# design 1

design_1/clock_map.png
Bar = 20 um.
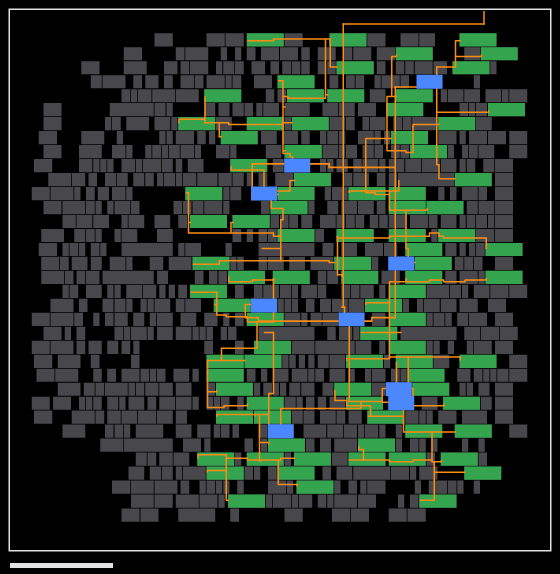
design_1/registers.png
Bar = 20 um. Other sequential cells in the stronger gray, the rest of the logic in the fainter gray.
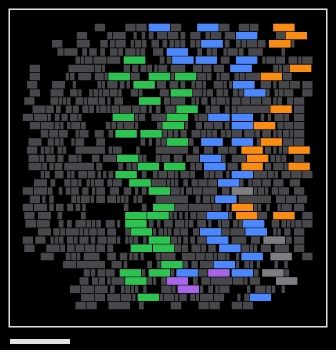
design_1/cell_classes.png
Bar = 20 um.
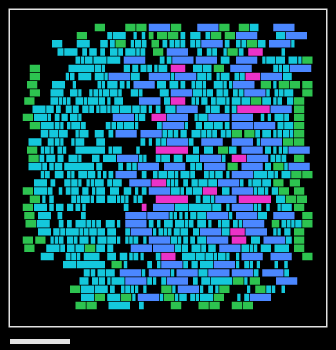
$ cat src/rtl/div_32_5_recon.sv
// Multiply-back path for the divide-by-5 datapath: rebuilds X = 5*Q + R in a two-stage
// valid/ready pipeline and flags quotient/remainder pairs no 32-bit dividend can produce.
module div_32_5_recon (
   input  logic        clk,
   input  logic        rst,
   input  logic        in_valid,
   output logic        in_ready,
   input  logic [29:0] Q,
   input  logic [2:0]  R,
   output logic        out_valid,
   input  logic        out_ready,
   output logic [31:0] X,
   output logic        err_rem,
   output logic        err_ovf,
   output logic [15:0] err_cnt
);

   logic        s1_v_q, s1_v_d;
   logic [32:0] p_q, p_d;
   logic [2:0]  r1_q, r1_d;
   logic        rem_bad_q, rem_bad_d;
   logic        s2_v_q, s2_v_d;
   logic [31:0] x_q, x_d;
   logic        err_rem_q, err_rem_d;
   logic        err_ovf_q, err_ovf_d;
   logic [15:0] err_cnt_q, err_cnt_d;

   logic        accept, deliver, s2_load;
   logic [32:0] sum;

   // Stage 1 can take a new pair whenever it is empty or is handing off this cycle.
   assign s2_load  = s1_v_q && (!s2_v_q || out_ready);
   assign in_ready = !s1_v_q || !s2_v_q || out_ready;
   assign accept   = in_valid && in_ready;
   assign deliver  = s2_v_q && out_ready;
   assign sum      = p_q + {30'd0, r1_q};

   always_comb begin
      s1_v_d    = s1_v_q;
      p_d       = p_q;
      r1_d      = r1_q;
      rem_bad_d = rem_bad_q;
      s2_v_d    = s2_v_q;
      x_d       = x_q;
      err_rem_d = err_rem_q;
      err_ovf_d = err_ovf_q;
      err_cnt_d = err_cnt_q;

      if (accept) begin
         s1_v_d    = 1'b1;
         p_d       = {1'b0, Q, 2'b00} + {3'd0, Q};
         r1_d      = R;
         rem_bad_d = (R > 3'd4);
      end else if (s2_load) begin
         s1_v_d = 1'b0;
      end

      if (s2_load) begin
         s2_v_d    = 1'b1;
         x_d       = sum[31:0];
         err_ovf_d = sum[32];
         err_rem_d = rem_bad_q;
      end else if (deliver) begin
         s2_v_d = 1'b0;
      end

      if (deliver && (err_rem_q || err_ovf_q) && (err_cnt_q != 16'hFFFF)) begin
         err_cnt_d = err_cnt_q + 16'd1;
      end
   end

   always_ff @(posedge clk) begin
      if (rst) begin
         s1_v_q    <= 1'b0;
         p_q       <= '0;
         r1_q      <= '0;
         rem_bad_q <= 1'b0;
         s2_v_q    <= 1'b0;
         x_q       <= '0;
         err_rem_q <= 1'b0;
         err_ovf_q <= 1'b0;
         err_cnt_q <= '0;
      end else begin
         s1_v_q    <= s1_v_d;
         p_q       <= p_d;
         r1_q      <= r1_d;
         rem_bad_q <= rem_bad_d;
         s2_v_q    <= s2_v_d;
         x_q       <= x_d;
         err_rem_q <= err_rem_d;
         err_ovf_q <= err_ovf_d;
         err_cnt_q <= err_cnt_d;
      end
   end

   assign out_valid = s2_v_q;
   assign X         = x_q;
   assign err_rem   = err_rem_q;
   assign err_ovf   = err_ovf_q;
   assign err_cnt   = err_cnt_q;

endmodule
$ cat config.mk
export PLATFORM = sky130hd
export DESIGN_NAME = div_32_5_recon
export DESIGN_NICKNAME = d
export VERILOG_FILES = /design/src/rtl/div_32_5_recon.sv
export SDC_FILE = /design/constraint.sdc
export NUM_CORES = 1
export LEC_CHECK = 0
export CORE_MARGIN = 4
export CORE_UTILIZATION = 58
export DETAILED_ROUTE_END_ITERATION = 10
export PLACE_DENSITY = 0.86
export RECOVER_POWER = 50
export SYNTH_ARGS = -nofsm -noshare
export SYNTH_HDL_FRONTEND = slang
export SYNTH_SLANG_ARGS = --single-unit
$ cat constraint.sdc
create_clock -name clk -period 8.2 [get_ports clk]
set_clock_uncertainty 0.2 [all_clocks]
set_input_delay 1.23 -clock clk [delete_from_list [all_inputs] [get_ports clk]]
set_output_delay 1.23 -clock clk [all_outputs]
set_load 0.02 [all_outputs]
==> results.tsv <==
stage	metric	value	unit
floorplanning	Die Y	105.1	um
power_and_ir_drop	Pwr per Cell Area	172.9	nW/um^2
layout	Final Cell Area	6634	um^2
final_timing	Fmax	235.0	MHz
global_route	grt total ovfl	0	
power_and_ir_drop	Leak	2.643	nW
layout	layout cells sized above 1	0.04907	
floorplanning	full die area	11040	um^2
power_and_ir_drop	combinational share of power	0.224	
worst_setup_path	cell class contributing the biggest share of worst-path delay	buffers and inverters	
global_route	initial antenna violation count	0	
worst_setup_path	critical path launch point	out_ready	
place	DP Worst Slack	4011	ps
power_and_ir_drop	overall power	1.147	mW
layout	ANT cells	0	
global_route	GR met2 Demand/Resource	0.4244	
flow_run	max cap viols	0	
flow_run	stage-log warning count	27	
status	status	completed	
synth	Complex Gates by Area	0.2103	
detailed_routing	Routed Antenna Nets	0	
clock_network	cts bufs inserted	9	
detailed_routing	drt wl/cell	16.11	um
place	IO Port Bufs	88	
synth	Chip Area, Yosys	5466	um^2
worst_setup_path	critical path arrival	2820	ps
global_route	Total GRT Usage	0.2463	
worst_setup_path	Slowest cell on crit path	dlygate4sd3_1	
global_route	GR Util met3	0.03150	
power_and_ir_drop	Pint	819.1	uW
final_timing	Slew headroom	0.07655	
synth	synthesized cell area	5466	um^2
worst_setup_path	endpoint of the worst setup timing path	in_ready	
clock_network	Max Root-Sink Buffers	2	
floorplanning	num ports	89	
place	Detailed Place HPWL	10290	um
final_timing	cycle use final	0.5189	
detailed_routing	Routed WL	13930	um
final_timing	Final Hold Viols	0	
worst_setup_path	Worst Setup End Kind	output pin	
detailed_routing	post-route DRC violation count	0	
global_route	first-pass GRT wire length	22750	um
floorplanning	Initial Util	0.5944	
clock_network	Resize count post-CTS	0	
worst_setup_path	Worst R2R End	p_q[28]$_SDFFE_PP0P_	
global_route	largest net degree at the start of global routing	68	
synth	syn nets	755	
final_timing	Slew @ Worst Pin	1384	ps
global_route	GRT Max-Usage Layer	met2	
Notes on design_1/clock_map.png above:
cells driving clock nets -> blue  # count 9
flip-flops -> green  # count 89
clock wires -> orange  # length 1000 um
routed clock nets = 10

Notes on design_1/registers.png above:
r1_q -> purple  # sequential cells 3
err_cnt -> orange  # sequential cells 16
X -> blue  # sequential cells 32
p_q -> green  # sequential cells 33, where a vertical strip down the middle
fin util: 0.7214
flop share of the area: 0.2686
Seq. cell area: 1782 um^2

Notes on design_1/cell_classes.png above:
clock drivers and dummy loads -> magenta  # cells 16, share of their area 4.3%
all other logic -> cyan  # cells 559, share of their area 55%
flip-flops -> blue  # cells 89, share of their area 27%
other buffers and delay cells -> green  # cells 90, share of their area 14%

## metal layers
metal | share of wire | vias up
met5 | 0 | -
met4 | 0.020 | 0
met3 | 0.065 | 20
met2 | 0.48 | 207
met1 | 0.43 | 2426
li1 | - | 2592
## Yosys cell counts (all sizes together), types with 11 or more instances
| cell | count | area (um^2) |
|---|---|---|
| o21ai | 43 | 222.7 |
| and3 | 11 | 68.82 |
| nand4 | 15 | 100.1 |
| nor2b | 12 | 75.07 |
| ha | 32 | 400.4 |
| a211oi | 18 | 135.1 |
| buf | 11 | 52.55 |
| nor2 | 69 | 261.5 |
| nand3 | 29 | 145.1 |
| xor2 | 33 | 289.0 |
| clkbuf | 25 | 93.84 |
| dfxtp | 89 | 1782 |
| a21oi | 66 | 334.1 |
| xnor2 | 29 | 254.0 |
| nand2 | 98 | 367.9 |
## layout make-up
type	instances	area (um^2)	area share
multi-input cells	551	3516	0.5300
flip-flops and latches	89	1782	0.2686
repair buffers	90	890.9	0.1343
clock buffers	11	151.4	0.02282
well taps	111	138.9	0.02094
clock inverters	5	125.1	0.01886
inverters	8	30.03	0.004527

# design 2

design_2/cell_classes.png
Bar = 100 um.
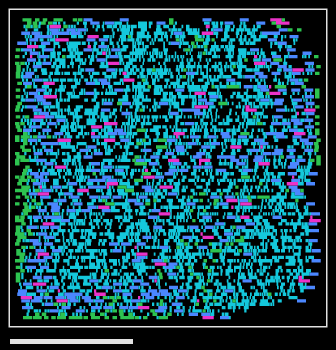
design_2/wire_density.png
Bar = 100 um. 26 x 26 tiles, from dark blue (low) to red (high), scaled to the fullest tile. Values are wire area over tile area, all layers added.
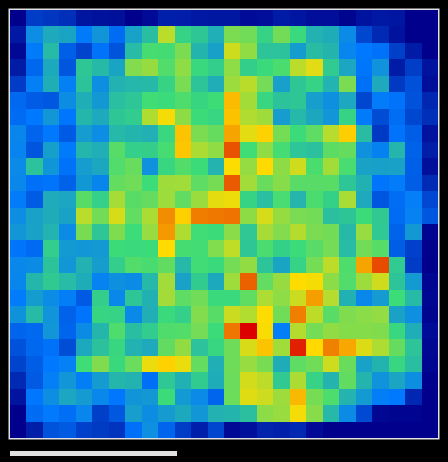
design_2/gate_families.png
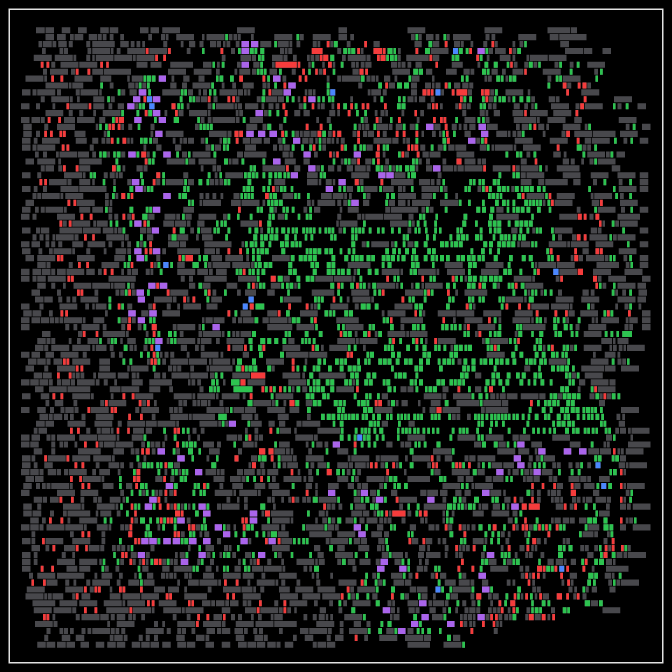
### src/rtl/mandel_pkg.sv
// Shared constants and types for the Mandelbrot coordinate mappers.
package mandel_pkg;

  // Q10.21 fixed-point layout of coordinates, zoom and window operands
  localparam int unsigned FRAC_BITS = 21;
  localparam int unsigned INT_BITS  = 10;

  // Pixel coordinate width and default screen geometry
  localparam int unsigned PIX_W      = 10;
  localparam int unsigned DEF_WIDTH  = 640;
  localparam int unsigned DEF_HEIGHT = 480;

  typedef enum logic [1:0] {
    IDLE = 2'd0,
    PREP = 2'd1,
    DIV  = 2'd2,
    DONE = 2'd3
  } c2p_state_t;

endpackage

### src/rtl/coord_to_pixel_if.sv
// Request/result handshake bundle for coord_to_pixel.
// master = requester/consumer side, slave = the mapper itself.
interface coord_to_pixel_if
  import mandel_pkg::*;
#(
  parameter int unsigned DATA_W = 32
);
  logic              in_valid;
  logic              in_ready;
  logic [DATA_W-1:0] re;
  logic [DATA_W-1:0] im;
  logic [DATA_W-1:0] zoom_factor;
  logic [DATA_W-1:0] re_lower;
  logic [DATA_W-1:0] im_upper;
  logic              out_valid;
  logic              out_ready;
  logic [PIX_W-1:0]  x;
  logic [PIX_W-1:0]  y;
  logic              in_range;

  modport master (
    output in_valid, re, im, zoom_factor, re_lower, im_upper, out_ready,
    input  in_ready, out_valid, x, y, in_range
  );

  modport slave (
    input  in_valid, re, im, zoom_factor, re_lower, im_upper, out_ready,
    output in_ready, out_valid, x, y, in_range
  );
endinterface

### src/rtl/serial_divider.sv
// Serial restoring divider, one quotient bit per cycle, MSB first.
// The first bit is resolved on the start edge itself, so QUOT_BITS edges
// (start included) produce the quotient; done pulses for one cycle after.
// overflow flags dividend >= divisor << QUOT_BITS (quotient would not fit).
// QUOT_BITS must be at least 2.
module serial_divider #(
  parameter int unsigned DVD_W     = 33,
  parameter int unsigned DVS_W     = 32,
  parameter int unsigned QUOT_BITS = 10
) (
  input  logic                 clk,
  input  logic                 rst,
  input  logic                 start,
  input  logic [DVD_W-1:0]     dividend,
  input  logic [DVS_W-1:0]     divisor,
  output logic [QUOT_BITS-1:0] quotient,
  output logic                 overflow,
  output logic                 done
);
  localparam int unsigned CALC_W = (DVD_W > DVS_W + QUOT_BITS) ? DVD_W : DVS_W + QUOT_BITS;
  localparam int unsigned IDX_W  = $clog2(QUOT_BITS);

  logic [CALC_W-1:0]    rem_q, rem_cur, rem_d, trial;
  logic [DVS_W-1:0]     div_q, div_cur;
  logic [IDX_W-1:0]     idx_q, idx_cur;
  logic [QUOT_BITS-1:0] quot_q, quot_cur, quot_d;
  logic                 busy_q, done_q, ovf_q, active, ge;

  // One restoring step on either the fresh operands (start) or the held ones
  always_comb begin
    active   = start | busy_q;
    rem_cur  = start ? CALC_W'(dividend) : rem_q;
    div_cur  = start ? divisor : div_q;
    idx_cur  = start ? IDX_W'(QUOT_BITS - 1) : idx_q;
    quot_cur = start ? '0 : quot_q;
    trial    = CALC_W'(div_cur) << idx_cur;
    ge       = rem_cur >= trial;
    rem_d    = ge ? rem_cur - trial : rem_cur;
    quot_d   = {quot_cur[QUOT_BITS-2:0], ge};
  end

  // Divider state; quotient and overflow hold after done until the next start
  always_ff @(posedge clk) begin
    if (rst) begin
      rem_q  <= '0;
      div_q  <= '0;
      idx_q  <= '0;
      quot_q <= '0;
      busy_q <= 1'b0;
      done_q <= 1'b0;
      ovf_q  <= 1'b0;
    end else begin
      if (start) begin
        div_q <= divisor;
        ovf_q <= CALC_W'(dividend) >= (CALC_W'(divisor) << QUOT_BITS);
      end
      if (active) begin
        rem_q  <= rem_d;
        quot_q <= quot_d;
        idx_q  <= idx_cur - 1'b1;
        busy_q <= idx_cur != '0;
      end
      done_q <= active && (idx_cur == '0);
    end
  end

  assign quotient = quot_q;
  assign overflow = ovf_q;
  assign done     = done_q;

endmodule

### src/rtl/coord_to_pixel.sv
// Complex point -> screen pixel mapper:
//   x = floor((re - re_lower) / zoom), y = floor((im_upper - im) / zoom)
// Optional build macro COORD_TO_PIXEL_ROUND_EN: round to nearest (ties up)
// by adding zoom>>1 to both dividends; latency is unchanged.
module coord_to_pixel
  import mandel_pkg::*;
#(
  parameter int unsigned DATA_W    = 32,
  parameter int unsigned QUOT_BITS = 10,
  parameter int unsigned WIDTH     = DEF_WIDTH,
  parameter int unsigned HEIGHT    = DEF_HEIGHT
) (
  input logic             aclk,
  input logic             areset,
  coord_to_pixel_if.slave bus
);
  c2p_state_t state_q, state_d;

  logic [DATA_W-1:0]    re_q, im_q, zoom_q, re_lower_q, im_upper_q;
  logic                 fast_q;
  logic [PIX_W-1:0]     x_q, y_q;
  logic                 in_range_q, out_valid_q;

  logic signed [DATA_W:0] dx, dy;
  logic [DATA_W-1:0]      half;
  logic [DATA_W:0]        dvd_x, dvd_y;
  logic                   fast, div_start;
  logic [QUOT_BITS-1:0]   quot_x, quot_y;
  logic                   ovf_x, ovf_y, done_x, done_y;
  logic                   in_range_d;

  // Offsets from the window corner and the early-out decision
  always_comb begin
    dx = $signed({re_q[DATA_W-1], re_q}) - $signed({re_lower_q[DATA_W-1], re_lower_q});
    dy = $signed({im_upper_q[DATA_W-1], im_upper_q}) - $signed({im_q[DATA_W-1], im_q});
`ifdef COORD_TO_PIXEL_ROUND_EN
    half = zoom_q >> 1;
`else
    half = '0;
`endif
    // dx, dy are non-negative whenever they reach the dividers, so the sign bit is dropped
    dvd_x     = {1'b0, dx[DATA_W-1:0]} + {1'b0, half};
    dvd_y     = {1'b0, dy[DATA_W-1:0]} + {1'b0, half};
    fast      = dx[DATA_W] | dy[DATA_W] | zoom_q[DATA_W-1] | (zoom_q == '0);
    div_start = (state_q == PREP) && !fast;
  end

  serial_divider #(
    .DVD_W    (DATA_W + 1),
    .DVS_W    (DATA_W),
    .QUOT_BITS(QUOT_BITS)
  ) u_div_x (
    .clk     (aclk),
    .rst     (areset),
    .start   (div_start),
    .dividend(dvd_x),
    .divisor (zoom_q),
    .quotient(quot_x),
    .overflow(ovf_x),
    .done    (done_x)
  );

  serial_divider #(
    .DVD_W    (DATA_W + 1),
    .DVS_W    (DATA_W),
    .QUOT_BITS(QUOT_BITS)
  ) u_div_y (
    .clk     (aclk),
    .rst     (areset),
    .start   (div_start),
    .dividend(dvd_y),
    .divisor (zoom_q),
    .quotient(quot_y),
    .overflow(ovf_y),
    .done    (done_y)
  );

  // Next-state logic
  always_comb begin
    state_d = state_q;
    unique case (state_q)
      IDLE: if (bus.in_valid) state_d = PREP;
      PREP: state_d = fast ? DONE : DIV;
      DIV:  if (done_x && done_y) state_d = DONE;
      DONE: if (out_valid_q && bus.out_ready) state_d = IDLE;
      default: state_d = IDLE;
    endcase
  end

  // Range check on the finished quotients
  always_comb begin
    in_range_d = !fast_q && !ovf_x && !ovf_y &&
                 (32'(quot_x) < WIDTH) && (32'(quot_y) < HEIGHT);
  end

  // FSM state, operand capture at accept, and the result register
  always_ff @(posedge aclk) begin
    if (areset) begin
      state_q     <= IDLE;
      re_q        <= '0;
      im_q        <= '0;
      zoom_q      <= '0;
      re_lower_q  <= '0;
      im_upper_q  <= '0;
      fast_q      <= 1'b0;
      x_q         <= '0;
      y_q         <= '0;
      in_range_q  <= 1'b0;
      out_valid_q <= 1'b0;
    end else begin
      state_q <= state_d;
      if (state_q == IDLE && bus.in_valid) begin
        re_q       <= bus.re;
        im_q       <= bus.im;
        zoom_q     <= bus.zoom_factor;
        re_lower_q <= bus.re_lower;
        im_upper_q <= bus.im_upper;
      end
      if (state_q == PREP) fast_q <= fast;
      // First DONE cycle registers the result; it then holds until taken
      if (state_q == DONE && !out_valid_q) begin
        out_valid_q <= 1'b1;
        in_range_q  <= in_range_d;
        x_q         <= in_range_d ? PIX_W'(quot_x) : '0;
        y_q         <= in_range_d ? PIX_W'(quot_y) : '0;
      end else if (out_valid_q && bus.out_ready) begin
        out_valid_q <= 1'b0;
      end
    end
  end

  assign bus.in_ready  = (state_q == IDLE);
  assign bus.out_valid = out_valid_q;
  assign bus.x         = x_q;
  assign bus.y         = y_q;
  assign bus.in_range  = in_range_q;

endmodule

### src/flat_wrapper.sv
// flat-port wrapper written by rule: the top's interface ports become plain ports
module coord_to_pixel_flat import mandel_pkg::*;
#(
  parameter int unsigned DATA_W    = 32,
  parameter int unsigned QUOT_BITS = 10,
  parameter int unsigned WIDTH     = DEF_WIDTH,
  parameter int unsigned HEIGHT    = DEF_HEIGHT
)
  (aclk, areset, bus_in_valid, bus_re, bus_im, bus_zoom_factor, bus_re_lower, bus_im_upper, bus_out_ready, bus_in_ready, bus_out_valid, bus_x, bus_y, bus_in_range);
  coord_to_pixel_if #(.DATA_W(DATA_W)) bus_i ();
  input logic aclk;
  input logic areset;
  input wire logic [$bits(bus_i.in_valid)-1:0] bus_in_valid;
  input wire logic [$bits(bus_i.re)-1:0] bus_re;
  input wire logic [$bits(bus_i.im)-1:0] bus_im;
  input wire logic [$bits(bus_i.zoom_factor)-1:0] bus_zoom_factor;
  input wire logic [$bits(bus_i.re_lower)-1:0] bus_re_lower;
  input wire logic [$bits(bus_i.im_upper)-1:0] bus_im_upper;
  input wire logic [$bits(bus_i.out_ready)-1:0] bus_out_ready;
  output wire logic [$bits(bus_i.in_ready)-1:0] bus_in_ready;
  output wire logic [$bits(bus_i.out_valid)-1:0] bus_out_valid;
  output wire logic [$bits(bus_i.x)-1:0] bus_x;
  output wire logic [$bits(bus_i.y)-1:0] bus_y;
  output wire logic [$bits(bus_i.in_range)-1:0] bus_in_range;
  assign bus_i.in_valid = bus_in_valid;
  assign bus_i.re = bus_re;
  assign bus_i.im = bus_im;
  assign bus_i.zoom_factor = bus_zoom_factor;
  assign bus_i.re_lower = bus_re_lower;
  assign bus_i.im_upper = bus_im_upper;
  assign bus_i.out_ready = bus_out_ready;
  assign bus_in_ready = bus_i.in_ready;
  assign bus_out_valid = bus_i.out_valid;
  assign bus_x = bus_i.x;
  assign bus_y = bus_i.y;
  assign bus_in_range = bus_i.in_range;
  coord_to_pixel #(.DATA_W(DATA_W), .QUOT_BITS(QUOT_BITS), .WIDTH(WIDTH), .HEIGHT(HEIGHT)) u_core (.aclk(aclk), .areset(areset), .bus(bus_i));
endmodule
### config.mk
export PLATFORM = sky130hd
export DESIGN_NAME = coord_to_pixel_flat
export DESIGN_NICKNAME = d
export VERILOG_FILES = /design/src/rtl/mandel_pkg.sv /design/src/rtl/coord_to_pixel_if.sv /design/src/rtl/serial_divider.sv /design/src/rtl/coord_to_pixel.sv /design/src/flat_wrapper.sv
export SDC_FILE = /design/constraint.sdc
export NUM_CORES = 1
export LEC_CHECK = 0
export ABC_AREA = 1
export CORE_MARGIN = 4
export CORE_UTILIZATION = 45
export CTS_BUF_LIST = sky130_fd_sc_hd__clkbuf_16
export DETAILED_ROUTE_END_ITERATION = 7
export SLEW_MARGIN = 20
export SYNTH_ARGS = -nofsm -noshare
export SYNTH_HDL_FRONTEND = slang
export SYNTH_SLANG_ARGS = --single-unit
### constraint.sdc
create_clock -name aclk -period 6.16 [get_ports aclk]
set_input_delay 1.232 -clock aclk [delete_from_list [all_inputs] [get_ports aclk]]
set_output_delay 1.232 -clock aclk [all_outputs]
set_load 0.02 [all_outputs]
==> results.tsv <==
stage	metric	value	unit
layout	Clock-cell share	0.04705	
floorplanning	Initial Util	0.4583	
global_route	initial antenna violation count	0	
place	IO Port Bufs	186	
detailed_routing	Via Count	30080	
synth	syn_area_per_cell	6.184	um^2
synth	ys async rst share	0	
synth	number of enable flip-flop cells	0	
global_route	first-pass GRT wire length	153800	um
place	DP Area	30840	um^2
final_timing	Worst Hold Slack	445.7	ps
worst_setup_path	WP data required	6640	ps
place	Detailed Place HPWL	76440	um
worst_setup_path	crit-path most repeated cell	nand2_1	
detailed_routing	highest routed metal layer	met4	
final_timing	PnR worst setup slack	494.5	ps
final_timing	Slew Viols, Final	0	
place	placed cells	5374	
worst_setup_path	CP Class	reg2reg	
detailed_routing	met2 wire length	41250	um
worst_hold_path	Min-Delay Endpoint	u_core.bus.y[9]$_SDFFE_PP0P_	
synth	syn nets	4873	
global_route	largest net degree at the start of global routing	140	
floorplanning	Die Y	256.9	um
worst_setup_path	Worst R2R Path Depth	39	
worst_setup_path	critical path launch point	u_core.im_upper_q[0]$_SDFFE_PP0P_	
floorplanning	Die Wd	256.9	um
worst_setup_path	R2R Path Start	u_core.im_upper_q[0]$_SDFFE_PP0P_	
detailed_routing	metal3 WL	7607	um
detailed_routing	First-pass DRT Iterations	6	
worst_setup_path	Worst R2R End	u_core.u_div_x.rem_q[32]$_SDFFE_PP0N_	
worst_setup_path	setup slack, reg-to-reg	490	ps
layout	nonclk inv count	496	
clock_network	htree depth	2	
clock_network	cts bufs inserted	45	
status	status	completed	
clock_network	clock root buffer	clkbuf_16	
clock_network	Max Root-Sink Buffers	3	
final_timing	Slew @ Worst Pin	802.3	ps
final_timing	crit path time final	5665	ps
global_route	met1 Use GR	0.4147	
layout	most frequent cells in the layout	1124 x nand2_1, 481 x inv_1, 472 x nand3_1	
synth	number of unique standard cell types used by synthesis	49	
detailed_routing	drt via density	5.506	
layout	Flops	367	
detailed_routing	drt wl/cell	18.10	um
worst_setup_path	Worst Setup End Kind	flop	
worst_hold_path	Hold Path Cell Cnt	2	
About design_2/cell_classes.png:
other buffers and delay cells -> green  # cells 291, share of their area 9.3%
clock drivers and dummy loads -> magenta  # cells 82, share of their area 4.8%
flip-flops -> blue  # cells 367, share of their area 23%
all other logic -> cyan  # cells 3941, share of their area 63%
# rows: 90
flop share of the area: 0.2250
Final Cell Area: 32660 um^2
fin util: 0.5371
core area: 60810 um^2

About design_2/wire_density.png:
emptiest ninth of the die = upper right
mean over tiles = 0.25
fullest tile = 0.61
tiles over half the peak = 34%
nearly empty tiles = 4.7%

About design_2/gate_families.png:
NAND gates -> green  # cells 1643
AND and OR gates -> blue  # cells 15, where spread over the die
NOR gates -> red  # cells 543, where spread over the die
XOR/XNOR gates -> purple  # cells 114

==> registers in the layout (all words and copies together), names as in the netlist, 32 cells and up <==
| name | count |
|---|---|
| u_core.re_lower_q | 32 |
| u_core.u_div_x.rem_q | 42 |
| u_core.u_div_y.div_q | 32 |
| u_core.u_div_y.rem_q | 42 |
| u_core.im_upper_q | 32 |
| u_core.re_q | 32 |
| u_core.u_div_x.div_q | 32 |
| u_core.zoom_q | 32 |
| u_core.im_q | 32 |
==> cell families after synthesis <==
logic type | count (synthesis) | synth area share
fa+ha+maj | 202 | 0.09176
flops | 367 | 0.2636
buf+inv | 695 | 0.09585
simple gates | 2201 | 0.3281
compound gates | 928 | 0.1848
xor+xnor | 114 | 0.03583
==> critical path, delay by kind of cell (launching register included) <==
kind,cells,cell delay [ps]
AOI/OAI and AO/OA,4,670
and+or+nand+nor,23,2400
DFF,1,300
xor gates and xnor gates,1,160
adders and majority gates,4,1210
buffers and inverters,7,760

# design 3

design_3/clock_map.png
Bar = 20 um.
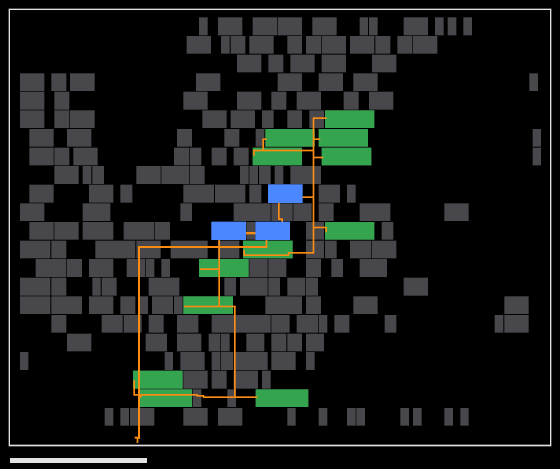
design_3/registers.png
Bar = 20 um. Other sequential cells in the stronger gray, the rest of the logic in the fainter gray.
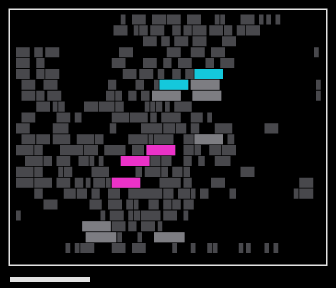
===== config.mk =====
export PLATFORM = sky130hd
export DESIGN_NAME = cam_array_seq
export DESIGN_NICKNAME = d
export VERILOG_FILES = /design/src/rtl/cam_array_seq.sv
export SDC_FILE = /design/constraint.sdc
export NUM_CORES = 1
export LEC_CHECK = 0
export CELL_PAD_IN_SITES_DETAIL_PLACEMENT = 0
export CELL_PAD_IN_SITES_GLOBAL_PLACEMENT = 1
export CORE_ASPECT_RATIO = 0.8
export CORE_UTILIZATION = 26
export DETAILED_ROUTE_END_ITERATION = 10
export PLACE_DENSITY = 0.87
export SLEW_MARGIN = 20
export SYNTH_ARGS = -nofsm -noshare
export SYNTH_HDL_FRONTEND = slang
export SYNTH_SLANG_ARGS = --single-unit

===== constraint.sdc =====
create_clock -name clk -period 2.6 [get_ports clk]
set_clock_uncertainty 0.05 [all_clocks]
set_input_delay 0.52 -clock clk [delete_from_list [all_inputs] [get_ports clk]]
set_output_delay 0.52 -clock clk [all_outputs]
set_load 0.02 [all_outputs]

===== src/rtl/cam_array_seq.sv =====
// Command sequencer for a cell_R-style CAM storage array: load/read row-wise or column-wise, clear, copy.
// Optional statistics counters are enabled by defining CAM_SEQ_STATS_EN.
module cam_array_seq #(
  parameter int DATA_WIDTH     = 4,
  parameter int DATA_DEPTH     = 4,
  parameter int ADDR_WIDTH_CAM = 8
) (
  input  logic                      clk,
  input  logic                      rst,
  input  logic                      cmd_valid,
  output logic                      cmd_ready,
  input  logic [2:0]                cmd_op,
  input  logic                      wr_valid,
  output logic                      wr_ready,
  input  logic [DATA_WIDTH-1:0]     wr_row_data,
  input  logic [DATA_DEPTH-1:0]     wr_col_data,
  output logic                      rd_valid,
  output logic [DATA_WIDTH-1:0]     rd_row_data,
  output logic [DATA_DEPTH-1:0]     rd_col_data,
  output logic                      rd_last,
  output logic                      done,
  output logic                      err,
  output logic                      busy,
  output logic [2:0]                input_mode,
  output logic                      rst_In,
  output logic [ADDR_WIDTH_CAM-1:0] addr_input_rbr,
  output logic [ADDR_WIDTH_CAM-1:0] addr_input_cbc,
  output logic [ADDR_WIDTH_CAM-1:0] addr_output_rbr,
  output logic [ADDR_WIDTH_CAM-1:0] addr_output_cbc,
  output logic [DATA_WIDTH-1:0]     input_row,
  output logic [DATA_DEPTH-1:0]     input_col,
  input  logic [DATA_WIDTH-1:0]     Q_out_row,
  input  logic [DATA_DEPTH-1:0]     Q_out_col
`ifdef CAM_SEQ_STATS_EN
  ,
  output logic [15:0]               op_count,
  output logic [15:0]               wr_stall_count
`endif
);

  localparam logic [2:0] MODE_ROWXROW = 3'd1;
  localparam logic [2:0] MODE_COLXCOL = 3'd2;
  localparam logic [2:0] MODE_COPY_B  = 3'd3;
  localparam logic [2:0] MODE_COPY_A  = 3'd5;
  localparam logic [2:0] MODE_RST0    = 3'd6;

  localparam logic [2:0] OP_LOAD_ROW = 3'd0;
  localparam logic [2:0] OP_LOAD_COL = 3'd1;
  localparam logic [2:0] OP_READ_ROW = 3'd2;
  localparam logic [2:0] OP_READ_COL = 3'd3;
  localparam logic [2:0] OP_CLEAR    = 3'd4;
  localparam logic [2:0] OP_COPY_A   = 3'd5;
  localparam logic [2:0] OP_COPY_B   = 3'd6;
  localparam logic [2:0] OP_ILLEGAL  = 3'd7;

  localparam int MAX_N = (DATA_DEPTH > DATA_WIDTH) ? DATA_DEPTH : DATA_WIDTH;
  localparam int IDX_W = (MAX_N > 1) ? $clog2(MAX_N) : 1;

  localparam logic [IDX_W-1:0] LAST_ROW_IDX = IDX_W'(DATA_DEPTH - 1);
  localparam logic [IDX_W-1:0] LAST_COL_IDX = IDX_W'(DATA_WIDTH - 1);

  // Out-of-range output addresses disable the array's read ports.
  localparam logic [ADDR_WIDTH_CAM-1:0] SENT_ROW = ADDR_WIDTH_CAM'(DATA_DEPTH + 3);
  localparam logic [ADDR_WIDTH_CAM-1:0] SENT_COL = ADDR_WIDTH_CAM'(DATA_WIDTH + 3);

  typedef enum logic [2:0] {
    S_IDLE,
    S_WRITE,
    S_READ,
    S_DRAIN,
    S_ONESHOT,
    S_DONE
  } state_t;

  state_t           state_reg, state_next;
  logic [2:0]       op_reg, op_next;
  logic [IDX_W-1:0] idx_reg, idx_next;
  logic [1:0]       vpipe_reg, lpipe_reg;
  logic             rd_issue, rd_issue_last;
  logic             row_op;
  logic [IDX_W-1:0] last_idx;

  assign row_op   = (op_reg == OP_LOAD_ROW) || (op_reg == OP_READ_ROW);
  assign last_idx = row_op ? LAST_ROW_IDX : LAST_COL_IDX;

  always_comb begin
    state_next      = state_reg;
    op_next         = op_reg;
    idx_next        = idx_reg;
    cmd_ready       = 1'b0;
    wr_ready        = 1'b0;
    done            = 1'b0;
    err             = 1'b0;
    input_mode      = 3'd0;
    rst_In          = 1'b1;
    addr_input_rbr  = '0;
    addr_input_cbc  = '0;
    addr_output_rbr = SENT_ROW;
    addr_output_cbc = SENT_COL;
    input_row       = '0;
    input_col       = '0;
    rd_issue        = 1'b0;
    rd_issue_last   = 1'b0;

    case (state_reg)
      S_IDLE: begin
        cmd_ready = 1'b1;
        if (cmd_valid) begin
          op_next  = cmd_op;
          idx_next = '0;
          case (cmd_op)
            OP_LOAD_ROW, OP_LOAD_COL:       state_next = S_WRITE;
            OP_READ_ROW, OP_READ_COL:       state_next = S_READ;
            OP_CLEAR, OP_COPY_A, OP_COPY_B: state_next = S_ONESHOT;
            default:                        state_next = S_DONE;
          endcase
        end
      end

      S_WRITE: begin
        wr_ready   = 1'b1;
        input_mode = row_op ? MODE_ROWXROW : MODE_COLXCOL;
        // The array writes only while rst_In is low, so an idle beat simply holds it.
        rst_In     = ~wr_valid;
        if (row_op) begin
          addr_input_rbr = ADDR_WIDTH_CAM'(idx_reg);
          input_row      = wr_row_data;
        end else begin
          addr_input_cbc = ADDR_WIDTH_CAM'(idx_reg);
          input_col      = wr_col_data;
        end
        if (wr_valid) begin
          if (idx_reg == last_idx) begin
            idx_next   = '0;
            state_next = S_DONE;
          end else begin
            idx_next = idx_reg + 1'b1;
          end
        end
      end

      S_READ: begin
        input_mode = row_op ? MODE_ROWXROW : MODE_COLXCOL;
        if (row_op) addr_output_rbr = ADDR_WIDTH_CAM'(idx_reg);
        else        addr_output_cbc = ADDR_WIDTH_CAM'(idx_reg);
        rd_issue      = 1'b1;
        rd_issue_last = (idx_reg == last_idx);
        if (idx_reg == last_idx) begin
          idx_next   = '0;
          state_next = S_DRAIN;
        end else begin
          idx_next = idx_reg + 1'b1;
        end
      end

      S_DRAIN: begin
        // Two cycles cover the array's output latency so the last beat lands before DONE.
        input_mode = row_op ? MODE_ROWXROW : MODE_COLXCOL;
        if (idx_reg == IDX_W'(1)) begin
          idx_next   = '0;
          state_next = S_DONE;
        end else begin
          idx_next = idx_reg + 1'b1;
        end
      end

      S_ONESHOT: begin
        case (op_reg)
          OP_COPY_A: begin
            input_mode = MODE_COPY_A;
            rst_In     = 1'b0;
          end
          OP_COPY_B: begin
            input_mode = MODE_COPY_B;
            rst_In     = 1'b0;
          end
          default: input_mode = MODE_RST0;
        endcase
        state_next = S_DONE;
      end

      S_DONE: begin
        done       = 1'b1;
        err        = (op_reg == OP_ILLEGAL);
        state_next = S_IDLE;
      end

      default: state_next = S_IDLE;
    endcase
  end

  always_ff @(posedge clk) begin
    if (rst) begin
      state_reg <= S_IDLE;
      op_reg    <= 3'd0;
      idx_reg   <= '0;
      vpipe_reg <= 2'b00;
      lpipe_reg <= 2'b00;
    end else begin
      state_reg <= state_next;
      op_reg    <= op_next;
      idx_reg   <= idx_next;
      vpipe_reg <= {vpipe_reg[0], rd_issue};
      lpipe_reg <= {lpipe_reg[0], rd_issue_last};
    end
  end

  assign busy        = (state_reg != S_IDLE);
  assign rd_valid    = vpipe_reg[1];
  assign rd_last     = lpipe_reg[1];
  assign rd_row_data = rd_valid ? Q_out_row : '0;
  assign rd_col_data = rd_valid ? Q_out_col : '0;

`ifdef CAM_SEQ_STATS_EN
  logic [15:0] op_count_reg, wr_stall_count_reg;

  always_ff @(posedge clk) begin
    if (rst) begin
      op_count_reg       <= 16'd0;
      wr_stall_count_reg <= 16'd0;
    end else begin
      if (done) op_count_reg <= op_count_reg + 16'd1;
      if ((state_reg == S_WRITE) && !wr_valid && (wr_stall_count_reg != 16'hFFFF))
        wr_stall_count_reg <= wr_stall_count_reg + 16'd1;
    end
  end

  assign op_count       = op_count_reg;
  assign wr_stall_count = wr_stall_count_reg;
`endif

endmodule


==> results.tsv <==
stage	metric	value	unit
layout	Layout Nets	235	
synth	Chip Area, Yosys	1232	um^2
final_timing	cycle use final	0.9512	
layout	nonclk inv count	8	
power_and_ir_drop	Leak	0.7922	nW
status	status	completed	
synth	leading area contributor after synthesis	dfxtp_1	
worst_setup_path	CP Class	reg2out	
worst_setup_path	Worst Setup End Kind	output pin	
worst_setup_path	setup slack, reg-to-reg	830	ps
worst_setup_path	Worst R2R End	idx_reg[1]$_SDFFE_PP0P_	
layout	NonClk Buf Share	0.3419	
floorplanning	Die Wd	78.98	um
floorplanning	# rows	22	
layout	layout cells sized above 1	0.1106	
flow_run	stage-log warning count	28	
layout	most frequent cells in the layout	54 x clkdlybuf4s50_1, 22 x conb_1, 16 x and2_1	
final_timing	unrepaired setup endpoints after global routing	false	
power_and_ir_drop	combinational share of power	0.523	
final_timing	Slew Viols, Final	0	
worst_setup_path	critical path arrival	1900	ps
synth	top cells by area	dfxtp_1 19%, buf_4 15%, and2_1 8.1%, ha_1 3.0%, nor2_1 2.7%	
layout	number of non-clock buffers	63	
detailed_routing	Routed Antenna Nets	0	
layout	mi-comb count	121	
synth	Post-Synthesis Cells	152	
## Picture notes: design_3/clock_map.png
flip-flops -> green  # count 12
clock wires -> orange  # length 177 um
cells driving clock nets -> blue  # count 3
routed clock nets = 4
clk latency late pin: 240 ps
clock share of power: 0.227
Clk power: 202 uW

## Picture notes: design_3/registers.png
vpipe_reg -> cyan  # sequential cells 2
state_reg -> magenta  # sequential cells 3
not colored = 7
Seq. cell area: 242.7 um^2
Flop+latch power: 222 uW
flop share of the area: 0.1311

worst max-delay path: stages (launching register included):
cell and delay, ps:
dfxtp_1 330, or3b_4 460, nor2_4 150, and2_1 130, clkdlybuf4s50_1 600
worst min-delay path by stage:
stage | cells past startpoint | end | slack (ps) | start
finish | 1 | vpipe_reg[1]$_SDFF_PP0_ | 390 | vpipe_reg[0]$_SDFF_PP0_
global placement | 1 | lpipe_reg[1]$_SDFF_PP0_ | 370 | lpipe_reg[0]$_SDFF_PP0_
detailed placement | 1 | vpipe_reg[1]$_SDFF_PP0_ | 370 | vpipe_reg[0]$_SDFF_PP0_
global route | 1 | vpipe_reg[1]$_SDFF_PP0_ | 400 | vpipe_reg[0]$_SDFF_PP0_
CTS | 1 | vpipe_reg[1]$_SDFF_PP0_ | 390 | vpipe_reg[0]$_SDFF_PP0_
floorplan | 1 | lpipe_reg[1]$_SDFF_PP0_ | 360 | lpipe_reg[0]$_SDFF_PP0_
per-layer routing:
metal | vias to the layer above | part of all wire | track usage
met1 | 524 | 0.48 | 0.1716
met4 | 0 | 0.0088 | 0.03409
met2 | 38 | 0.44 | 0.1821
met3 | 2 | 0.064 | 0.03623
li1 | 591 | - | -
met5 | - | 0 | 0

# design 4

--- config.mk ---
export PLATFORM = sky130hd
export DESIGN_NAME = instr_boot_loader
export DESIGN_NICKNAME = d
export VERILOG_FILES = /design/src/rtl/instr_boot_loader.sv
export SDC_FILE = /design/constraint.sdc
export NUM_CORES = 1
export LEC_CHECK = 0
export CAP_MARGIN = 20
export CORE_UTILIZATION = 49
export CTS_CLUSTER_SIZE = 14
export DETAILED_ROUTE_END_ITERATION = 12
export PLACE_DENSITY = 0.75
export SETUP_SLACK_MARGIN = 0.3
export SYNTH_ARGS = -nofsm -noshare
export SYNTH_HDL_FRONTEND = slang
export SYNTH_SLANG_ARGS = --single-unit
--- constraint.sdc ---
create_clock -name clock -period 1.9 [get_ports clock]
set_clock_uncertainty 0.05 [all_clocks]
set_input_delay 0.19 -clock clock [delete_from_list [all_inputs] [get_ports clock]]
set_output_delay 0.19 -clock clock [all_outputs]
set_load 0.1 [all_outputs]
--- src/rtl/instr_boot_loader.sv ---
`default_nettype none
// ---------------------------------------------------------------------------
// instr_boot_loader : byte-stream to instruction-memory loader, holds CPU in reset
// until the image is written. Optional macro BOOT_CHECKSUM_EN adds a checksum byte.
// Revision 1.0
// ---------------------------------------------------------------------------
module instr_boot_loader #(
   parameter int ADDR_WIDTH = 8,
   parameter int MAX_WORDS  = 256
) (
   input  logic                  clock,
   input  logic                  Reset,
   input  logic                  in_valid,
   input  logic [7:0]            in_data,
   output logic                  in_ready,
   input  logic                  reload,
   output logic                  imem_we,
   output logic [ADDR_WIDTH-1:0] imem_addr,
   output logic [31:0]           imem_wdata,
   output logic                  cpu_reset,
   output logic                  done,
   output logic                  error,
   output logic [ADDR_WIDTH:0]   words_loaded
);

   typedef enum logic [2:0] {
      S_LEN_HI = 3'd0,
      S_LEN_LO = 3'd1,
      S_DATA   = 3'd2,
      S_CHECK  = 3'd3,
      S_DONE   = 3'd4,
      S_ERROR  = 3'd5
   } state_t;

   localparam logic [16:0] c_max_words = 17'(MAX_WORDS);
`ifdef BOOT_CHECKSUM_EN
   localparam state_t c_end_state = S_CHECK;
`else
   localparam state_t c_end_state = S_DONE;
`endif

   state_t                r_state;
   state_t                w_state_next;
   logic [7:0]            r_len_hi;
   logic [15:0]           r_len;
   logic [1:0]            r_byte_cnt;
   logic [23:0]           r_word_buf;
   logic [ADDR_WIDTH-1:0] r_word_idx;
   logic [ADDR_WIDTH:0]   r_words_loaded;
   logic                  r_imem_we;
   logic [ADDR_WIDTH-1:0] r_imem_addr;
   logic [31:0]           r_imem_wdata;
   logic                  r_done;
`ifdef BOOT_CHECKSUM_EN
   logic [7:0]            r_sum;
   logic [7:0]            w_sum_next;
`endif

   logic                  w_accept;
   logic                  w_reload_ok;
   logic [15:0]           w_len_full;
   logic                  w_last_word;

   assign in_ready     = (r_state == S_LEN_HI) || (r_state == S_LEN_LO) ||
                         (r_state == S_DATA)   || (r_state == S_CHECK);
   assign w_accept     = in_valid && in_ready;
   assign w_reload_ok  = reload && ((r_state == S_DONE) || (r_state == S_ERROR));
   assign w_len_full   = {r_len_hi, in_data};
   assign w_last_word  = ((17'(r_words_loaded) + 17'd1) == {1'b0, r_len});
`ifdef BOOT_CHECKSUM_EN
   assign w_sum_next   = r_sum + in_data;
`endif

   assign imem_we      = r_imem_we;
   assign imem_addr    = r_imem_addr;
   assign imem_wdata   = r_imem_wdata;
   assign words_loaded = r_words_loaded;
   assign done         = r_done;
   assign error        = (r_state == S_ERROR);
   // done lags the state by one cycle so the CPU leaves reset only after the last write
   assign cpu_reset    = ~r_done;

   always_ff @(posedge clock) begin
      if (Reset) r_state <= S_LEN_HI;
      else       r_state <= w_state_next;
   end

   always_comb begin
      w_state_next = r_state;
      case (r_state)
         S_LEN_HI: if (w_accept) w_state_next = S_LEN_LO;
         S_LEN_LO: begin
            if (w_accept) begin
               if ({1'b0, w_len_full} > c_max_words) w_state_next = S_ERROR;
               else if (w_len_full == 16'd0)          w_state_next = c_end_state;
               else                                   w_state_next = S_DATA;
            end
         end
         S_DATA: begin
            if (w_accept && (r_byte_cnt == 2'd3) && w_last_word) w_state_next = c_end_state;
         end
`ifdef BOOT_CHECKSUM_EN
         S_CHECK: begin
            if (w_accept) w_state_next = (w_sum_next == 8'd0) ? S_DONE : S_ERROR;
         end
`else
         S_CHECK: w_state_next = S_LEN_HI;
`endif
         S_DONE, S_ERROR: if (reload) w_state_next = S_LEN_HI;
         default: w_state_next = S_LEN_HI;
      endcase
   end

   always_ff @(posedge clock) begin
      if (Reset) begin
         r_len_hi       <= '0;
         r_len          <= '0;
         r_byte_cnt     <= '0;
         r_word_buf     <= '0;
         r_word_idx     <= '0;
         r_words_loaded <= '0;
         r_imem_we      <= 1'b0;
         r_imem_addr    <= '0;
         r_imem_wdata   <= '0;
         r_done         <= 1'b0;
`ifdef BOOT_CHECKSUM_EN
         r_sum          <= '0;
`endif
      end else begin
         r_imem_we <= 1'b0;
         r_done    <= (r_state == S_DONE) && !reload;
         if (w_reload_ok) begin
            r_byte_cnt     <= '0;
            r_word_idx     <= '0;
            r_words_loaded <= '0;
`ifdef BOOT_CHECKSUM_EN
            r_sum          <= '0;
`endif
         end
         if (w_accept) begin
`ifdef BOOT_CHECKSUM_EN
            if (r_state != S_CHECK) r_sum <= w_sum_next;
`endif
            case (r_state)
               S_LEN_HI: r_len_hi <= in_data;
               S_LEN_LO: r_len    <= w_len_full;
               S_DATA: begin
                  r_byte_cnt <= r_byte_cnt + 2'd1;
                  case (r_byte_cnt)
                     2'd0: r_word_buf[23:16] <= in_data;
                     2'd1: r_word_buf[15:8]  <= in_data;
                     2'd2: r_word_buf[7:0]   <= in_data;
                     default: begin
                        r_imem_we      <= 1'b1;
                        r_imem_addr    <= r_word_idx;
                        r_imem_wdata   <= {r_word_buf, in_data};
                        r_word_idx     <= r_word_idx + 1'b1;
                        r_words_loaded <= r_words_loaded + 1'b1;
                     end
                  endcase
               end
               default: ;
            endcase
         end
      end
   end

endmodule
`default_nettype wire

==> results.tsv <==
stage	metric	value	unit
layout	Leading cell kind	combinational gates	
synth	ys cells	594	
detailed_routing	post-route DRC violation count	5	
power_and_ir_drop	Sw Pwr	1.104	mW
synth	syn nets	613	
global_route	grt total ovfl	0	
floorplanning	full die area	9710	um^2
final_timing	Final setup viols	2	
place	IO Port Bufs	65	
worst_setup_path	startpoint types	flop	
worst_setup_path	Worst R2R End	r_state[2]$_SDFFE_PP0P_	
final_timing	Final Hold Viols	0	
worst_hold_path	worst hold-check path type	in2reg	
worst_hold_path	hold wc startpoint	Reset	
status	status	finished with violations	
final_timing	Worst Hold Slack	192.1	ps
worst_setup_path	critical path launch point	words_loaded[0]$_SDFF_PP0_	
layout	Clock-cell share	0.03403	
floorplanning	core area	8891	um^2
layout	Flops	112	
place	DP Area	5572	um^2
synth	Most used DFF post-synth	dfxtp_1	
worst_setup_path	cell class contributing the biggest share of worst-path delay	simple AND/OR/NAND/NOR gates	
final_timing	cycle use final	1.041	
clock_network	TritonCTS clock tree	yes	
global_route	vias in the first global route	3926	
worst_setup_path	Critical Path Max Stage Delay	440	ps
synth	syn_area_per_cell	7.688	um^2
layout	clock buffers	9	
status	failing checks	DRC, setup timing	
clock_network	cts bufs inserted	9	
final_timing	PnR worst setup slack	-77.84	ps
detailed_routing	metal3 WL	672	um
clock_network	clock sinks	112	
power_and_ir_drop	Peak supply drop	0.4077	mV
synth	Post-Synthesis Cells	594	
layout	number of fill cells	768	
global_route	initial antenna violation count	0	
layout	fin util	0.6617	
place	DP Worst Slack	-303.3	ps
synth	Basic Gates by Area	0.2710	
synth	yosys adder share	0.01918	
worst_setup_path	CP max FO	4	
detailed_routing	drt wl/cell	14.43	um
[worst reg2reg max path, stage by stage, from the launching register on]
cell,delay [ps]
dfxtp_4,380
ha_4,130
and3_4,200
nand3_4,80
or4_4,430
a2111oi_4,440
a41o_1,230
[registers in the layout, summed over array words and instances (netlist names), 2 cells and up]
name	count
imem_wdata	32
r_word_idx	8
words_loaded	9
r_byte_cnt	2
r_word_buf	24
r_len_hi	8
r_state	3
imem_addr	8
r_len	16
[cell usage after synthesis, types with 4 or more instances]
cell type and instances:
dfxtp_1 112, nor4_1 5, a21oi_1 106, a31oi_1 5
nor2_1 34, ha_1 7, o21ai_0 16, and3_1 4
xnor2_1 6, nor2b_1 4, inv_1 5, or3_1 4
nand2_1 174, nor3_1 9, nand3_1 33, clkbuf_1 35
[power groups by stage]
stage	clock network, mW	logic, mW	registers, mW
after floorplan	0	0.211	2.46
after global placement	0	0.356	2.46
after detailed placement	0	0.362	2.46
after CTS	1.48	0.369	2.41
after global routing	1.58	0.419	2.42
final	1.46	0.384	2.41
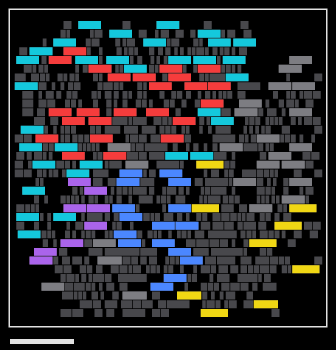
design_4/registers.png
Bar = 20 um. Other sequential cells in the stronger gray, the rest of the logic in the fainter gray.
r_len_hi -> purple  # sequential cells 8
r_word_buf -> red  # sequential cells 24
imem_wdata -> cyan  # sequential cells 32
words_loaded -> yellow  # sequential cells 9
r_len -> blue  # sequential cells 16


# design 5

--- src/rtl/video_mon_pkg.sv ---
// video_mon_pkg: shared FSM states and CRC-32 constants for the video frame monitor
package video_mon_pkg;
  typedef enum logic [1:0] {IDLE, WAIT_VSYNC, CAPTURE, DONE} state_t;
  localparam logic [31:0] CRC_POLY = 32'h04C11DB7;
  localparam logic [31:0] CRC_INIT = 32'hFFFFFFFF;
endpackage

--- src/rtl/crc32_step.sv ---
// crc32_step: one combinational CRC-32 update over DATA_W bits, MSB first, unreflected
module crc32_step
  import video_mon_pkg::*;
#(
  parameter int DATA_W = 9
) (
  input  logic [31:0]       crc_in,
  input  logic [DATA_W-1:0] data,
  output logic [31:0]       crc_out
);
  always_comb begin
    crc_out = crc_in;
    for (int i = DATA_W - 1; i >= 0; i--)
      crc_out = {crc_out[30:0], 1'b0} ^ ((crc_out[31] ^ data[i]) ? CRC_POLY : 32'h0);
  end
endmodule

--- src/rtl/video_frame_monitor.sv ---
// video_frame_monitor: measures line timing, line count and pixel CRC of captured video frames
module video_frame_monitor
  import video_mon_pkg::*;
#(
  parameter int COLOR_W = 3,
  parameter int CNT_W = 11,
  parameter int NUM_FRAMES = 3,
  localparam int FC_W = $clog2(NUM_FRAMES + 1)
) (
  input  logic               clock,
  input  logic               reset,
  input  logic [COLOR_W-1:0] R,
  input  logic [COLOR_W-1:0] G,
  input  logic [COLOR_W-1:0] B,
  input  logic               HSYNC_n,
  input  logic               VSYNC_n,
  input  logic               start,
  input  logic               abort,
  output logic               frame_valid,
  output logic [FC_W-1:0]    frame_count,
  output logic [CNT_W-1:0]   line_len,
  output logic [CNT_W-1:0]   line_count,
  output logic [31:0]        frame_crc,
  output logic               sync_error,
  output logic               done
);
  localparam logic [CNT_W-1:0] CNT_MAX = '1;
  localparam logic [CNT_W-1:0] CNT_ONE = CNT_W'(1);
  state_t state_q;
  logic hs_prev_q, vs_prev_q, hs_fall, vs_fall;
  logic [31:0] crc_q, crc_b, crc_d;
  logic [CNT_W-1:0] lines_q, lines_b, lines_d, cyc_q, cyc_b, cyc_d, len_q, len_b, len_d;
  logic ovf_q, ovf_b, ovf_d, err_q, err_b, err_d, lines_sat, cyc_sat;
  logic frame_valid_q, sync_error_q, done_q;
  logic [FC_W-1:0] frame_count_q;
  logic [CNT_W-1:0] line_len_q, line_count_q;
  logic [31:0] frame_crc_q;
  assign hs_fall = hs_prev_q & ~HSYNC_n;
  assign vs_fall = vs_prev_q & ~VSYNC_n;
  // A VSYNC edge restarts the accumulators from scratch but still counts its own cycle
  always_comb begin
    crc_b = vs_fall ? CRC_INIT : crc_q;
    lines_b = vs_fall ? '0 : lines_q;
    cyc_b = vs_fall ? '0 : cyc_q;
    len_b = vs_fall ? '0 : len_q;
    ovf_b = vs_fall ? 1'b0 : ovf_q;
    err_b = vs_fall ? 1'b0 : err_q;
    lines_sat = lines_b == CNT_MAX;
    cyc_sat = cyc_b == CNT_MAX;
    lines_d = (hs_fall && !lines_sat) ? lines_b + CNT_ONE : lines_b;
    cyc_d = hs_fall ? CNT_ONE : cyc_sat ? cyc_b : cyc_b + CNT_ONE;
    ovf_d = !hs_fall && (ovf_b || cyc_sat);
    len_d = (hs_fall && lines_b == CNT_ONE) ? cyc_b : len_b;
    err_d = err_b || (hs_fall && (lines_sat || (lines_b != '0 && ovf_b) ||
                                  (lines_b > CNT_ONE && cyc_b != len_b)));
  end
  crc32_step #(.DATA_W(3 * COLOR_W)) u_crc (.crc_in(crc_b), .data({R, G, B}), .crc_out(crc_d));
  always_ff @(posedge clock) begin
    if (reset) begin
      state_q <= IDLE;
      hs_prev_q <= 1'b1;
      vs_prev_q <= 1'b1;
      crc_q <= CRC_INIT;
      lines_q <= '0;
      cyc_q <= '0;
      len_q <= '0;
      ovf_q <= 1'b0;
      err_q <= 1'b0;
      frame_valid_q <= 1'b0;
      frame_count_q <= '0;
      line_len_q <= '0;
      line_count_q <= '0;
      frame_crc_q <= CRC_INIT;
      sync_error_q <= 1'b0;
      done_q <= 1'b0;
    end else begin
      hs_prev_q <= HSYNC_n;
      vs_prev_q <= VSYNC_n;
      frame_valid_q <= 1'b0;
      if (abort) begin
        state_q <= IDLE;
        frame_count_q <= '0;
        done_q <= 1'b0;
      end else begin
        case (state_q)
          IDLE: if (start) state_q <= WAIT_VSYNC;
          WAIT_VSYNC, CAPTURE: begin
            crc_q <= crc_d;
            lines_q <= lines_d;
            cyc_q <= cyc_d;
            len_q <= len_d;
            ovf_q <= ovf_d;
            err_q <= err_d;
            if (vs_fall && state_q == WAIT_VSYNC) state_q <= CAPTURE;
            if (vs_fall && state_q == CAPTURE) begin
              line_len_q <= len_q;
              line_count_q <= lines_q;
              frame_crc_q <= crc_q;
              sync_error_q <= err_q;
              frame_count_q <= frame_count_q + FC_W'(1);
              frame_valid_q <= 1'b1;
              if (frame_count_q == FC_W'(NUM_FRAMES - 1)) begin
                state_q <= DONE;
                done_q <= 1'b1;
              end
            end
          end
          DONE: ;
        endcase
      end
    end
  end
  assign frame_valid = frame_valid_q;
  assign frame_count = frame_count_q;
  assign line_len = line_len_q;
  assign line_count = line_count_q;
  assign frame_crc = frame_crc_q;
  assign sync_error = sync_error_q;
  assign done = done_q;
endmodule

--- config.mk ---
export PLATFORM = sky130hd
export DESIGN_NAME = video_frame_monitor
export DESIGN_NICKNAME = d
export VERILOG_FILES = /design/src/rtl/video_mon_pkg.sv /design/src/rtl/crc32_step.sv /design/src/rtl/video_frame_monitor.sv
export SDC_FILE = /design/constraint.sdc
export NUM_CORES = 1
export LEC_CHECK = 0
export CORE_AREA = 10 10 118 120
export DETAILED_ROUTE_END_ITERATION = 8
export DIE_AREA = 0 0 128 130
export GPL_TIMING_DRIVEN = 0
export PLACE_DENSITY_LB_ADDON = 0.08
export SLEW_MARGIN = 15
export SYNTH_ARGS = -nofsm -noshare
export SYNTH_HDL_FRONTEND = slang
export SYNTH_SLANG_ARGS = --single-unit
--- constraint.sdc ---
create_clock -name clock -period 5.7 [get_ports clock]
set_input_delay 0.57 -clock clock [delete_from_list [all_inputs] [get_ports clock]]
set_output_delay 0.57 -clock clock [all_outputs]
set_load 0.005 [all_outputs]
==> results.tsv <==
stage	metric	value	unit
power_and_ir_drop	Sw Pwr	637.2	uW
synth	number of unique standard cell types used by synthesis	63	
worst_setup_path	WP buf/inv	3	
worst_setup_path	CP Depth	12	
place	Detailed Place HPWL	14260	um
final_timing	cycle use final	0.6312	
worst_hold_path	Hold Path Cell Cnt	2	
global_route	grt total ovfl	0	
synth	top cells by area	dfxtp_1 38%, xnor2_1 9.8%, nand2_1 9.4%, nor2_1 4.0%, xor2_1 3.8%	
final_timing	Worst Hold Slack	450.9	ps
power_and_ir_drop	clock share of power	0.459	
power_and_ir_drop	overall power	2.468	mW
clock_network	Resize count post-CTS	0	
layout	most frequent cells in the layout	172 x nand2_1, 130 x dfxtp_1, 77 x xnor2_1	
layout	Finished Layout Cells	1058	
final_timing	Final setup viols	0	
global_route	vias in the first global route	5890	
power_and_ir_drop	Peak supply drop	0.2637	mV
final_timing	Slew @ Worst Pin	638.0	ps
status	status	completed	
detailed_routing	metal3 WL	1093	um
clock_network	clk latency late pin	420	ps
layout	fin util	0.7135	
worst_setup_path	CP max FO	10	
final_timing	Slew headroom	0.5747	
-- cell type report --
cell class | count | area [um^2]
Buffer | 60 | 334.1
Clock buffer | 20 | 466.7
Clock inverter | 12 | 156.4
Fill cell | 954 | 3356
Inverter | 7 | 26.28
Multi-Input combinational cell | 613 | 3895
Sequential cell | 130 | 2603
Tap cell | 147 | 183.9
Timing Repair Buffer | 69 | 690.7
-- power by group through the flow --
stage	registers (mW)	logic, mW	clock network, mW
2_1_floorplan	0.951	0.313	0
3_3_place_gp	0.955	0.392	0
3_5_place_dp	0.955	0.394	0
4_1_cts	0.936	0.398	1.14
5_1_grt	0.937	0.429	1.18
6_report	0.936	0.400	1.13
-- tightest hold or removal path: stages, from the launching register on --
cell and delay, ps:
dfxtp_1 300, nand2_1 50, a21oi_1 50
-- cell families after synthesis --
logic type,Yosys count,share of synthesized area
flip-flops,130,0.3795
AND-OR/OR-AND,114,0.1053
multiplexers,2,0.003284
XOR/XNOR,131,0.2095
AND/OR/NAND/NOR,358,0.2354
buffers and inverters,67,0.05254
adder cells (fa/ha/maj),8,0.01460
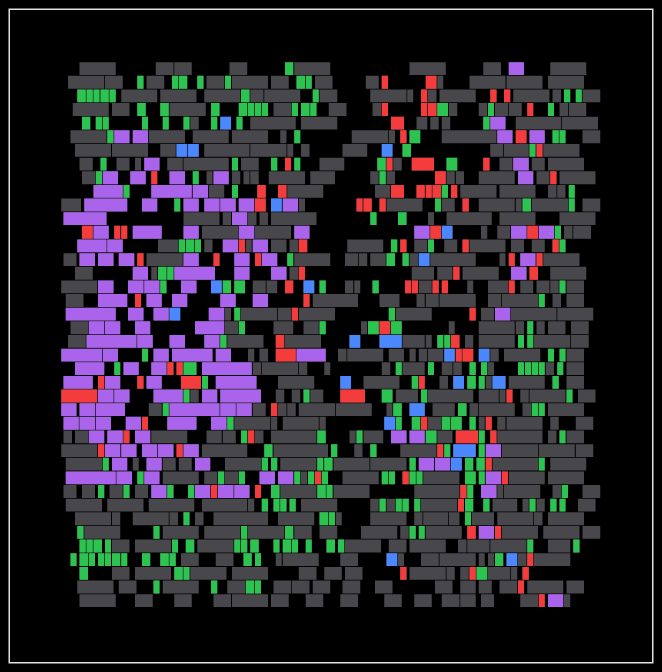
design_5/gate_families.png
AND and OR gates -> blue  # cells 23
XOR/XNOR gates -> purple  # cells 131
NAND gates -> green  # cells 233, where spread over the die
NOR gates -> red  # cells 102


# design 6

<file path="src/rtl/bounce_box_gen.sv">
// bounce_box_gen
// Pixel-stage pattern generator placed directly after the video timing
// controller. It draws a solid BOX_SIZE x BOX_SIZE box over a background
// colour. The box moves diagonally by STEP pixels once per frame and bounces
// off the edges of the active area. The colour path is a 2-stage pipeline,
// and sync/blank are delayed by the same 2 cycles so they stay aligned with it.
//
// Ports:
//   VGA_CLK        pixel clock; all logic runs on the rising edge
//   reset          synchronous, active-high reset
//   line_value     current line from the VTC (visible lines are 0..V_ACTIVE-1)
//   pixel_location current pixel from the VTC (visible pixels are 0..H_ACTIVE-1)
//   visible_region high during active video
//   hs_in/vs_in    VTC horizontal and vertical sync
//   blank_n_in     VTC blank_n
//   pause          freezes box position and direction
//   VGA_R/G/B      colour outputs
//   VGA_HS/VS      sync outputs, 2-cycle delayed
//   VGA_BLANK_N    blank_n output, 2-cycle delayed
//   frame_tick     1-cycle pulse after each position-update event
//   bounce_count   edge bounces since reset; wraps at 16'hFFFF

module bounce_box_gen #(
    parameter int          H_ACTIVE  = 640,
    parameter int          V_ACTIVE  = 480,
    parameter int          BOX_SIZE  = 32,
    parameter int          STEP      = 2,
    parameter logic [23:0] BG_COLOR  = 24'h000040,
    parameter logic [23:0] BOX_COLOR = 24'hFFFFFF
) (
    input  logic        VGA_CLK,
    input  logic        reset,
    input  logic [15:0] line_value,
    input  logic [15:0] pixel_location,
    input  logic        visible_region,
    input  logic        hs_in,
    input  logic        vs_in,
    input  logic        blank_n_in,
    input  logic        pause,
    output logic [7:0]  VGA_R,
    output logic [7:0]  VGA_G,
    output logic [7:0]  VGA_B,
    output logic        VGA_HS,
    output logic        VGA_VS,
    output logic        VGA_BLANK_N,
    output logic        frame_tick,
    output logic [15:0] bounce_count
);

    localparam logic [16:0] H_LIM    = 17'(H_ACTIVE);
    localparam logic [16:0] V_LIM    = 17'(V_ACTIVE);
    localparam logic [16:0] BOX_W    = 17'(BOX_SIZE);
    localparam logic [16:0] STEP_W   = 17'(STEP);
    localparam logic [15:0] EVT_LINE = 16'(V_ACTIVE);

    // Advances one axis by one update event.
    // The result is packed as {bounce, new_dir, new_pos}, where dir=1 means the
    // box is moving toward larger coordinates.
    function automatic logic [17:0] axis_next(input logic [15:0] pos,
                                              input logic        dir,
                                              input logic [16:0] limit);
        logic [16:0] p;
        logic [16:0] p_n;
        logic        d_n;
        logic        b;
        p   = {1'b0, pos};
        p_n = p;
        d_n = dir;
        b   = 1'b0;
        if (dir) begin
            if ((p + BOX_W + STEP_W) > limit) begin
                p_n = limit - BOX_W;
                d_n = 1'b0;
                b   = 1'b1;
            end else begin
                p_n = p + STEP_W;
            end
        end else begin
            if (p < STEP_W) begin
                p_n = 17'd0;
                d_n = 1'b1;
                b   = 1'b1;
            end else begin
                p_n = p - STEP_W;
            end
        end
        return {b, d_n, p_n[15:0]};
    endfunction

    logic [15:0] box_x_q, box_x_d, box_y_q, box_y_d;
    logic        dir_x_q, dir_x_d, dir_y_q, dir_y_d;
    logic [15:0] bounce_count_q, bounce_count_d;
    logic        frame_tick_q, frame_tick_d;
    // stage 1
    logic        inside_q, inside_d, vis1_q, hs1_q, vs1_q, bn1_q;
    // stage 2
    logic [23:0] rgb_q, rgb_d;
    logic        hs2_q, vs2_q, bn2_q;

    logic        event_s;
    logic [17:0] nx_s, ny_s;
    logic [16:0] px_s, ly_s, bx_s, by_s;

    // Next state for motion, inside detection and colour selection
    always_comb begin
        box_x_d        = box_x_q;
        box_y_d        = box_y_q;
        dir_x_d        = dir_x_q;
        dir_y_d        = dir_y_q;
        bounce_count_d = bounce_count_q;

        event_s      = (line_value == EVT_LINE) && (pixel_location == 16'd0);
        frame_tick_d = event_s;
        nx_s         = axis_next(box_x_q, dir_x_q, H_LIM);
        ny_s         = axis_next(box_y_q, dir_y_q, V_LIM);

        // The event still produces a tick while paused; only the motion is held.
        if (event_s && !pause) begin
            box_x_d        = nx_s[15:0];
            dir_x_d        = nx_s[16];
            box_y_d        = ny_s[15:0];
            dir_y_d        = ny_s[16];
            bounce_count_d = bounce_count_q + {15'd0, nx_s[17]} + {15'd0, ny_s[17]};
        end else begin
            bounce_count_d = bounce_count_q;
        end

        // Coordinates outside the active area never count as inside the box.
        px_s     = {1'b0, pixel_location};
        ly_s     = {1'b0, line_value};
        bx_s     = {1'b0, box_x_q};
        by_s     = {1'b0, box_y_q};
        inside_d = visible_region
                   && (px_s < H_LIM) && (ly_s < V_LIM)
                   && (px_s >= bx_s) && (px_s < (bx_s + BOX_W))
                   && (ly_s >= by_s) && (ly_s < (by_s + BOX_W));

        if (inside_q) begin
            rgb_d = BOX_COLOR;
        end else if (vis1_q) begin
            rgb_d = BG_COLOR;
        end else begin
            rgb_d = 24'h000000;
        end
    end

    // State, pipeline and output registers with synchronous reset
    always_ff @(posedge VGA_CLK) begin
        if (reset) begin
            box_x_q        <= 16'd0;
            box_y_q        <= 16'd0;
            dir_x_q        <= 1'b1;
            dir_y_q        <= 1'b1;
            bounce_count_q <= 16'd0;
            frame_tick_q   <= 1'b0;
            inside_q       <= 1'b0;
            vis1_q         <= 1'b0;
            hs1_q          <= 1'b1;
            vs1_q          <= 1'b1;
            bn1_q          <= 1'b0;
            rgb_q          <= 24'h000000;
            hs2_q          <= 1'b1;
            vs2_q          <= 1'b1;
            bn2_q          <= 1'b0;
        end else begin
            box_x_q        <= box_x_d;
            box_y_q        <= box_y_d;
            dir_x_q        <= dir_x_d;
            dir_y_q        <= dir_y_d;
            bounce_count_q <= bounce_count_d;
            frame_tick_q   <= frame_tick_d;
            inside_q       <= inside_d;
            vis1_q         <= visible_region;
            hs1_q          <= hs_in;
            vs1_q          <= vs_in;
            bn1_q          <= blank_n_in;
            rgb_q          <= rgb_d;
            hs2_q          <= hs1_q;
            vs2_q          <= vs1_q;
            bn2_q          <= bn1_q;
        end
    end

    assign VGA_R        = rgb_q[23:16];
    assign VGA_G        = rgb_q[15:8];
    assign VGA_B        = rgb_q[7:0];
    assign VGA_HS       = hs2_q;
    assign VGA_VS       = vs2_q;
    assign VGA_BLANK_N  = bn2_q;
    assign frame_tick   = frame_tick_q;
    assign bounce_count = bounce_count_q;

endmodule

</file>
<file path="config.mk">
export PLATFORM = sky130hd
export DESIGN_NAME = bounce_box_gen
export DESIGN_NICKNAME = d
export VERILOG_FILES = /design/src/rtl/bounce_box_gen.sv
export SDC_FILE = /design/constraint.sdc
export NUM_CORES = 1
export LEC_CHECK = 0
export ABC_AREA = 1
export CAP_MARGIN = 10
export CORE_MARGIN = 2
export CORE_UTILIZATION = 50
export DETAILED_ROUTE_END_ITERATION = 10
export PLACE_DENSITY = 0.73
export SETUP_SLACK_MARGIN = 0.15
export SYNTH_ARGS = -nofsm -noshare
export SYNTH_HDL_FRONTEND = slang
export SYNTH_SLANG_ARGS = --single-unit
</file>
<file path="constraint.sdc">
create_clock -name VGA_CLK -period 9.6 [get_ports VGA_CLK]
set_input_delay 2.88 -clock VGA_CLK [delete_from_list [all_inputs] [get_ports VGA_CLK]]
set_output_delay 2.88 -clock VGA_CLK [all_outputs]
set_load 0.005 [all_outputs]
</file>
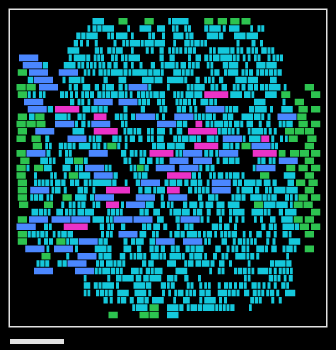
design_6/cell_classes.png
Bar = 20 um.
flip-flops -> blue  # cells 59, share of their area 16%
clock drivers and dummy loads -> magenta  # cells 15, share of their area 4.3%
all other logic -> cyan  # cells 894, share of their area 68%
other buffers and delay cells -> green  # cells 84, share of their area 12%

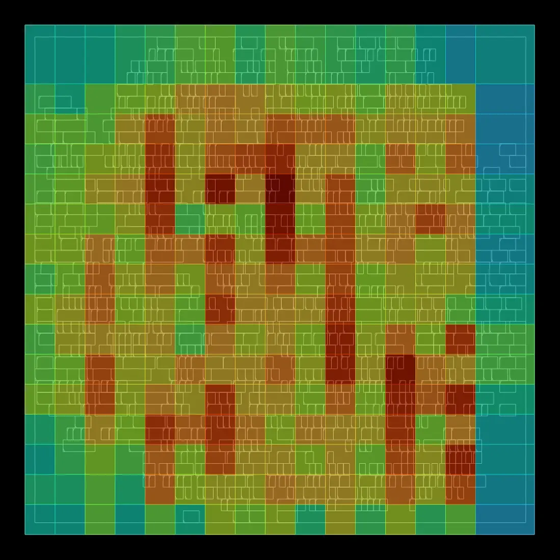
design_6/final_congestion.png
GR Util met3: 0.05149
drt wl/cell: 14.73 um
GR met2 Demand/Resource: 0.4054

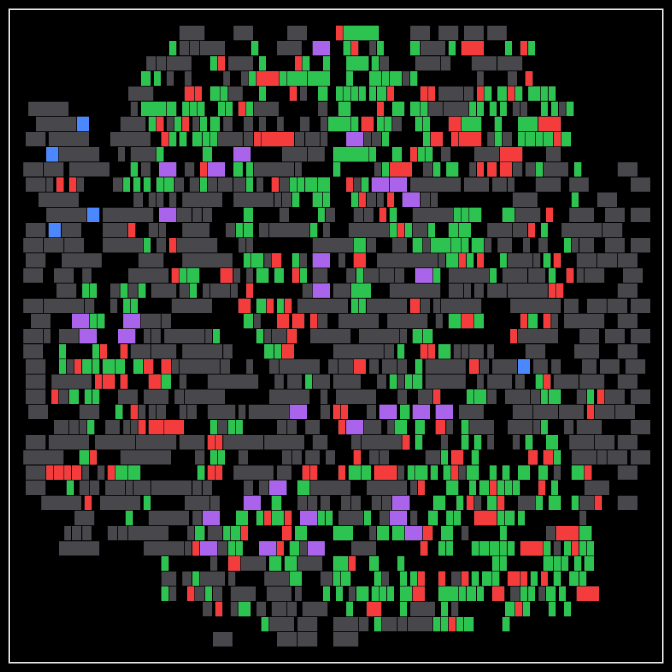
design_6/gate_families.png
XOR/XNOR gates -> purple  # cells 31
NAND gates -> green  # cells 358
AND and OR gates -> blue  # cells 5
NOR gates -> red  # cells 156, where spread over the die
dominant logic cell type in the layout: nand2_1
Finished Layout Cells: 1224
logic share of the area: 0.5998

==> results.tsv <==
stage	metric	value	unit
layout	ANT cells	0	
worst_setup_path	CP cell instances	clkdlybuf4s50_1 -> or2_1 -> nor2_1 -> nand3_1 -> nor3_1 -> nand2_1 -> buf_4 -> inv_1 -> o21ai_0 -> a311oi_1	
global_route	vias in the first global route	5820	
place	placed cells	1209	
synth	number of unique standard cell types used by synthesis	47	
synth	synthesized cell area	6386	um^2
final_timing	crit path time final	5352	ps
power_and_ir_drop	Pwr per Cell Area	86.88	nW/um^2
clock_network	clock root buffer	clkbuf_16	
layout	fin util	0.5915	
layout	most frequent cells in the layout	234 x nand2_1, 107 x nor2_1, 100 x inv_1	
power_and_ir_drop	Leak	3.161	nW
synth	syn nets	1104	
place	DP Area	7122	um^2
status	status	completed	
floorplanning	Die Y	117.0	um
synth	Post-Synthesis Cells	1001	
global_route	largest net degree at the start of global routing	34	
worst_hold_path	worst hold-check path type	reg2reg	
floorplanning	full die area	13690	um^2
detailed_routing	Via Count	6617	
final_timing	Slew Viols, Final	0	
worst paths after layout:
check                                             start                            end  cells after the start
worst max-delay path                     line_value[11]       box_y_q[14]$_SDFFE_PP0P_                     10
worst min-delay path                   bn1_q$_SDFF_PP0_         VGA_BLANK_N$_SDFF_PP0_                      2
worst min register to register         bn1_q$_SDFF_PP0_         VGA_BLANK_N$_SDFF_PP0_                      2
worst max register to register  box_x_q[5]$_SDFFE_PP0P_  bounce_count[12]$_SDFFE_PP0P_                     25
power by group:
group	switching, mW	leakage (nW)	internal, mW
logic	0.0344	2.53	0.0310
clock network	0.113	0.151	0.221
registers	0.000355	0.477	0.247
critical path, delay by kind of cell:
family | cells | cell delay, ps
AND-OR/OR-AND | 2 | 520
buffers and inverters | 3 | 1310
AND/OR/NAND/NOR | 5 | 850
area by class of cell:
| cell class | count | area [um^2] | area share |
|---|---|---|---|
| multi-input combinational | 780 | 4459 | 0.5998 |
| sequential | 59 | 1181 | 0.1589 |
| timing repair buffer | 84 | 835.8 | 0.1124 |
| inverter | 114 | 430.4 | 0.05789 |
| clock buffer | 12 | 266.5 | 0.03585 |
| tap | 172 | 215.2 | 0.02895 |
| clock inverter | 3 | 46.29 | 0.006227 |

# design 7

--- config.mk ---
export PLATFORM = sky130hd
export DESIGN_NAME = pe_result_collector
export DESIGN_NICKNAME = d
export VERILOG_FILES = /design/src/rtl/pe_result_collector.sv
export SDC_FILE = /design/constraint.sdc
export NUM_CORES = 1
export LEC_CHECK = 0
export ABC_AREA = 1
export CAP_MARGIN = 20
export CORE_MARGIN = 4
export CORE_UTILIZATION = 55
export DETAILED_ROUTE_END_ITERATION = 12
export HOLD_SLACK_MARGIN = 0.08
export PLACE_DENSITY = 0.73
export REMOVE_ABC_BUFFERS = 1
export SLEW_MARGIN = 10
export SYNTH_ARGS = -nofsm -noshare
export SYNTH_HDL_FRONTEND = slang
export SYNTH_SLANG_ARGS = --single-unit
--- constraint.sdc ---
create_clock -name clk -period 4.3 [get_ports clk]
set_input_delay 1.075 -clock clk [delete_from_list [all_inputs] [get_ports clk]]
set_output_delay 1.075 -clock clk [all_outputs]
set_load 0.005 [all_outputs]
--- src/rtl/pe_result_collector.sv ---
// Collects results from the last PE of a chain, reserving a FIFO slot for every
// PE_DataInRdy cycle so in-flight MAC results always have somewhere to land.
module pe_result_collector #(
  parameter int DataWidth       = 32,
  parameter int BufferWidth     = 4,
  parameter int BufferSize      = 16,
  parameter int Pipeline_Stages = 12,
  parameter int CountWidth      = 16
) (
  input  logic                  clk,
  input  logic                  aclr,
  input  logic                  Start,
  input  logic [CountWidth-1:0] Len,
  output logic                  Busy,
  output logic                  Done,
  output logic                  Err,
  input  logic [DataWidth-1:0]  PE_DataIn,
  input  logic                  PE_DataInValid,
  output logic                  PE_DataInRdy,
  output logic [DataWidth-1:0]  DataOut,
  output logic                  DataOutValid,
  input  logic                  DataOutRdy
);

  localparam int IW   = $clog2(Pipeline_Stages + 1);
  localparam int OW   = BufferWidth + 1;
  localparam int SUMW = ((OW > IW) ? OW : IW) + 1;

  typedef enum logic [1:0] {S_IDLE, S_COLLECT, S_DRAIN} state_t;

  state_t                     state_q, state_d;
  logic [OW-1:0]              occ_q, occ_d;
  logic [IW-1:0]              inflight_q, inflight_d;
  logic [Pipeline_Stages-1:0] resv_q, resv_d;
  logic [BufferWidth-1:0]     wr_ptr_q, wr_ptr_d, rd_ptr_q, rd_ptr_d;
  logic [CountWidth-1:0]      recv_q, recv_d, len_q, len_d;
  logic                       err_q, err_d, done_q, done_d;
  logic [DataWidth-1:0]       mem [BufferSize];

  logic [SUMW-1:0] committed;
  logic            expiring, empty, full, pop, push, active, cnt_ok, err_evt;

  // Committed slots: words already buffered plus results the PE may still deliver.
  assign committed    = SUMW'(occ_q) + SUMW'(inflight_q);
  assign PE_DataInRdy = (state_q == S_COLLECT) && (committed < SUMW'(BufferSize));
  assign expiring     = resv_q[Pipeline_Stages-1];
  assign empty        = (occ_q == '0);
  assign full         = (occ_q == OW'(BufferSize));
  assign pop          = !empty && DataOutRdy;
  assign active       = (state_q == S_COLLECT) || (state_q == S_DRAIN);
  assign cnt_ok       = (recv_q < len_q);
  assign push         = PE_DataInValid && active && cnt_ok && (!full || pop);
  assign err_evt      = PE_DataInValid && (!cnt_ok || (full && !pop) || !expiring);

  assign Busy         = (state_q != S_IDLE);
  assign Done         = done_q;
  assign Err          = err_q;
  assign DataOutValid = !empty;
  assign DataOut      = empty ? '0 : mem[rd_ptr_q];

  always_comb begin
    resv_d     = {resv_q[Pipeline_Stages-2:0], PE_DataInRdy};
    inflight_d = inflight_q + IW'(PE_DataInRdy) - IW'(expiring);
    wr_ptr_d   = push ? wr_ptr_q + 1'b1 : wr_ptr_q;
    rd_ptr_d   = pop  ? rd_ptr_q + 1'b1 : rd_ptr_q;
    case ({push, pop})
      2'b10:   occ_d = occ_q + 1'b1;
      2'b01:   occ_d = occ_q - 1'b1;
      default: occ_d = occ_q;
    endcase
  end

  always_comb begin
    state_d = state_q;
    len_d   = len_q;
    recv_d  = push ? recv_q + CountWidth'(1) : recv_q;
    err_d   = err_q;
    done_d  = 1'b0;
    case (state_q)
      S_IDLE: begin
        if (Start) begin
          if (Len != '0) begin
            len_d   = Len;
            recv_d  = '0;
            err_d   = 1'b0;
            state_d = S_COLLECT;
          end else begin
            done_d = 1'b1;
          end
        end
      end
      S_COLLECT: begin
        if (push && (recv_q + CountWidth'(1) == len_q)) state_d = S_DRAIN;
      end
      S_DRAIN: begin
        // Outstanding reservations must retire so a late result is never orphaned.
        if (empty && (inflight_q == '0)) begin
          state_d = S_IDLE;
          done_d  = 1'b1;
        end
      end
      default: state_d = S_IDLE;
    endcase
    if (err_evt) err_d = 1'b1;
  end

  always_ff @(posedge clk or negedge aclr) begin
    if (!aclr) begin
      state_q    <= S_IDLE;
      occ_q      <= '0;
      inflight_q <= '0;
      resv_q     <= '0;
      wr_ptr_q   <= '0;
      rd_ptr_q   <= '0;
      recv_q     <= '0;
      len_q      <= '0;
      err_q      <= 1'b0;
      done_q     <= 1'b0;
    end else begin
      state_q    <= state_d;
      occ_q      <= occ_d;
      inflight_q <= inflight_d;
      resv_q     <= resv_d;
      wr_ptr_q   <= wr_ptr_d;
      rd_ptr_q   <= rd_ptr_d;
      recv_q     <= recv_d;
      len_q      <= len_d;
      err_q      <= err_d;
      done_q     <= done_d;
    end
  end

  always_ff @(posedge clk) begin
    if (push) mem[wr_ptr_q] <= PE_DataIn;
  end

endmodule

==> results.tsv <==
stage	metric	value	unit
status	status	completed	
final_timing	Fmax	237.7	MHz
synth	post-synthesis sequential area ratio	0.7180	
power_and_ir_drop	top power group	registers	
global_route	first-pass GRT wire length	89040	um
floorplanning	Initial Util	0.5607	
clock_network	htree depth	2	
synth	Basic Gates by Area	0.1006	
floorplanning	Die Wd	215.5	um
worst_setup_path	CP cell instances	inv_4 -> buf_12 -> o21ai_0 -> o221ai_1 -> nand3_1 -> a21oi_1 -> clkdlybuf4s50_1	
synth	ys cells	1902	
power_and_ir_drop	combinational share of power	0.364	
floorplanning	full die area	46430	um^2
layout	Layout Nets	2086	
power_and_ir_drop	Peak supply drop	0.5076	mV
worst_setup_path	startpoint types	flop	
layout	area delta synth->final	15.90	%
worst_setup_path	WP data required	3220	ps
synth	top cells by area	edfxtp_1 65%, dfrtp_1 6.9%, o21ai_0 6.6%, nor2_1 5.3%, o221ai_1 3.6%	
synth	most frequent cells after synthesis	512 x edfxtp_1, 337 x nor2_1, 313 x o21ai_0	
detailed_routing	Routed WL	57990	um
synth	leading area contributor after synthesis	edfxtp_1	
final_timing	setup_tns	0	ps
worst_setup_path	critical path arrival	3130	ps
clock_network	Resize count post-CTS	0	
clock_network	clk latency late pin	610	ps
worst_setup_path	cell class contributing the biggest share of worst-path delay	buffers and inverters	
synth	Top-area cell share	0.6493	
power_and_ir_drop	comb pwr	6.66	mW
place	IO Port Bufs	89	
worst_hold_path	Hold Path Cell Cnt	0	
clock_network	clock root buffer	clkbuf_16	
layout	nonclk inv count	73	
global_route	largest net degree at the start of global routing	131	
final_timing	Slew Viols, Final	0	
worst_setup_path	WP buf/inv	3	
worst_hold_path	worst hold-check path type	reg2reg	
layout	Clock-cell share	0.06415	
synth	Complex Gates by Area	0.1255	
final_timing	crit path time final	4207	ps
==> layer usage <==
layer | part of all wire | vias to the layer above | global-route usage
met5 | 0.00019 | - | 0
met4 | 0.032 | 2 | 0.09105
met3 | 0.086 | 134 | 0.03769
met2 | 0.48 | 746 | 0.4065
met1 | 0.40 | 7884 | 0.3317
li1 | - | 7211 | -
==> stage by stage <==
| step | std cells | area (um^2) |
|---|---|---|
| finish | 2580 | 27440 |
| global route | 2579 | 27440 |
| CTS | 2576 | 27400 |
| detailed placement | 2472 | 25620 |
| global placement | 2472 | 25620 |
| floorplan | 1787 | 23210 |
==> worst max path at each step <==
stage | depth (start not counted) | to | slack [ps] | startpoint
2_1_floorplan | 7 | DataOut[10] | -4470 | rd_ptr_q[0]$_DFFE_PN0P_
3_3_place_gp | 7 | DataOut[11] | 610 | rd_ptr_q[0]$_DFFE_PN0P_
3_5_place_dp | 7 | DataOut[11] | 560 | rd_ptr_q[0]$_DFFE_PN0P_
4_1_cts | 7 | DataOut[11] | 20 | rd_ptr_q[0]$_DFFE_PN0P_
5_1_grt | 9 | DataOut[4] | 0.5 | rd_ptr_q[1]$_DFFE_PN0P_
6_report | 7 | DataOut[18] | 90 | rd_ptr_q[1]$_DFFE_PN0P_
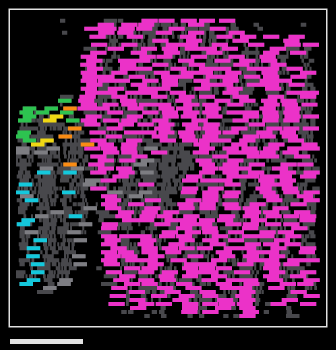
design_7/registers.png
Bar = 50 um. Other sequential cells in the stronger gray, the rest of the logic in the fainter gray.
resv_q -> green  # sequential cells 12
occ_q -> orange  # sequential cells 5, where middle left
len_q -> cyan  # sequential cells 16
inflight_q -> yellow  # sequential cells 4
mem -> magenta  # sequential cells 512
not colored = 28
flop share of the area: 0.6198
Flop+latch power: 6.93 mW
fin util: 0.6499

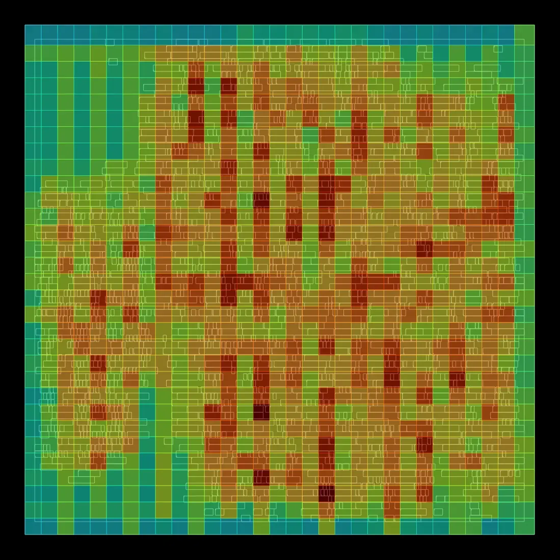
design_7/final_congestion.png
GR met2 Demand/Resource: 0.4065
drt wl/cell: 22.48 um
Total GRT Usage: 0.2448


# design 8

design_8/cell_classes.png
Bar = 20 um.
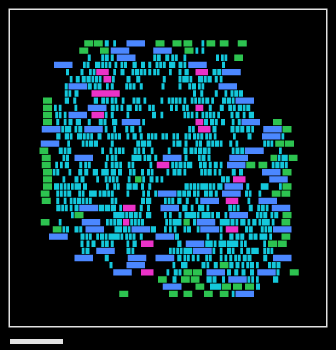
design_8/registers.png
Bar = 20 um. Other sequential cells in the stronger gray, the rest of the logic in the fainter gray.
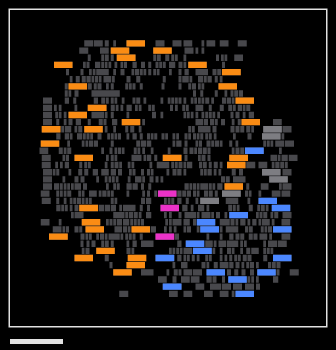
design_8/final_congestion.png
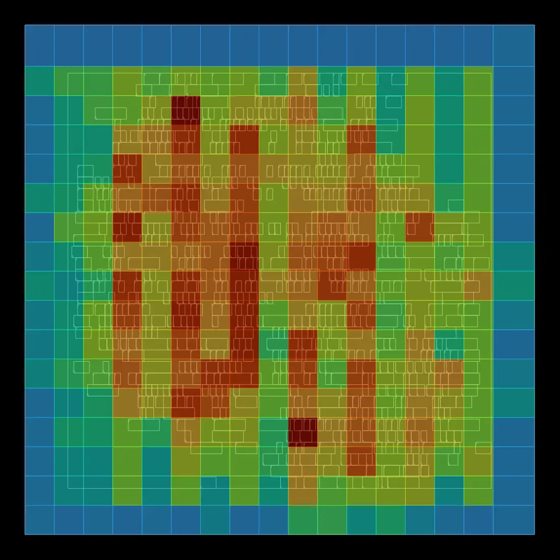
`src/rtl/adc_capture_ctrl_pkg.sv`:
```
// Shared encodings for the ADC capture sequencer: FSM states and trigger modes.
package adc_capture_ctrl_pkg;

  typedef enum logic [2:0] {
    ST_IDLE    = 3'd0,
    ST_ARMED   = 3'd1,
    ST_OFFSET  = 3'd2,
    ST_CAPTURE = 3'd3,
    ST_DONE    = 3'd4
  } state_e;

  localparam logic [1:0] TRIG_RISE = 2'd0;
  localparam logic [1:0] TRIG_FALL = 2'd1;
  localparam logic [1:0] TRIG_HIGH = 2'd2;
  localparam logic [1:0] TRIG_LOW  = 2'd3;

endpackage

```
`src/rtl/adc_capture_ctrl_trig_qualify.sv`:
```
// Trigger qualifier: synchronises the raw trigger, detects edges, selects the
// configured condition and ORs in the software trigger.
module trig_qualify
  import adc_capture_ctrl_pkg::*;
(
  input  logic       clk_i,
  input  logic       rst_i,
  input  logic       trigger_i,
  input  logic [1:0] mode_i,
  input  logic       trigger_now_i,
  output logic       qual_o
);

  logic sync1_q, sync2_q, sync3_q;
  logic qual_q;
  logic cond_d;

  // Mode mux on the synchronised value; edge modes compare against the third flop.
  always_comb begin
    cond_d = 1'b0;
    case (mode_i)
      TRIG_RISE: cond_d = sync2_q & ~sync3_q;
      TRIG_FALL: cond_d = ~sync2_q & sync3_q;
      TRIG_HIGH: cond_d = sync2_q;
      TRIG_LOW:  cond_d = ~sync2_q;
      default:   cond_d = 1'b0;
    endcase
  end

  // Two-flop synchroniser, edge-detect flop and registered condition (3-cycle latency).
  always_ff @(posedge clk_i) begin
    if (rst_i) begin
      sync1_q <= 1'b0;
      sync2_q <= 1'b0;
      sync3_q <= 1'b0;
      qual_q  <= 1'b0;
    end else begin
      sync1_q <= trigger_i;
      sync2_q <= sync1_q;
      sync3_q <= sync2_q;
      qual_q  <= cond_d;
    end
  end

  // The software trigger is already synchronous, so it bypasses the pipeline.
  assign qual_o = qual_q | trigger_now_i;

endmodule

```
`src/rtl/adc_capture_ctrl.sv`:
```
// Arm/trigger sequencer feeding the sample FIFO stage: waits for a qualified
// trigger, delays by a programmable offset, runs the capture until stopped.
module adc_capture_ctrl
  import adc_capture_ctrl_pkg::*;
#(
  parameter int OFFSET_W  = 32,
  parameter int TRIGCNT_W = 16
) (
  input  logic                 adc_sampleclk,
  input  logic                 reset_i,
  input  logic                 arm_i,
  input  logic                 trigger_i,
  input  logic [1:0]           trigger_mode_i,
  input  logic                 trigger_now_i,
  input  logic [OFFSET_W-1:0]  trigger_offset_i,
  input  logic                 adc_capture_stop,
  output logic                 adc_capture_go,
  output logic                 adc_capture_armed,
  output logic                 adc_trig_status,
  output logic                 capture_done_o,
  output logic [TRIGCNT_W-1:0] trig_count_o
);

  state_e               state_q, state_d;
  logic                 arm_q;
  logic                 arm_rise;
  logic                 qual;
  logic                 count_en;
  logic [OFFSET_W-1:0]  off_cnt_q, off_cnt_d;
  logic [TRIGCNT_W-1:0] trig_cnt_q, trig_cnt_d;
  logic                 status_q, status_d;

  trig_qualify u_trig_qualify (
    .clk_i         (adc_sampleclk),
    .rst_i         (reset_i),
    .trigger_i     (trigger_i),
    .mode_i        (trigger_mode_i),
    .trigger_now_i (trigger_now_i),
    .qual_o        (qual)
  );

  assign arm_rise = arm_i & ~arm_q;
  assign count_en = (state_q == ST_ARMED) || (state_q == ST_OFFSET) ||
                    (state_q == ST_CAPTURE);

  // Next-state logic plus offset counter, trigger counter and sticky status.
  always_comb begin
    state_d    = state_q;
    off_cnt_d  = off_cnt_q;
    trig_cnt_d = trig_cnt_q;
    status_d   = status_q;
    if (count_en && qual && (trig_cnt_q != {TRIGCNT_W{1'b1}}))
      trig_cnt_d = trig_cnt_q + 1'b1;
    case (state_q)
      ST_IDLE, ST_DONE: begin
        // Arming wins over a coincident trigger: nothing is counted here.
        if (arm_rise) begin
          state_d    = ST_ARMED;
          trig_cnt_d = '0;
          status_d   = 1'b0;
        end
      end
      ST_ARMED: begin
        if (!arm_i) begin
          state_d  = ST_IDLE;
          status_d = 1'b0;
        end else if (qual) begin
          status_d = 1'b1;
          if (trigger_offset_i == '0) begin
            state_d = ST_CAPTURE;
          end else begin
            state_d   = ST_OFFSET;
            off_cnt_d = trigger_offset_i;
          end
        end
      end
      ST_OFFSET: begin
        // Further triggers here only bump the count; the offset keeps running.
        off_cnt_d = off_cnt_q - 1'b1;
        if (!arm_i) begin
          state_d  = ST_IDLE;
          status_d = 1'b0;
        end else if (off_cnt_q == OFFSET_W'(1)) begin
          state_d = ST_CAPTURE;
        end
      end
      ST_CAPTURE: begin
        // Dropping arm does not abort a running capture; only stop ends it.
        if (adc_capture_stop) state_d = ST_DONE;
      end
      default: state_d = ST_IDLE;
    endcase
  end

  // State, arm-edge and counter registers.
  always_ff @(posedge adc_sampleclk) begin
    if (reset_i) begin
      state_q    <= ST_IDLE;
      arm_q      <= 1'b0;
      off_cnt_q  <= '0;
      trig_cnt_q <= '0;
      status_q   <= 1'b0;
    end else begin
      state_q    <= state_d;
      arm_q      <= arm_i;
      off_cnt_q  <= off_cnt_d;
      trig_cnt_q <= trig_cnt_d;
      status_q   <= status_d;
    end
  end

  assign adc_capture_go    = (state_q == ST_CAPTURE);
  assign adc_capture_armed = (state_q == ST_ARMED) || (state_q == ST_OFFSET);
  assign capture_done_o    = (state_q == ST_DONE);
  assign adc_trig_status   = status_q;
  assign trig_count_o      = trig_cnt_q;

endmodule

```
`config.mk`:
```
export PLATFORM = sky130hd
export DESIGN_NAME = adc_capture_ctrl
export DESIGN_NICKNAME = d
export VERILOG_FILES = /design/src/rtl/adc_capture_ctrl_pkg.sv /design/src/rtl/adc_capture_ctrl_trig_qualify.sv /design/src/rtl/adc_capture_ctrl.sv
export SDC_FILE = /design/constraint.sdc
export NUM_CORES = 1
export LEC_CHECK = 0
export ABC_AREA = 1
export CORE_MARGIN = 10
export CORE_UTILIZATION = 40
export DETAILED_ROUTE_END_ITERATION = 8
export HOLD_SLACK_MARGIN = 0.1
export MAX_ROUTING_LAYER = met4
export PLACE_DENSITY = 0.7
export SKIP_CTS_REPAIR_TIMING = 1
export SLEW_MARGIN = 20
export SYNTH_ARGS = -nofsm -noshare
export SYNTH_HDL_FRONTEND = slang
export SYNTH_SLANG_ARGS = --single-unit
```
`constraint.sdc`:
```
create_clock -name adc_sampleclk -period 4.3 [get_ports adc_sampleclk]
set_input_delay 0.86 -clock adc_sampleclk [delete_from_list [all_inputs] [get_ports adc_sampleclk]]
set_output_delay 0.86 -clock adc_sampleclk [all_outputs]
set_load 0.02 [all_outputs]
```
==> results.tsv <==
stage	metric	value	unit
status	status	completed	
worst_setup_path	Critical Path Max Stage Delay	680	ps
place	placed cells	876	
synth	dominant cell by count in the synthesized netlist	nand2_1	
global_route	vias in the first global route	4317	
layout	dominant logic cell type in the layout	nand2_1	
worst_setup_path	Worst Setup End Kind	output pin	
worst_hold_path	hold wc startpoint	u_trig_qualify.sync1_q$_SDFF_PP0_	
floorplanning	Die Wd	120.2	um
worst_setup_path	R2R Path Start	off_cnt_q[0]$_SDFFE_PP0P_	
final_timing	cycle use final	0.6383	
flow_run	stage-log warning count	27	
worst_setup_path	endpoint of the worst setup timing path	adc_capture_go	
global_route	grt total ovfl	0	
worst_hold_path	Hold Path Cell Cnt	2	
flow_run	max cap viols	0	
floorplanning	core area	9774	um^2
layout	clock buffers	11	
synth	Synthesis Warnings	0	
global_route	largest net degree at the start of global routing	50	
worst_setup_path	CP Depth	3	
layout	most frequent cells in the layout	204 x nand2_1, 123 x nor2_1, 80 x inv_1	
final_timing	Final setup viols	0	
detailed_routing	post-route DRC violation count	0	
final_timing	Fin Clk Skew	10.07	ps
worst_setup_path	Worst R2R End	off_cnt_q[22]$_SDFFE_PP0P_	
layout	Biggest register	off_cnt_q	
worst_hold_path	worst hold-check path type	reg2reg	
clock_network	clock root buffer	clkbuf_8	
layout	Final Cell Area	4895	um^2
synth	flops out of synthesis	57	
synth	top cells by area	dfxtp_1 28%, nand2_1 19%, nor2_1 12%, nand3_1 9.1%, inv_1 7.5%	
place	Placer Congestion	0.9785	
final_timing	Slew @ Worst Pin	693.0	ps
place	IO Port Bufs	59	
synth	Chip Area, Yosys	4013	um^2
layout	Logic cell area	2432	um^2
detailed_routing	First-pass DRT Iterations	5	
synth	syn nets	743	
floorplanning	# Taps	133	
power_and_ir_drop	Pwr per Cell Area	706.2	nW/um^2
final_timing	setup_tns	0	ps
worst_setup_path	Worst R2R Path Depth	10	
synth	post-synthesis sequential area ratio	0.2844	
detailed_routing	Routed Antenna Nets	0	
floorplanning	Initial Util	0.4105	
final_timing	Slew headroom	0.5365	
synth	synthesized cell area	4013	um^2
worst_setup_path	setup slack, reg-to-reg	2230	ps
floorplanning	# rows	36	
synth	syn_area_per_cell	5.732	um^2
clock_network	cts bufs inserted	9	
synth	number of enable flip-flop cells	0	
worst_setup_path	WP data required	3440	ps
About design_8/cell_classes.png:
clock drivers and dummy loads -> magenta  # cells 16, share of their area 4.6%
flip-flops -> blue  # cells 57, share of their area 24%
other buffers and delay cells -> green  # cells 62, share of their area 13%
all other logic -> cyan  # cells 624, share of their area 58%

About design_8/registers.png:
off_cnt_q -> orange  # sequential cells 32
state_q -> magenta  # sequential cells 3
trig_count_o -> blue  # sequential cells 16

About design_8/final_congestion.png:
GR Util met3: 0.02860
Total GRT Usage: 0.1780
fin util: 0.5008
drt wl/cell: 13.96 um
GR met2 Demand/Resource: 0.2809

==> power breakdown <==
group	switching, mW	internal (mW)
Clock	0.251	0.302
Combinational	1.46	0.658
Sequential	0.142	0.647
Total	1.85	1.61
==> cells by family (layout without fill, tap and decap cells) <==
family | count (synthesis) | in the layout | share of synthesized area
xor gates and xnor gates | 9 | 9 | 0.01965
DFF | 57 | 57 | 0.2844
AOI/OAI and AO/OA | 78 | 78 | 0.1004
adders and majority gates | 3 | 3 | 0.009356
and+or+nand+nor | 447 | 447 | 0.4768
buffers and inverters | 106 | 165 | 0.1094
==> metrics by stage <==
stage	utilization	hold WS, ps	worst slack (ps)
floorplan	-	388.3	2392
global placement	0.4788	398.2	1341
detailed placement	0.4788	407.7	1285
CTS	0.5008	419.4	1513
global route	0.5008	473.4	1385
finish	0.5008	412.3	1555
==> tightest hold or removal path: cells and delay by family (launching register included) <==
kind | cells | cell delay, ps
flip-flops | 1 | 300
buffers and inverters | 1 | 50
AND/OR/NAND/NOR | 1 | 30
==> metal layers <==
metal | share of wire | global-route usage
met1 | 0.47 | 0.2177
met2 | 0.46 | 0.2809
met3 | 0.047 | 0.02860
met4 | 0.020 | 0.08446
met5 | 0 | -

# design 9

design_9/registers.png
Bar = 50 um. Other sequential cells in the stronger gray, the rest of the logic in the fainter gray.
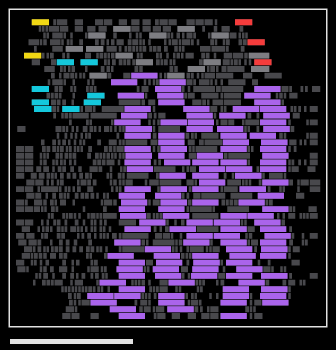
design_9/clock_map.png
Bar = 50 um.
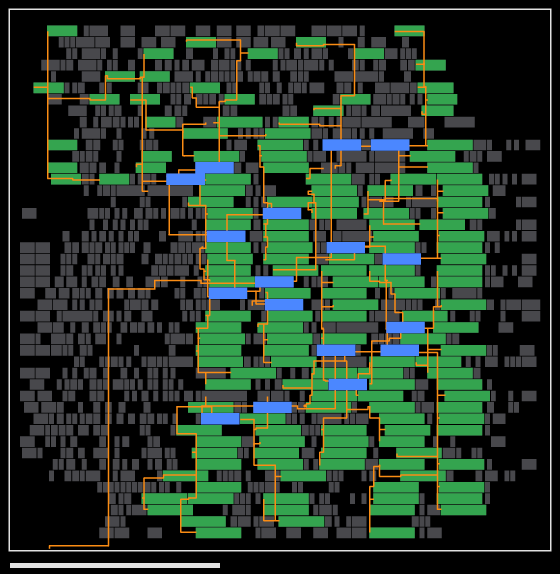
<file path="config.mk">
export PLATFORM = sky130hd
export DESIGN_NAME = audio_capture_ctrl
export DESIGN_NICKNAME = d
export VERILOG_FILES = /design/src/rtl/audio_pkg.sv /design/src/rtl/audio_frame_fifo.sv /design/src/rtl/audio_capture_ctrl.sv
export SDC_FILE = /design/constraint.sdc
export NUM_CORES = 1
export LEC_CHECK = 0
export ABC_AREA = 1
export CAP_MARGIN = 20
export CORE_MARGIN = 2
export CORE_UTILIZATION = 52
export CTS_BUF_LIST = sky130_fd_sc_hd__clkbuf_16
export DETAILED_ROUTE_END_ITERATION = 8
export GPL_ROUTABILITY_DRIVEN = 0
export PLACE_DENSITY_LB_ADDON = 0.25
export SLEW_MARGIN = 20
export SYNTH_ARGS = -nofsm -noshare
export SYNTH_HDL_FRONTEND = slang
export SYNTH_SLANG_ARGS = --single-unit
</file>
<file path="constraint.sdc">
create_clock -name clk -period 2.8 [get_ports clk]
set_input_delay 0.56 -clock clk [delete_from_list [all_inputs] [get_ports clk]]
set_output_delay 0.56 -clock clk [all_outputs]
set_load 0.01 [all_outputs]
</file>
<file path="src/rtl/audio_pkg.sv">
// Shared definitions for the stereo PDM capture path: FSM encoding,
// PCM sample width and the gain saturation limits.
package audio_pkg;

  typedef enum logic [1:0] {
    ST_IDLE   = 2'd0,
    ST_CLEAR  = 2'd1,
    ST_WARMUP = 2'd2,
    ST_RUN    = 2'd3
  } state_t;

  localparam int PCM_W   = 16;
  localparam int FRAME_W = 2 * PCM_W;
  localparam int GAIN_W  = 23;

  localparam int SAT_MAX = 32767;
  localparam int SAT_MIN = -32768;

endpackage

</file>
<file path="src/rtl/audio_frame_fifo.sv">
// DEPTH-entry synchronous frame FIFO with wrap-bit pointers. A push when full
// is accepted only if a pop happens in the same cycle.
module audio_frame_fifo
  import audio_pkg::*;
#(
  parameter int DEPTH = 4,
  parameter int WIDTH = FRAME_W
) (
  input  logic             clk,
  input  logic             rst_n,
  input  logic             push,
  input  logic             pop,
  input  logic [WIDTH-1:0] wdata,
  output logic [WIDTH-1:0] rdata,
  output logic             full,
  output logic             empty
);

  localparam int AW = $clog2(DEPTH);

  logic [WIDTH-1:0] mem [DEPTH];
  logic [AW:0]      wr_ptr;
  logic [AW:0]      rd_ptr;
  logic             do_push;
  logic             do_pop;

  assign empty   = (wr_ptr == rd_ptr);
  assign full    = (wr_ptr[AW] != rd_ptr[AW]) &&
                   (wr_ptr[AW-1:0] == rd_ptr[AW-1:0]);
  assign do_pop  = pop && !empty;
  assign do_push = push && (!full || do_pop);
  assign rdata   = mem[rd_ptr[AW-1:0]];

  always_ff @(posedge clk) begin
    if (!rst_n) begin
      wr_ptr <= '0;
      rd_ptr <= '0;
    end else begin
      if (do_push) wr_ptr <= wr_ptr + {{AW{1'b0}}, 1'b1};
      if (do_pop)  rd_ptr <= rd_ptr + {{AW{1'b0}}, 1'b1};
    end
  end

  // Storage is data-only; emptiness is tracked purely by the pointers.
  always_ff @(posedge clk) begin
    if (do_push) mem[wr_ptr[AW-1:0]] <= wdata;
  end

endmodule

</file>
<file path="src/rtl/audio_capture_ctrl.sv">
// Capture sequencer: mic power-up, filter clear, warm-up frame discard,
// gain/saturation of each stereo frame and overflow accounting into the FIFO.
module audio_capture_ctrl
  import audio_pkg::*;
#(
  parameter int DEPTH  = 4,
  parameter int WARMUP = 8
) (
  input  logic        clk,
  input  logic        rst_n,
  input  logic        enable,
  input  logic        stb_pcm,
  input  logic [15:0] pcm_left,
  input  logic [15:0] pcm_right,
  input  logic [2:0]  gain,
  input  logic        clr_ovf,
  output logic        mic_en,
  output logic        filt_clr,
  output logic        out_valid,
  input  logic        out_ready,
  output logic [31:0] out_data,
  output logic        running,
  output logic        overflow,
  output logic [7:0]  drop_cnt
);

  localparam logic signed [GAIN_W-1:0] SAT_HI = GAIN_W'(SAT_MAX);
  localparam logic signed [GAIN_W-1:0] SAT_LO = GAIN_W'(SAT_MIN);

  function automatic logic [PCM_W-1:0] gain_sat(input logic signed [PCM_W-1:0] x,
                                                input logic [2:0]              sh);
    logic signed [GAIN_W-1:0] ext;
    ext = {{(GAIN_W-PCM_W){x[PCM_W-1]}}, x};
    ext = ext <<< sh;
    if (ext > SAT_HI)      gain_sat = PCM_W'(SAT_MAX);
    else if (ext < SAT_LO) gain_sat = PCM_W'(SAT_MIN);
    else                   gain_sat = ext[PCM_W-1:0];
  endfunction

  state_t                   state;
  state_t                   state_nxt;
  logic [7:0]               warm_cnt;
  logic                     vld_p0;
  logic signed [PCM_W-1:0]  left_s;
  logic signed [PCM_W-1:0]  right_s;
  logic [FRAME_W-1:0]       frame_p0;
  logic [FRAME_W-1:0]       head;
  logic                     push;
  logic                     pop;
  logic                     drop;
  logic                     full;
  logic                     empty;

  always_ff @(posedge clk) begin
    if (!rst_n) state <= ST_IDLE;
    else        state <= state_nxt;
  end

  always_comb begin
    state_nxt = state;
    mic_en    = 1'b0;
    filt_clr  = 1'b0;
    running   = 1'b0;
    case (state)
      ST_IDLE: begin
        if (enable) state_nxt = ST_CLEAR;
      end
      ST_CLEAR: begin
        mic_en    = 1'b1;
        filt_clr  = 1'b1;
        state_nxt = ST_WARMUP;
      end
      ST_WARMUP: begin
        mic_en = 1'b1;
        if (stb_pcm && (warm_cnt == 8'd1)) state_nxt = ST_RUN;
      end
      ST_RUN: begin
        mic_en  = 1'b1;
        running = 1'b1;
      end
      default: state_nxt = ST_IDLE;
    endcase
    if (!enable) state_nxt = ST_IDLE;
  end

  // Strobes seen in CLEAR are not counted; the load happens on that edge.
  always_ff @(posedge clk) begin
    if (!rst_n)                           warm_cnt <= '0;
    else if (state == ST_CLEAR)           warm_cnt <= 8'(WARMUP);
    else if (state == ST_WARMUP && stb_pcm) warm_cnt <= warm_cnt - 8'd1;
  end

  // ---- stage p0: filters update on stb_pcm, sample one cycle later ----
  always_ff @(posedge clk) begin
    if (!rst_n) vld_p0 <= 1'b0;
    else        vld_p0 <= (state == ST_RUN) && stb_pcm && enable;
  end

  assign left_s   = pcm_left;
  assign right_s  = pcm_right;
  assign frame_p0 = {gain_sat(left_s, gain), gain_sat(right_s, gain)};

  // A disable in the capture cycle cancels the pending frame.
  assign push = vld_p0 && enable && (state == ST_RUN);
  assign pop  = !empty && out_ready;
  assign drop = push && full && !pop;

  audio_frame_fifo #(
    .DEPTH (DEPTH),
    .WIDTH (FRAME_W)
  ) u_fifo (
    .clk   (clk),
    .rst_n (rst_n),
    .push  (push),
    .pop   (pop),
    .wdata (frame_p0),
    .rdata (head),
    .full  (full),
    .empty (empty)
  );

  assign out_valid = !empty;
  assign out_data  = empty ? '0 : head;

  // A drop in the same cycle as clr_ovf wins and restarts the count at 1.
  always_ff @(posedge clk) begin
    if (!rst_n) begin
      overflow <= 1'b0;
      drop_cnt <= '0;
    end else if (drop) begin
      overflow <= 1'b1;
      if (clr_ovf)                drop_cnt <= 8'd1;
      else if (drop_cnt != 8'hFF) drop_cnt <= drop_cnt + 8'd1;
    end else if (clr_ovf) begin
      overflow <= 1'b0;
      drop_cnt <= '0;
    end
  end

endmodule
</file>
==> results.tsv <==
stage	metric	value	unit
detailed_routing	1st-iter DRT viols	542	
layout	most frequent cells in the layout	248 x nand2_1, 140 x nor2_1, 128 x edfxtp_1	
worst_setup_path	WP data required	2240	ps
worst_setup_path	endpoint of the worst setup timing path	out_data[15]	
power_and_ir_drop	Seq pwr share	0.432	
worst_setup_path	CP cell instances	inv_4 -> buf_12 -> nor2_1 -> o32ai_1 -> nand2_1 -> inv_1 -> clkdlybuf4s50_1	
detailed_routing	drt via density	5.404	
detailed_routing	First-pass DRT Iterations	5	
final_timing	Final setup viols	0	
layout	Layout Nets	1080	
floorplanning	core area	15200	um^2
power_and_ir_drop	overall power	5.923	mW
final_timing	Slew headroom	0.7047	
layout	area delta synth->final	23.26	%
clock_network	htree depth	4	
worst_setup_path	setup slack, reg-to-reg	720	ps
power_and_ir_drop	Leak	4.110	nW
worst_setup_path	Worst Setup End Kind	output pin	
worst_setup_path	critical path arrival	2150	ps
power_and_ir_drop	Peak supply drop	0.4055	mV
power_and_ir_drop	Pint	4.399	mW
place	IO Port Bufs	85	
global_route	Total GRT Usage	0.2264	
synth	XORs/XNORs by Area	0.005413	
power_and_ir_drop	Pwr per Cell Area	593.9	nW/um^2
synth	number of enable flip-flop cells	128	
synth	Chip Area, Yosys	8090	um^2
clock_network	post-CTS setup buffers	1	
layout	ANT cells	0	
floorplanning	num ports	86	
synth	ys async rst share	0	
status	status	completed	
worst_setup_path	CP Class	reg2out	
worst_hold_path	worst hold-check path type	reg2reg	
floorplanning	Die Wd	128.7	um
synth	synthesized cell area	8090	um^2
synth	post-synthesis sequential area ratio	0.5444	
place	DP Area	9225	um^2
synth	Top-area cell share	0.4751	
clock_network	cts bufs inserted	17	
worst_hold_path	hold wc startpoint	u_fifo.wr_ptr[2]$_SDFFE_PN0P_	
worst_setup_path	R2R Path Start	state[0]$_SDFFE_PN0P_	
global_route	grt total ovfl	0	
synth	dominant cell by count in the synthesized netlist	nand2_1	
worst_setup_path	startpoint types	flop	
final_timing	Slew Viols, Final	0	
synth	comb area leader	simple AND/OR/NAND/NOR gates	
synth	flops out of synthesis	156	
final_timing	crit path time final	2708	ps
flow_run	max cap viols	0	
synth	syn nets	999	
place	Detailed Place HPWL	11610	um
worst_hold_path	Hold Path Cell Cnt	2	
global_route	largest net degree at the start of global routing	65	
worst_setup_path	Worst R2R End	u_fifo.mem[1][19]$_DFFE_PP_	
layout	max reg flops	128	
synth	leading area contributor after synthesis	edfxtp_1	
global_route	vias in the first global route	6051	
worst_setup_path	CP max FO	20	
final_timing	cycle use final	0.9671	
floorplanning	Initial Util	0.5322	
About design_9/registers.png:
u_fifo.mem -> purple  # sequential cells 128
u_fifo.rd_ptr -> red  # sequential cells 3
warm_cnt -> cyan  # sequential cells 8, where upper left
state -> yellow  # sequential cells 2

About design_9/clock_map.png:
cells driving clock nets -> blue  # count 17
clock wires -> orange  # length 1510 um
flip-flops -> green  # count 156
routed clock nets = 18

layout make-up:
type	instances	area, um^2
well taps	188	235.2
clock inverters	15	195.2
repair buffers	114	1235
inverters	92	350.3
fillers	1179	5230
flip-flops and latches	156	4409
clock buffers	17	425.4
multi-input cells	644	3122
layer usage:
layer | GRT usage | share of wire
met5 | 0 | 0
met4 | 0.06394 | 0.0093
met3 | 0.03909 | 0.060
met2 | 0.3598 | 0.47
met1 | 0.3237 | 0.46
critical path: cells and delay by family (launching register included):
kind,cells,cell delay [ps]
AND/OR/NAND/NOR,2,150
buffers and inverters,4,900
AND-OR/OR-AND,1,300
flip-flops,1,390
through the flow:
step           hold WS [ps]  setup TNS [ps]  worst slack (ps)  std cells
2_1_floorplan         447.1           -9236            -96.20        944
3_3_place_gp          461.1               0             88.15       1190
3_5_place_dp          468.5               0             60.50       1190
4_1_cts               478.3               0             14.61       1224
5_1_grt               510.5         -0.6604           -0.6604       1226
6_report              478.6               0             92.00       1226
power groups by stage:
stage               Clock [mW]  Sequential (mW)  Combinational (mW)
finish                    2.37             2.56               0.994
global route              2.50             2.56                1.10
CTS                       2.40             2.56               0.974
detailed placement           0             2.61               0.936
global placement             0             2.61               0.927
floorplan                    0             2.60               0.575

# design 10

## src/rtl/mux_scan_sequencer.sv

```systemverilog
// mux_scan_sequencer: steps 4:1 mux selects, samples z per channel, emits 4-bit frames over valid/ready
module mux_scan_sequencer #(
    parameter int DWELL_W = 4
) (
    input  logic               clk,
    input  logic               rst,
    input  logic               start,
    input  logic               continuous,
    input  logic [DWELL_W-1:0] dwell,
    input  logic               z,
    output logic               s0,
    output logic               s1,
    output logic [3:0]         frame,
    output logic               frame_valid,
    input  logic               frame_ready,
    output logic               busy,
    output logic               overrun
);
    typedef enum logic {IDLE, SCAN} state_t;
    state_t             r_state, w_next;
    logic [DWELL_W-1:0] r_dwell, r_cnt;
    logic [1:0]         r_ch;
    logic [2:0]         r_acc;
    logic [3:0]         r_frame;
    logic               r_fv, r_ovr;
    logic               w_accept, w_sample, w_load;

    assign w_accept    = (r_state == IDLE) && start;
    assign w_sample    = (r_state == SCAN) && (r_cnt == r_dwell);
    assign w_load      = w_sample && (r_ch == 2'd3);
    assign s0          = r_ch[0];
    assign s1          = r_ch[1];
    assign busy        = (r_state == SCAN);
    assign frame       = r_frame;
    assign frame_valid = r_fv;
    assign overrun     = r_ovr;

    // next state: enter SCAN on accepted start, leave after the last channel unless continuous
    always_comb begin
        w_next = w_accept ? SCAN : (w_load && !continuous) ? IDLE : r_state;
    end

    // state register
    always_ff @(posedge clk or posedge rst) begin
        if (rst) r_state <= IDLE;
        else     r_state <= w_next;
    end

    // dwell counter, channel index and partial-sample accumulator
    always_ff @(posedge clk or posedge rst) begin
        if (rst) begin
            r_dwell <= '0;
            r_cnt   <= '0;
            r_ch    <= '0;
            r_acc   <= '0;
        end else if (w_accept) begin
            r_dwell <= dwell;
            r_cnt   <= '0;
            r_ch    <= '0;
            r_acc   <= '0;
        end else if (w_sample) begin
            r_cnt <= '0;
            r_ch  <= r_ch + 2'd1;
            if (r_ch == 2'd3) r_acc <= '0;
            else              r_acc[r_ch] <= z;
        end else if (r_state == SCAN) begin
            r_cnt <= r_cnt + DWELL_W'(1);
        end
    end

    // frame output, valid/ready handshake and sticky overrun flag
    always_ff @(posedge clk or posedge rst) begin
        if (rst) begin
            r_frame <= '0;
            r_fv    <= 1'b0;
            r_ovr   <= 1'b0;
        end else begin
            r_frame <= w_load ? {z, r_acc} : r_frame;
            r_fv    <= w_load ? 1'b1 : (r_fv && frame_ready) ? 1'b0 : r_fv;
            r_ovr   <= w_accept ? 1'b0 : (w_load && r_fv && !frame_ready) ? 1'b1 : r_ovr;
        end
    end
endmodule

```

## config.mk

```make
export PLATFORM = sky130hd
export DESIGN_NAME = mux_scan_sequencer
export DESIGN_NICKNAME = d
export VERILOG_FILES = /design/src/rtl/mux_scan_sequencer.sv
export SDC_FILE = /design/constraint.sdc
export NUM_CORES = 1
export LEC_CHECK = 0
export ABC_AREA = 1
export CAP_MARGIN = 20
export CORE_AREA = 10 10 56 58
export CTS_CLUSTER_SIZE = 14
export DETAILED_ROUTE_END_ITERATION = 12
export DIE_AREA = 0 0 66 68
export GPL_TIMING_DRIVEN = 0
export HOLD_SLACK_MARGIN = 0.1
export PLACE_DENSITY = 0.77
export SLEW_MARGIN = 20
export SYNTH_ARGS = -nofsm -noshare
export SYNTH_HDL_FRONTEND = slang
export SYNTH_SLANG_ARGS = --single-unit
export TNS_END_PERCENT = 5
```

## constraint.sdc

```tcl
create_clock -name clk -period 2 [get_ports clk]
set_clock_uncertainty 0.15 [all_clocks]
set_input_delay 0.4 -clock clk [delete_from_list [all_inputs] [get_ports clk]]
set_output_delay 0.4 -clock clk [all_outputs]
set_load 0.02 [all_outputs]
```

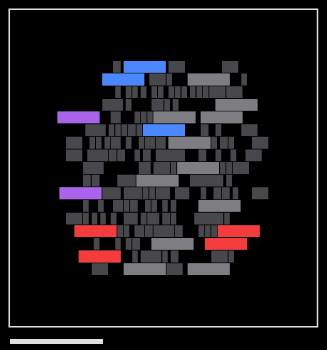
design_10/registers.png
Bar = 20 um. Other sequential cells in the stronger gray, the rest of the logic in the fainter gray.
r_ch -> purple  # sequential cells 2
r_dwell -> red  # sequential cells 4, where bottom center
r_acc -> blue  # sequential cells 3
not colored = 11

==> results.tsv <==
stage	metric	value	unit
status	status	completed	
layout	Flops	20	
layout	Leading cell kind	sequential cells	
final_timing	setup_tns	0	ps
worst_setup_path	Critical Path Max Stage Delay	640	ps
clock_network	cts bufs inserted	3	
place	DP Worst Slack	161.2	ps
layout	Layout Nets	164	
layout	NonClk Buf Share	0.1442	
worst_setup_path	CP Class	reg2out	
floorplanning	Die Y	68	um
layout	Clock-cell share	0.01731	
place	Placer Congestion	0.7843	
worst_setup_path	WP data required	1450	ps
place	DP Area	1276	um^2
global_route	Total GRT Usage	0.1077	
## kinds of logic after synthesis
family,share of synthesized area
AND/OR/NAND/NOR,0.3184
buffers and inverters,0.07900
flip-flops,0.4717
AND-OR/OR-AND,0.05542
adder cells (fa/ha/maj),0.05896
XOR/XNOR,0.01651
## layout by cell type (no fill, tap or decap)
| cell | instances |
|---|---|
| nor2_2 | 1 |
| nand2_1 | 38 |
| nand2_4 | 2 |
| nand2_2 | 1 |
| clkbuf_4 | 3 |
| ha_1 | 5 |
| buf_2 | 1 |
| inv_1 | 17 |
| dlymetal6s2s_1 | 1 |
| xor2_1 | 2 |
| dfrtp_1 | 20 |
| o21ai_0 | 3 |
| clkdlybuf4s50_1 | 17 |
| o21ai_1 | 5 |
| nor4_1 | 3 |
| nor2_1 | 9 |
| nand4_1 | 1 |
| a21oi_1 | 2 |
| nand3_4 | 2 |
| clkinv_1 | 1 |
| nand3_1 | 7 |
| inv_2 | 3 |
| nor2_4 | 1 |
| o21ai_2 | 1 |
| nor2_8 | 1 |
## repair_timing
action / in CTS / in global routing
hold buffers: 0 / 0
setup endpoints to repair: 0 / 1
gates resized: 0 / 1

# design 11

design_11/clock_map.png
Bar = 20 um.
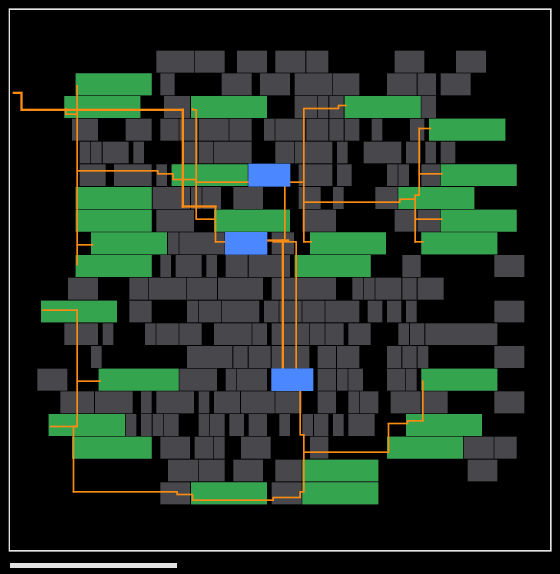
design_11/gate_families.png
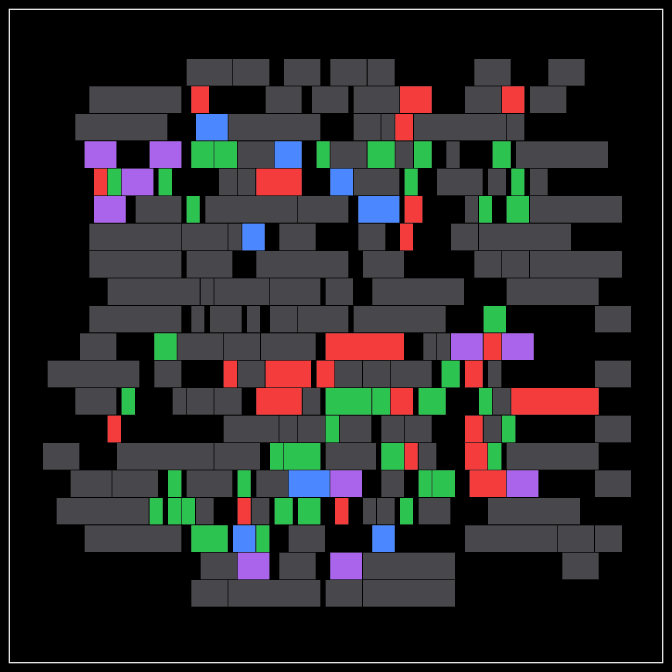
`src/rtl/vga_timing_ctrl.sv`:
```
// rtl/vga_timing_ctrl.sv - 640x480@60 timing generator driven by a pixel strobe
// The pixel clock is never generated; all state advances on a one-clk pix_en strobe.
module vga_timing_ctrl #(
  parameter int   CLK_DIV     = 4,
  parameter int   H_ACTIVE    = 640,
  parameter int   H_FP        = 16,
  parameter int   H_SYNC      = 96,
  parameter int   H_BP        = 48,
  parameter int   V_ACTIVE    = 480,
  parameter int   V_FP        = 10,
  parameter int   V_SYNC      = 2,
  parameter int   V_BP        = 33,
  parameter logic SYNC_ACTIVE = 1'b0
) (
  input  logic       clk,
  input  logic       rst_n,
  input  logic       en,
  output logic       pix_en,
  output logic       hsync,
  output logic       vsync,
  output logic       video_on,
  output logic [9:0] x,
  output logic [9:0] y,
  output logic       frame_start
);

  localparam int H_TOTAL = H_ACTIVE + H_FP + H_SYNC + H_BP;
  localparam int V_TOTAL = V_ACTIVE + V_FP + V_SYNC + V_BP;
  localparam int DIV_W   = $clog2(CLK_DIV);

  localparam logic [DIV_W-1:0] DIV_LAST = DIV_W'(CLK_DIV - 1);
  localparam logic [9:0] X_LAST   = 10'(H_TOTAL - 1);
  localparam logic [9:0] Y_LAST   = 10'(V_TOTAL - 1);
  localparam logic [9:0] X_FP0    = 10'(H_ACTIVE);
  localparam logic [9:0] X_SYNC0  = 10'(H_ACTIVE + H_FP);
  localparam logic [9:0] X_BP0    = 10'(H_ACTIVE + H_FP + H_SYNC);
  localparam logic [9:0] Y_VIS    = 10'(V_ACTIVE);
  localparam logic [9:0] Y_VS0    = 10'(V_ACTIVE + V_FP);
  localparam logic [9:0] Y_VS1    = 10'(V_ACTIVE + V_FP + V_SYNC - 1);

  typedef enum logic [1:0] {HS_ACT, HS_FP, HS_SYNC, HS_BP} hstate_t;

  logic [DIV_W-1:0] div;
  hstate_t          hstate;
  logic             en_seen;
  logic             tick;
  logic             x_wrap;
  logic             y_wrap;
  logic [9:0]       x_next;

  // Counters move on the same edge that raises pix_en, so pix_en is coincident with the new x/y.
  assign tick   = en && (div == DIV_LAST);
  assign x_wrap = (x == X_LAST);
  assign y_wrap = (y == Y_LAST);
  assign x_next = x_wrap ? 10'd0 : x + 10'd1;

  always_ff @(posedge clk or negedge rst_n) begin
    if (!rst_n) begin
      div         <= '0;
      x           <= '0;
      y           <= '0;
      hstate      <= HS_ACT;
      en_seen     <= 1'b0;
      pix_en      <= 1'b0;
      frame_start <= 1'b0;
    end else begin
      pix_en      <= tick;
      frame_start <= tick && x_wrap && y_wrap;
      if (en) begin
        div <= (div == DIV_LAST) ? '0 : div + DIV_W'(1);
      end
      if (tick) begin
        en_seen <= 1'b1;
        x       <= x_next;
        if (x_wrap) begin
          y <= y_wrap ? 10'd0 : y + 10'd1;
        end
        case (hstate)
          HS_ACT:  if (x_next == X_FP0)   hstate <= HS_FP;
          HS_FP:   if (x_next == X_SYNC0) hstate <= HS_SYNC;
          HS_SYNC: if (x_next == X_BP0)   hstate <= HS_BP;
          HS_BP:   if (x_wrap)            hstate <= HS_ACT;
          default:                        hstate <= HS_ACT;
        endcase
      end
    end
  end

  assign hsync    = (hstate == HS_SYNC) ? SYNC_ACTIVE : ~SYNC_ACTIVE;
  assign vsync    = (y >= Y_VS0 && y <= Y_VS1) ? SYNC_ACTIVE : ~SYNC_ACTIVE;
  assign video_on = en_seen && (hstate == HS_ACT) && (y < Y_VIS);

endmodule

```
`config.mk`:
```
export PLATFORM = sky130hd
export DESIGN_NAME = vga_timing_ctrl
export DESIGN_NICKNAME = d
export VERILOG_FILES = /design/src/rtl/vga_timing_ctrl.sv
export SDC_FILE = /design/constraint.sdc
export NUM_CORES = 1
export LEC_CHECK = 0
export CORE_MARGIN = 3
export CORE_UTILIZATION = 50
export CTS_BUF_LIST = sky130_fd_sc_hd__clkbuf_8
export CTS_CLUSTER_DIAMETER = 30
export DETAILED_ROUTE_END_ITERATION = 12
export GPL_ROUTABILITY_DRIVEN = 0
export PLACE_DENSITY = 0.77
export SLEW_MARGIN = 20
export SYNTH_ARGS = -nofsm -noshare
export SYNTH_HDL_FRONTEND = slang
export SYNTH_SLANG_ARGS = --single-unit
```
`constraint.sdc`:
```
create_clock -name clk -period 2.6 [get_ports clk]
set_clock_uncertainty 0.15 [all_clocks]
set_input_delay 0.39 -clock clk [delete_from_list [all_inputs] [get_ports clk]]
set_output_delay 0.39 -clock clk [all_outputs]
set_load 0.05 [all_outputs]
```
==> results.tsv <==
stage	metric	value	unit
clock_network	hold_buf cts	0	
status	status	completed	
worst_setup_path	WP buf/inv	3	
floorplanning	Die Wd	64.66	um
place	DP Area	2028	um^2
final_timing	Slew Viols, Final	0	
synth	leading area contributor after synthesis	dfrtp_1	
layout	Finished Layout Cells	249	
detailed_routing	met2 wire length	1797	um
clock_network	TritonCTS clock tree	yes	
power_and_ir_drop	Pint	731.6	uW
floorplanning	num ports	28	
worst_setup_path	CP cell instances	inv_1 -> ha_1 -> inv_1 -> clkdlybuf4s50_1	
worst_setup_path	CP max FO	3	
detailed_routing	Routed Antenna Nets	0	
power_and_ir_drop	top power group	registers	
worst_setup_path	Worst Setup End Kind	output pin	
About design_11/clock_map.png:
clock wires -> orange  # length 327 um
cells driving clock nets -> blue  # count 3
flip-flops -> green  # count 27
routed clock nets = 4
clock share of power: 0.206
clk latency late pin: 270 ps
Clk power: 245 uW

About design_11/gate_families.png:
XOR/XNOR gates -> purple  # cells 10, where spread over the die
AND and OR gates -> blue  # cells 8
NAND gates -> green  # cells 39
NOR gates -> red  # cells 24

layout make-up:
cell class,count,area [um^2],area share
Inverter,12,45.04,0.02144
Sequential cell,27,678.2,0.3228
Clock inverter,1,7.507,0.003574
Clock buffer,3,41.29,0.01965
Tap cell,44,55.05,0.02621
Timing Repair Buffer,34,322.8,0.1537
Multi-Input combinational cell,128,950.9,0.4527
kinds of logic (layout without fill, tap and decap cells):
family,count (synthesis),after routing,share of synthesized area
adder cells (fa/ha/maj),10,10,0.07273
multiplexers,5,5,0.03418
XOR/XNOR,10,10,0.05091
flip-flops,27,27,0.3927
AND/OR/NAND/NOR,71,71,0.2495
AND-OR/OR-AND,32,32,0.1331
buffers and inverters,19,50,0.06690
worst paths after layout:
check / from / endpoint / slack, ps
min reg2reg: en_seen$_DFFE_PN0P_ / en_seen$_DFFE_PN0P_ / 340
max in group asynchronous: rst_n / x[1]$_DFFE_PN0P_ / 1710
max: hstate[0]$_DFFE_PN0P_ / hsync / 110
max reg2reg: x[0]$_DFFE_PN0P_ / hstate[1]$_DFFE_PN0P_ / 150
min in group clk: en_seen$_DFFE_PN0P_ / en_seen$_DFFE_PN0P_ / 340
min: rst_n / x[7]$_DFFE_PN0P_ / 320


## Gallery

Track usage over the die.
image #1
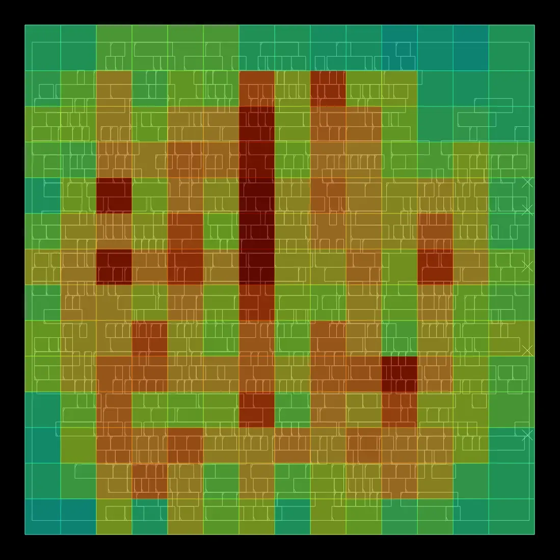
image #2
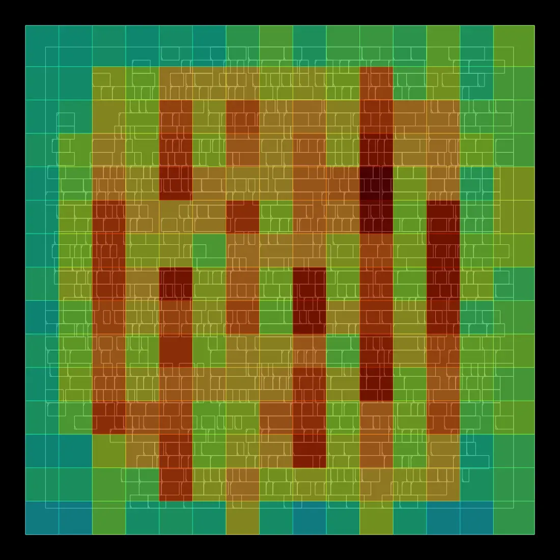
image #3
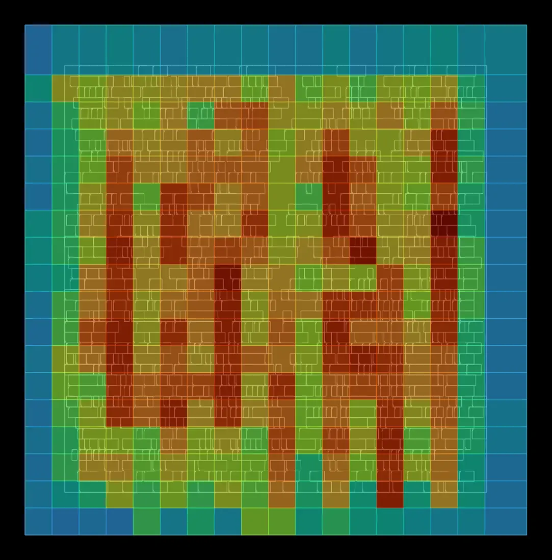
image #4
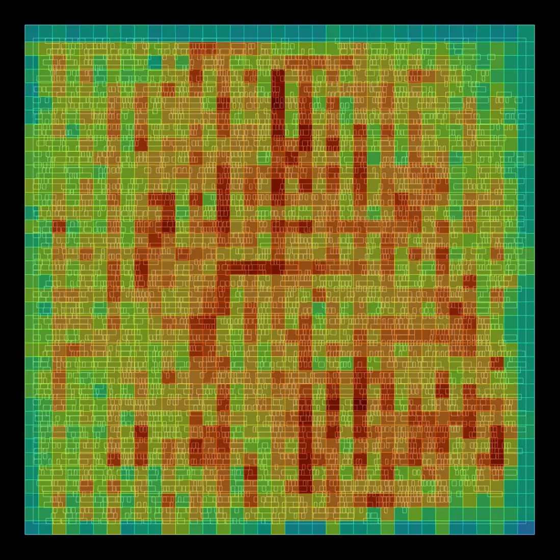
image #5
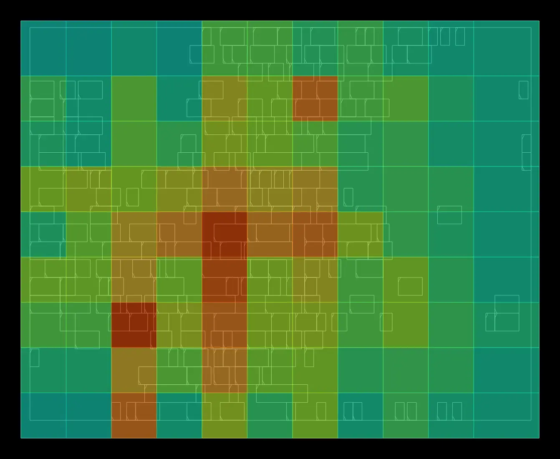
image #6
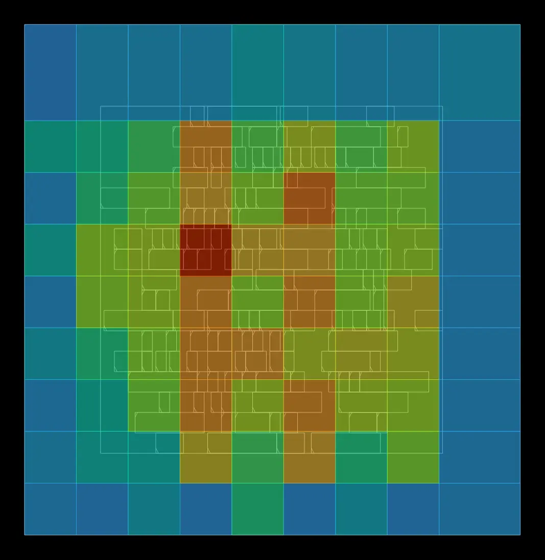
Image #6 is design 10.
Image #5 is design 3.
Image #4 is design 2.
Image #2 is design 1.
Image #1 is design 4.
Image #3 is design 5.
Of these, lowest utilization: image #5


==> gallery <==
Cells colored by class.
(a)
Bar = 20 um.
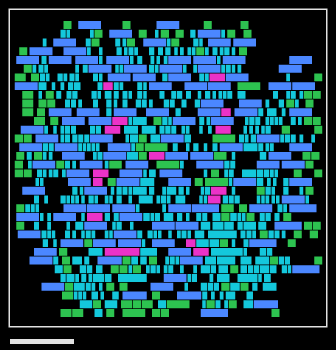
(b)
Bar = 20 um.
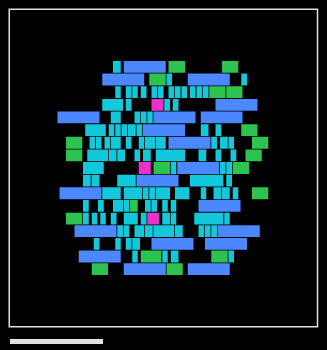
(c)
Bar = 50 um.
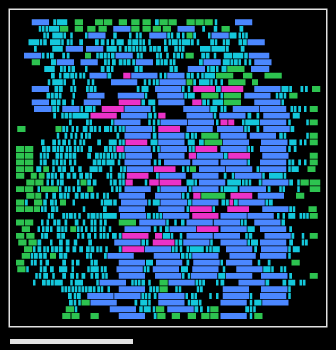
(d)
Bar = 20 um.
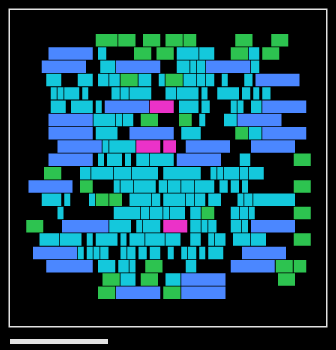
(e)
Bar = 50 um.
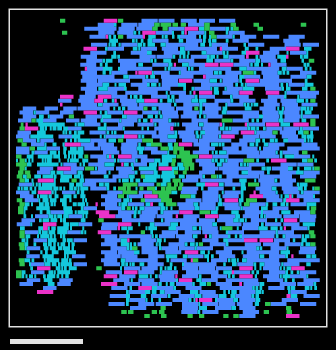
(f)
Bar = 20 um.
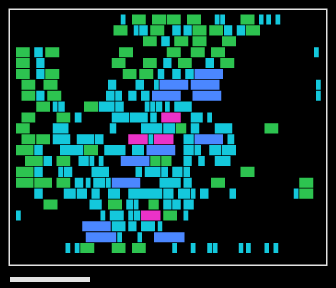
(d) -> design 11
(f) -> design 3
(c) -> design 9
(e) -> design 7
(a) -> design 4
(b) -> design 10

Power and IR drop assume default switching activity.
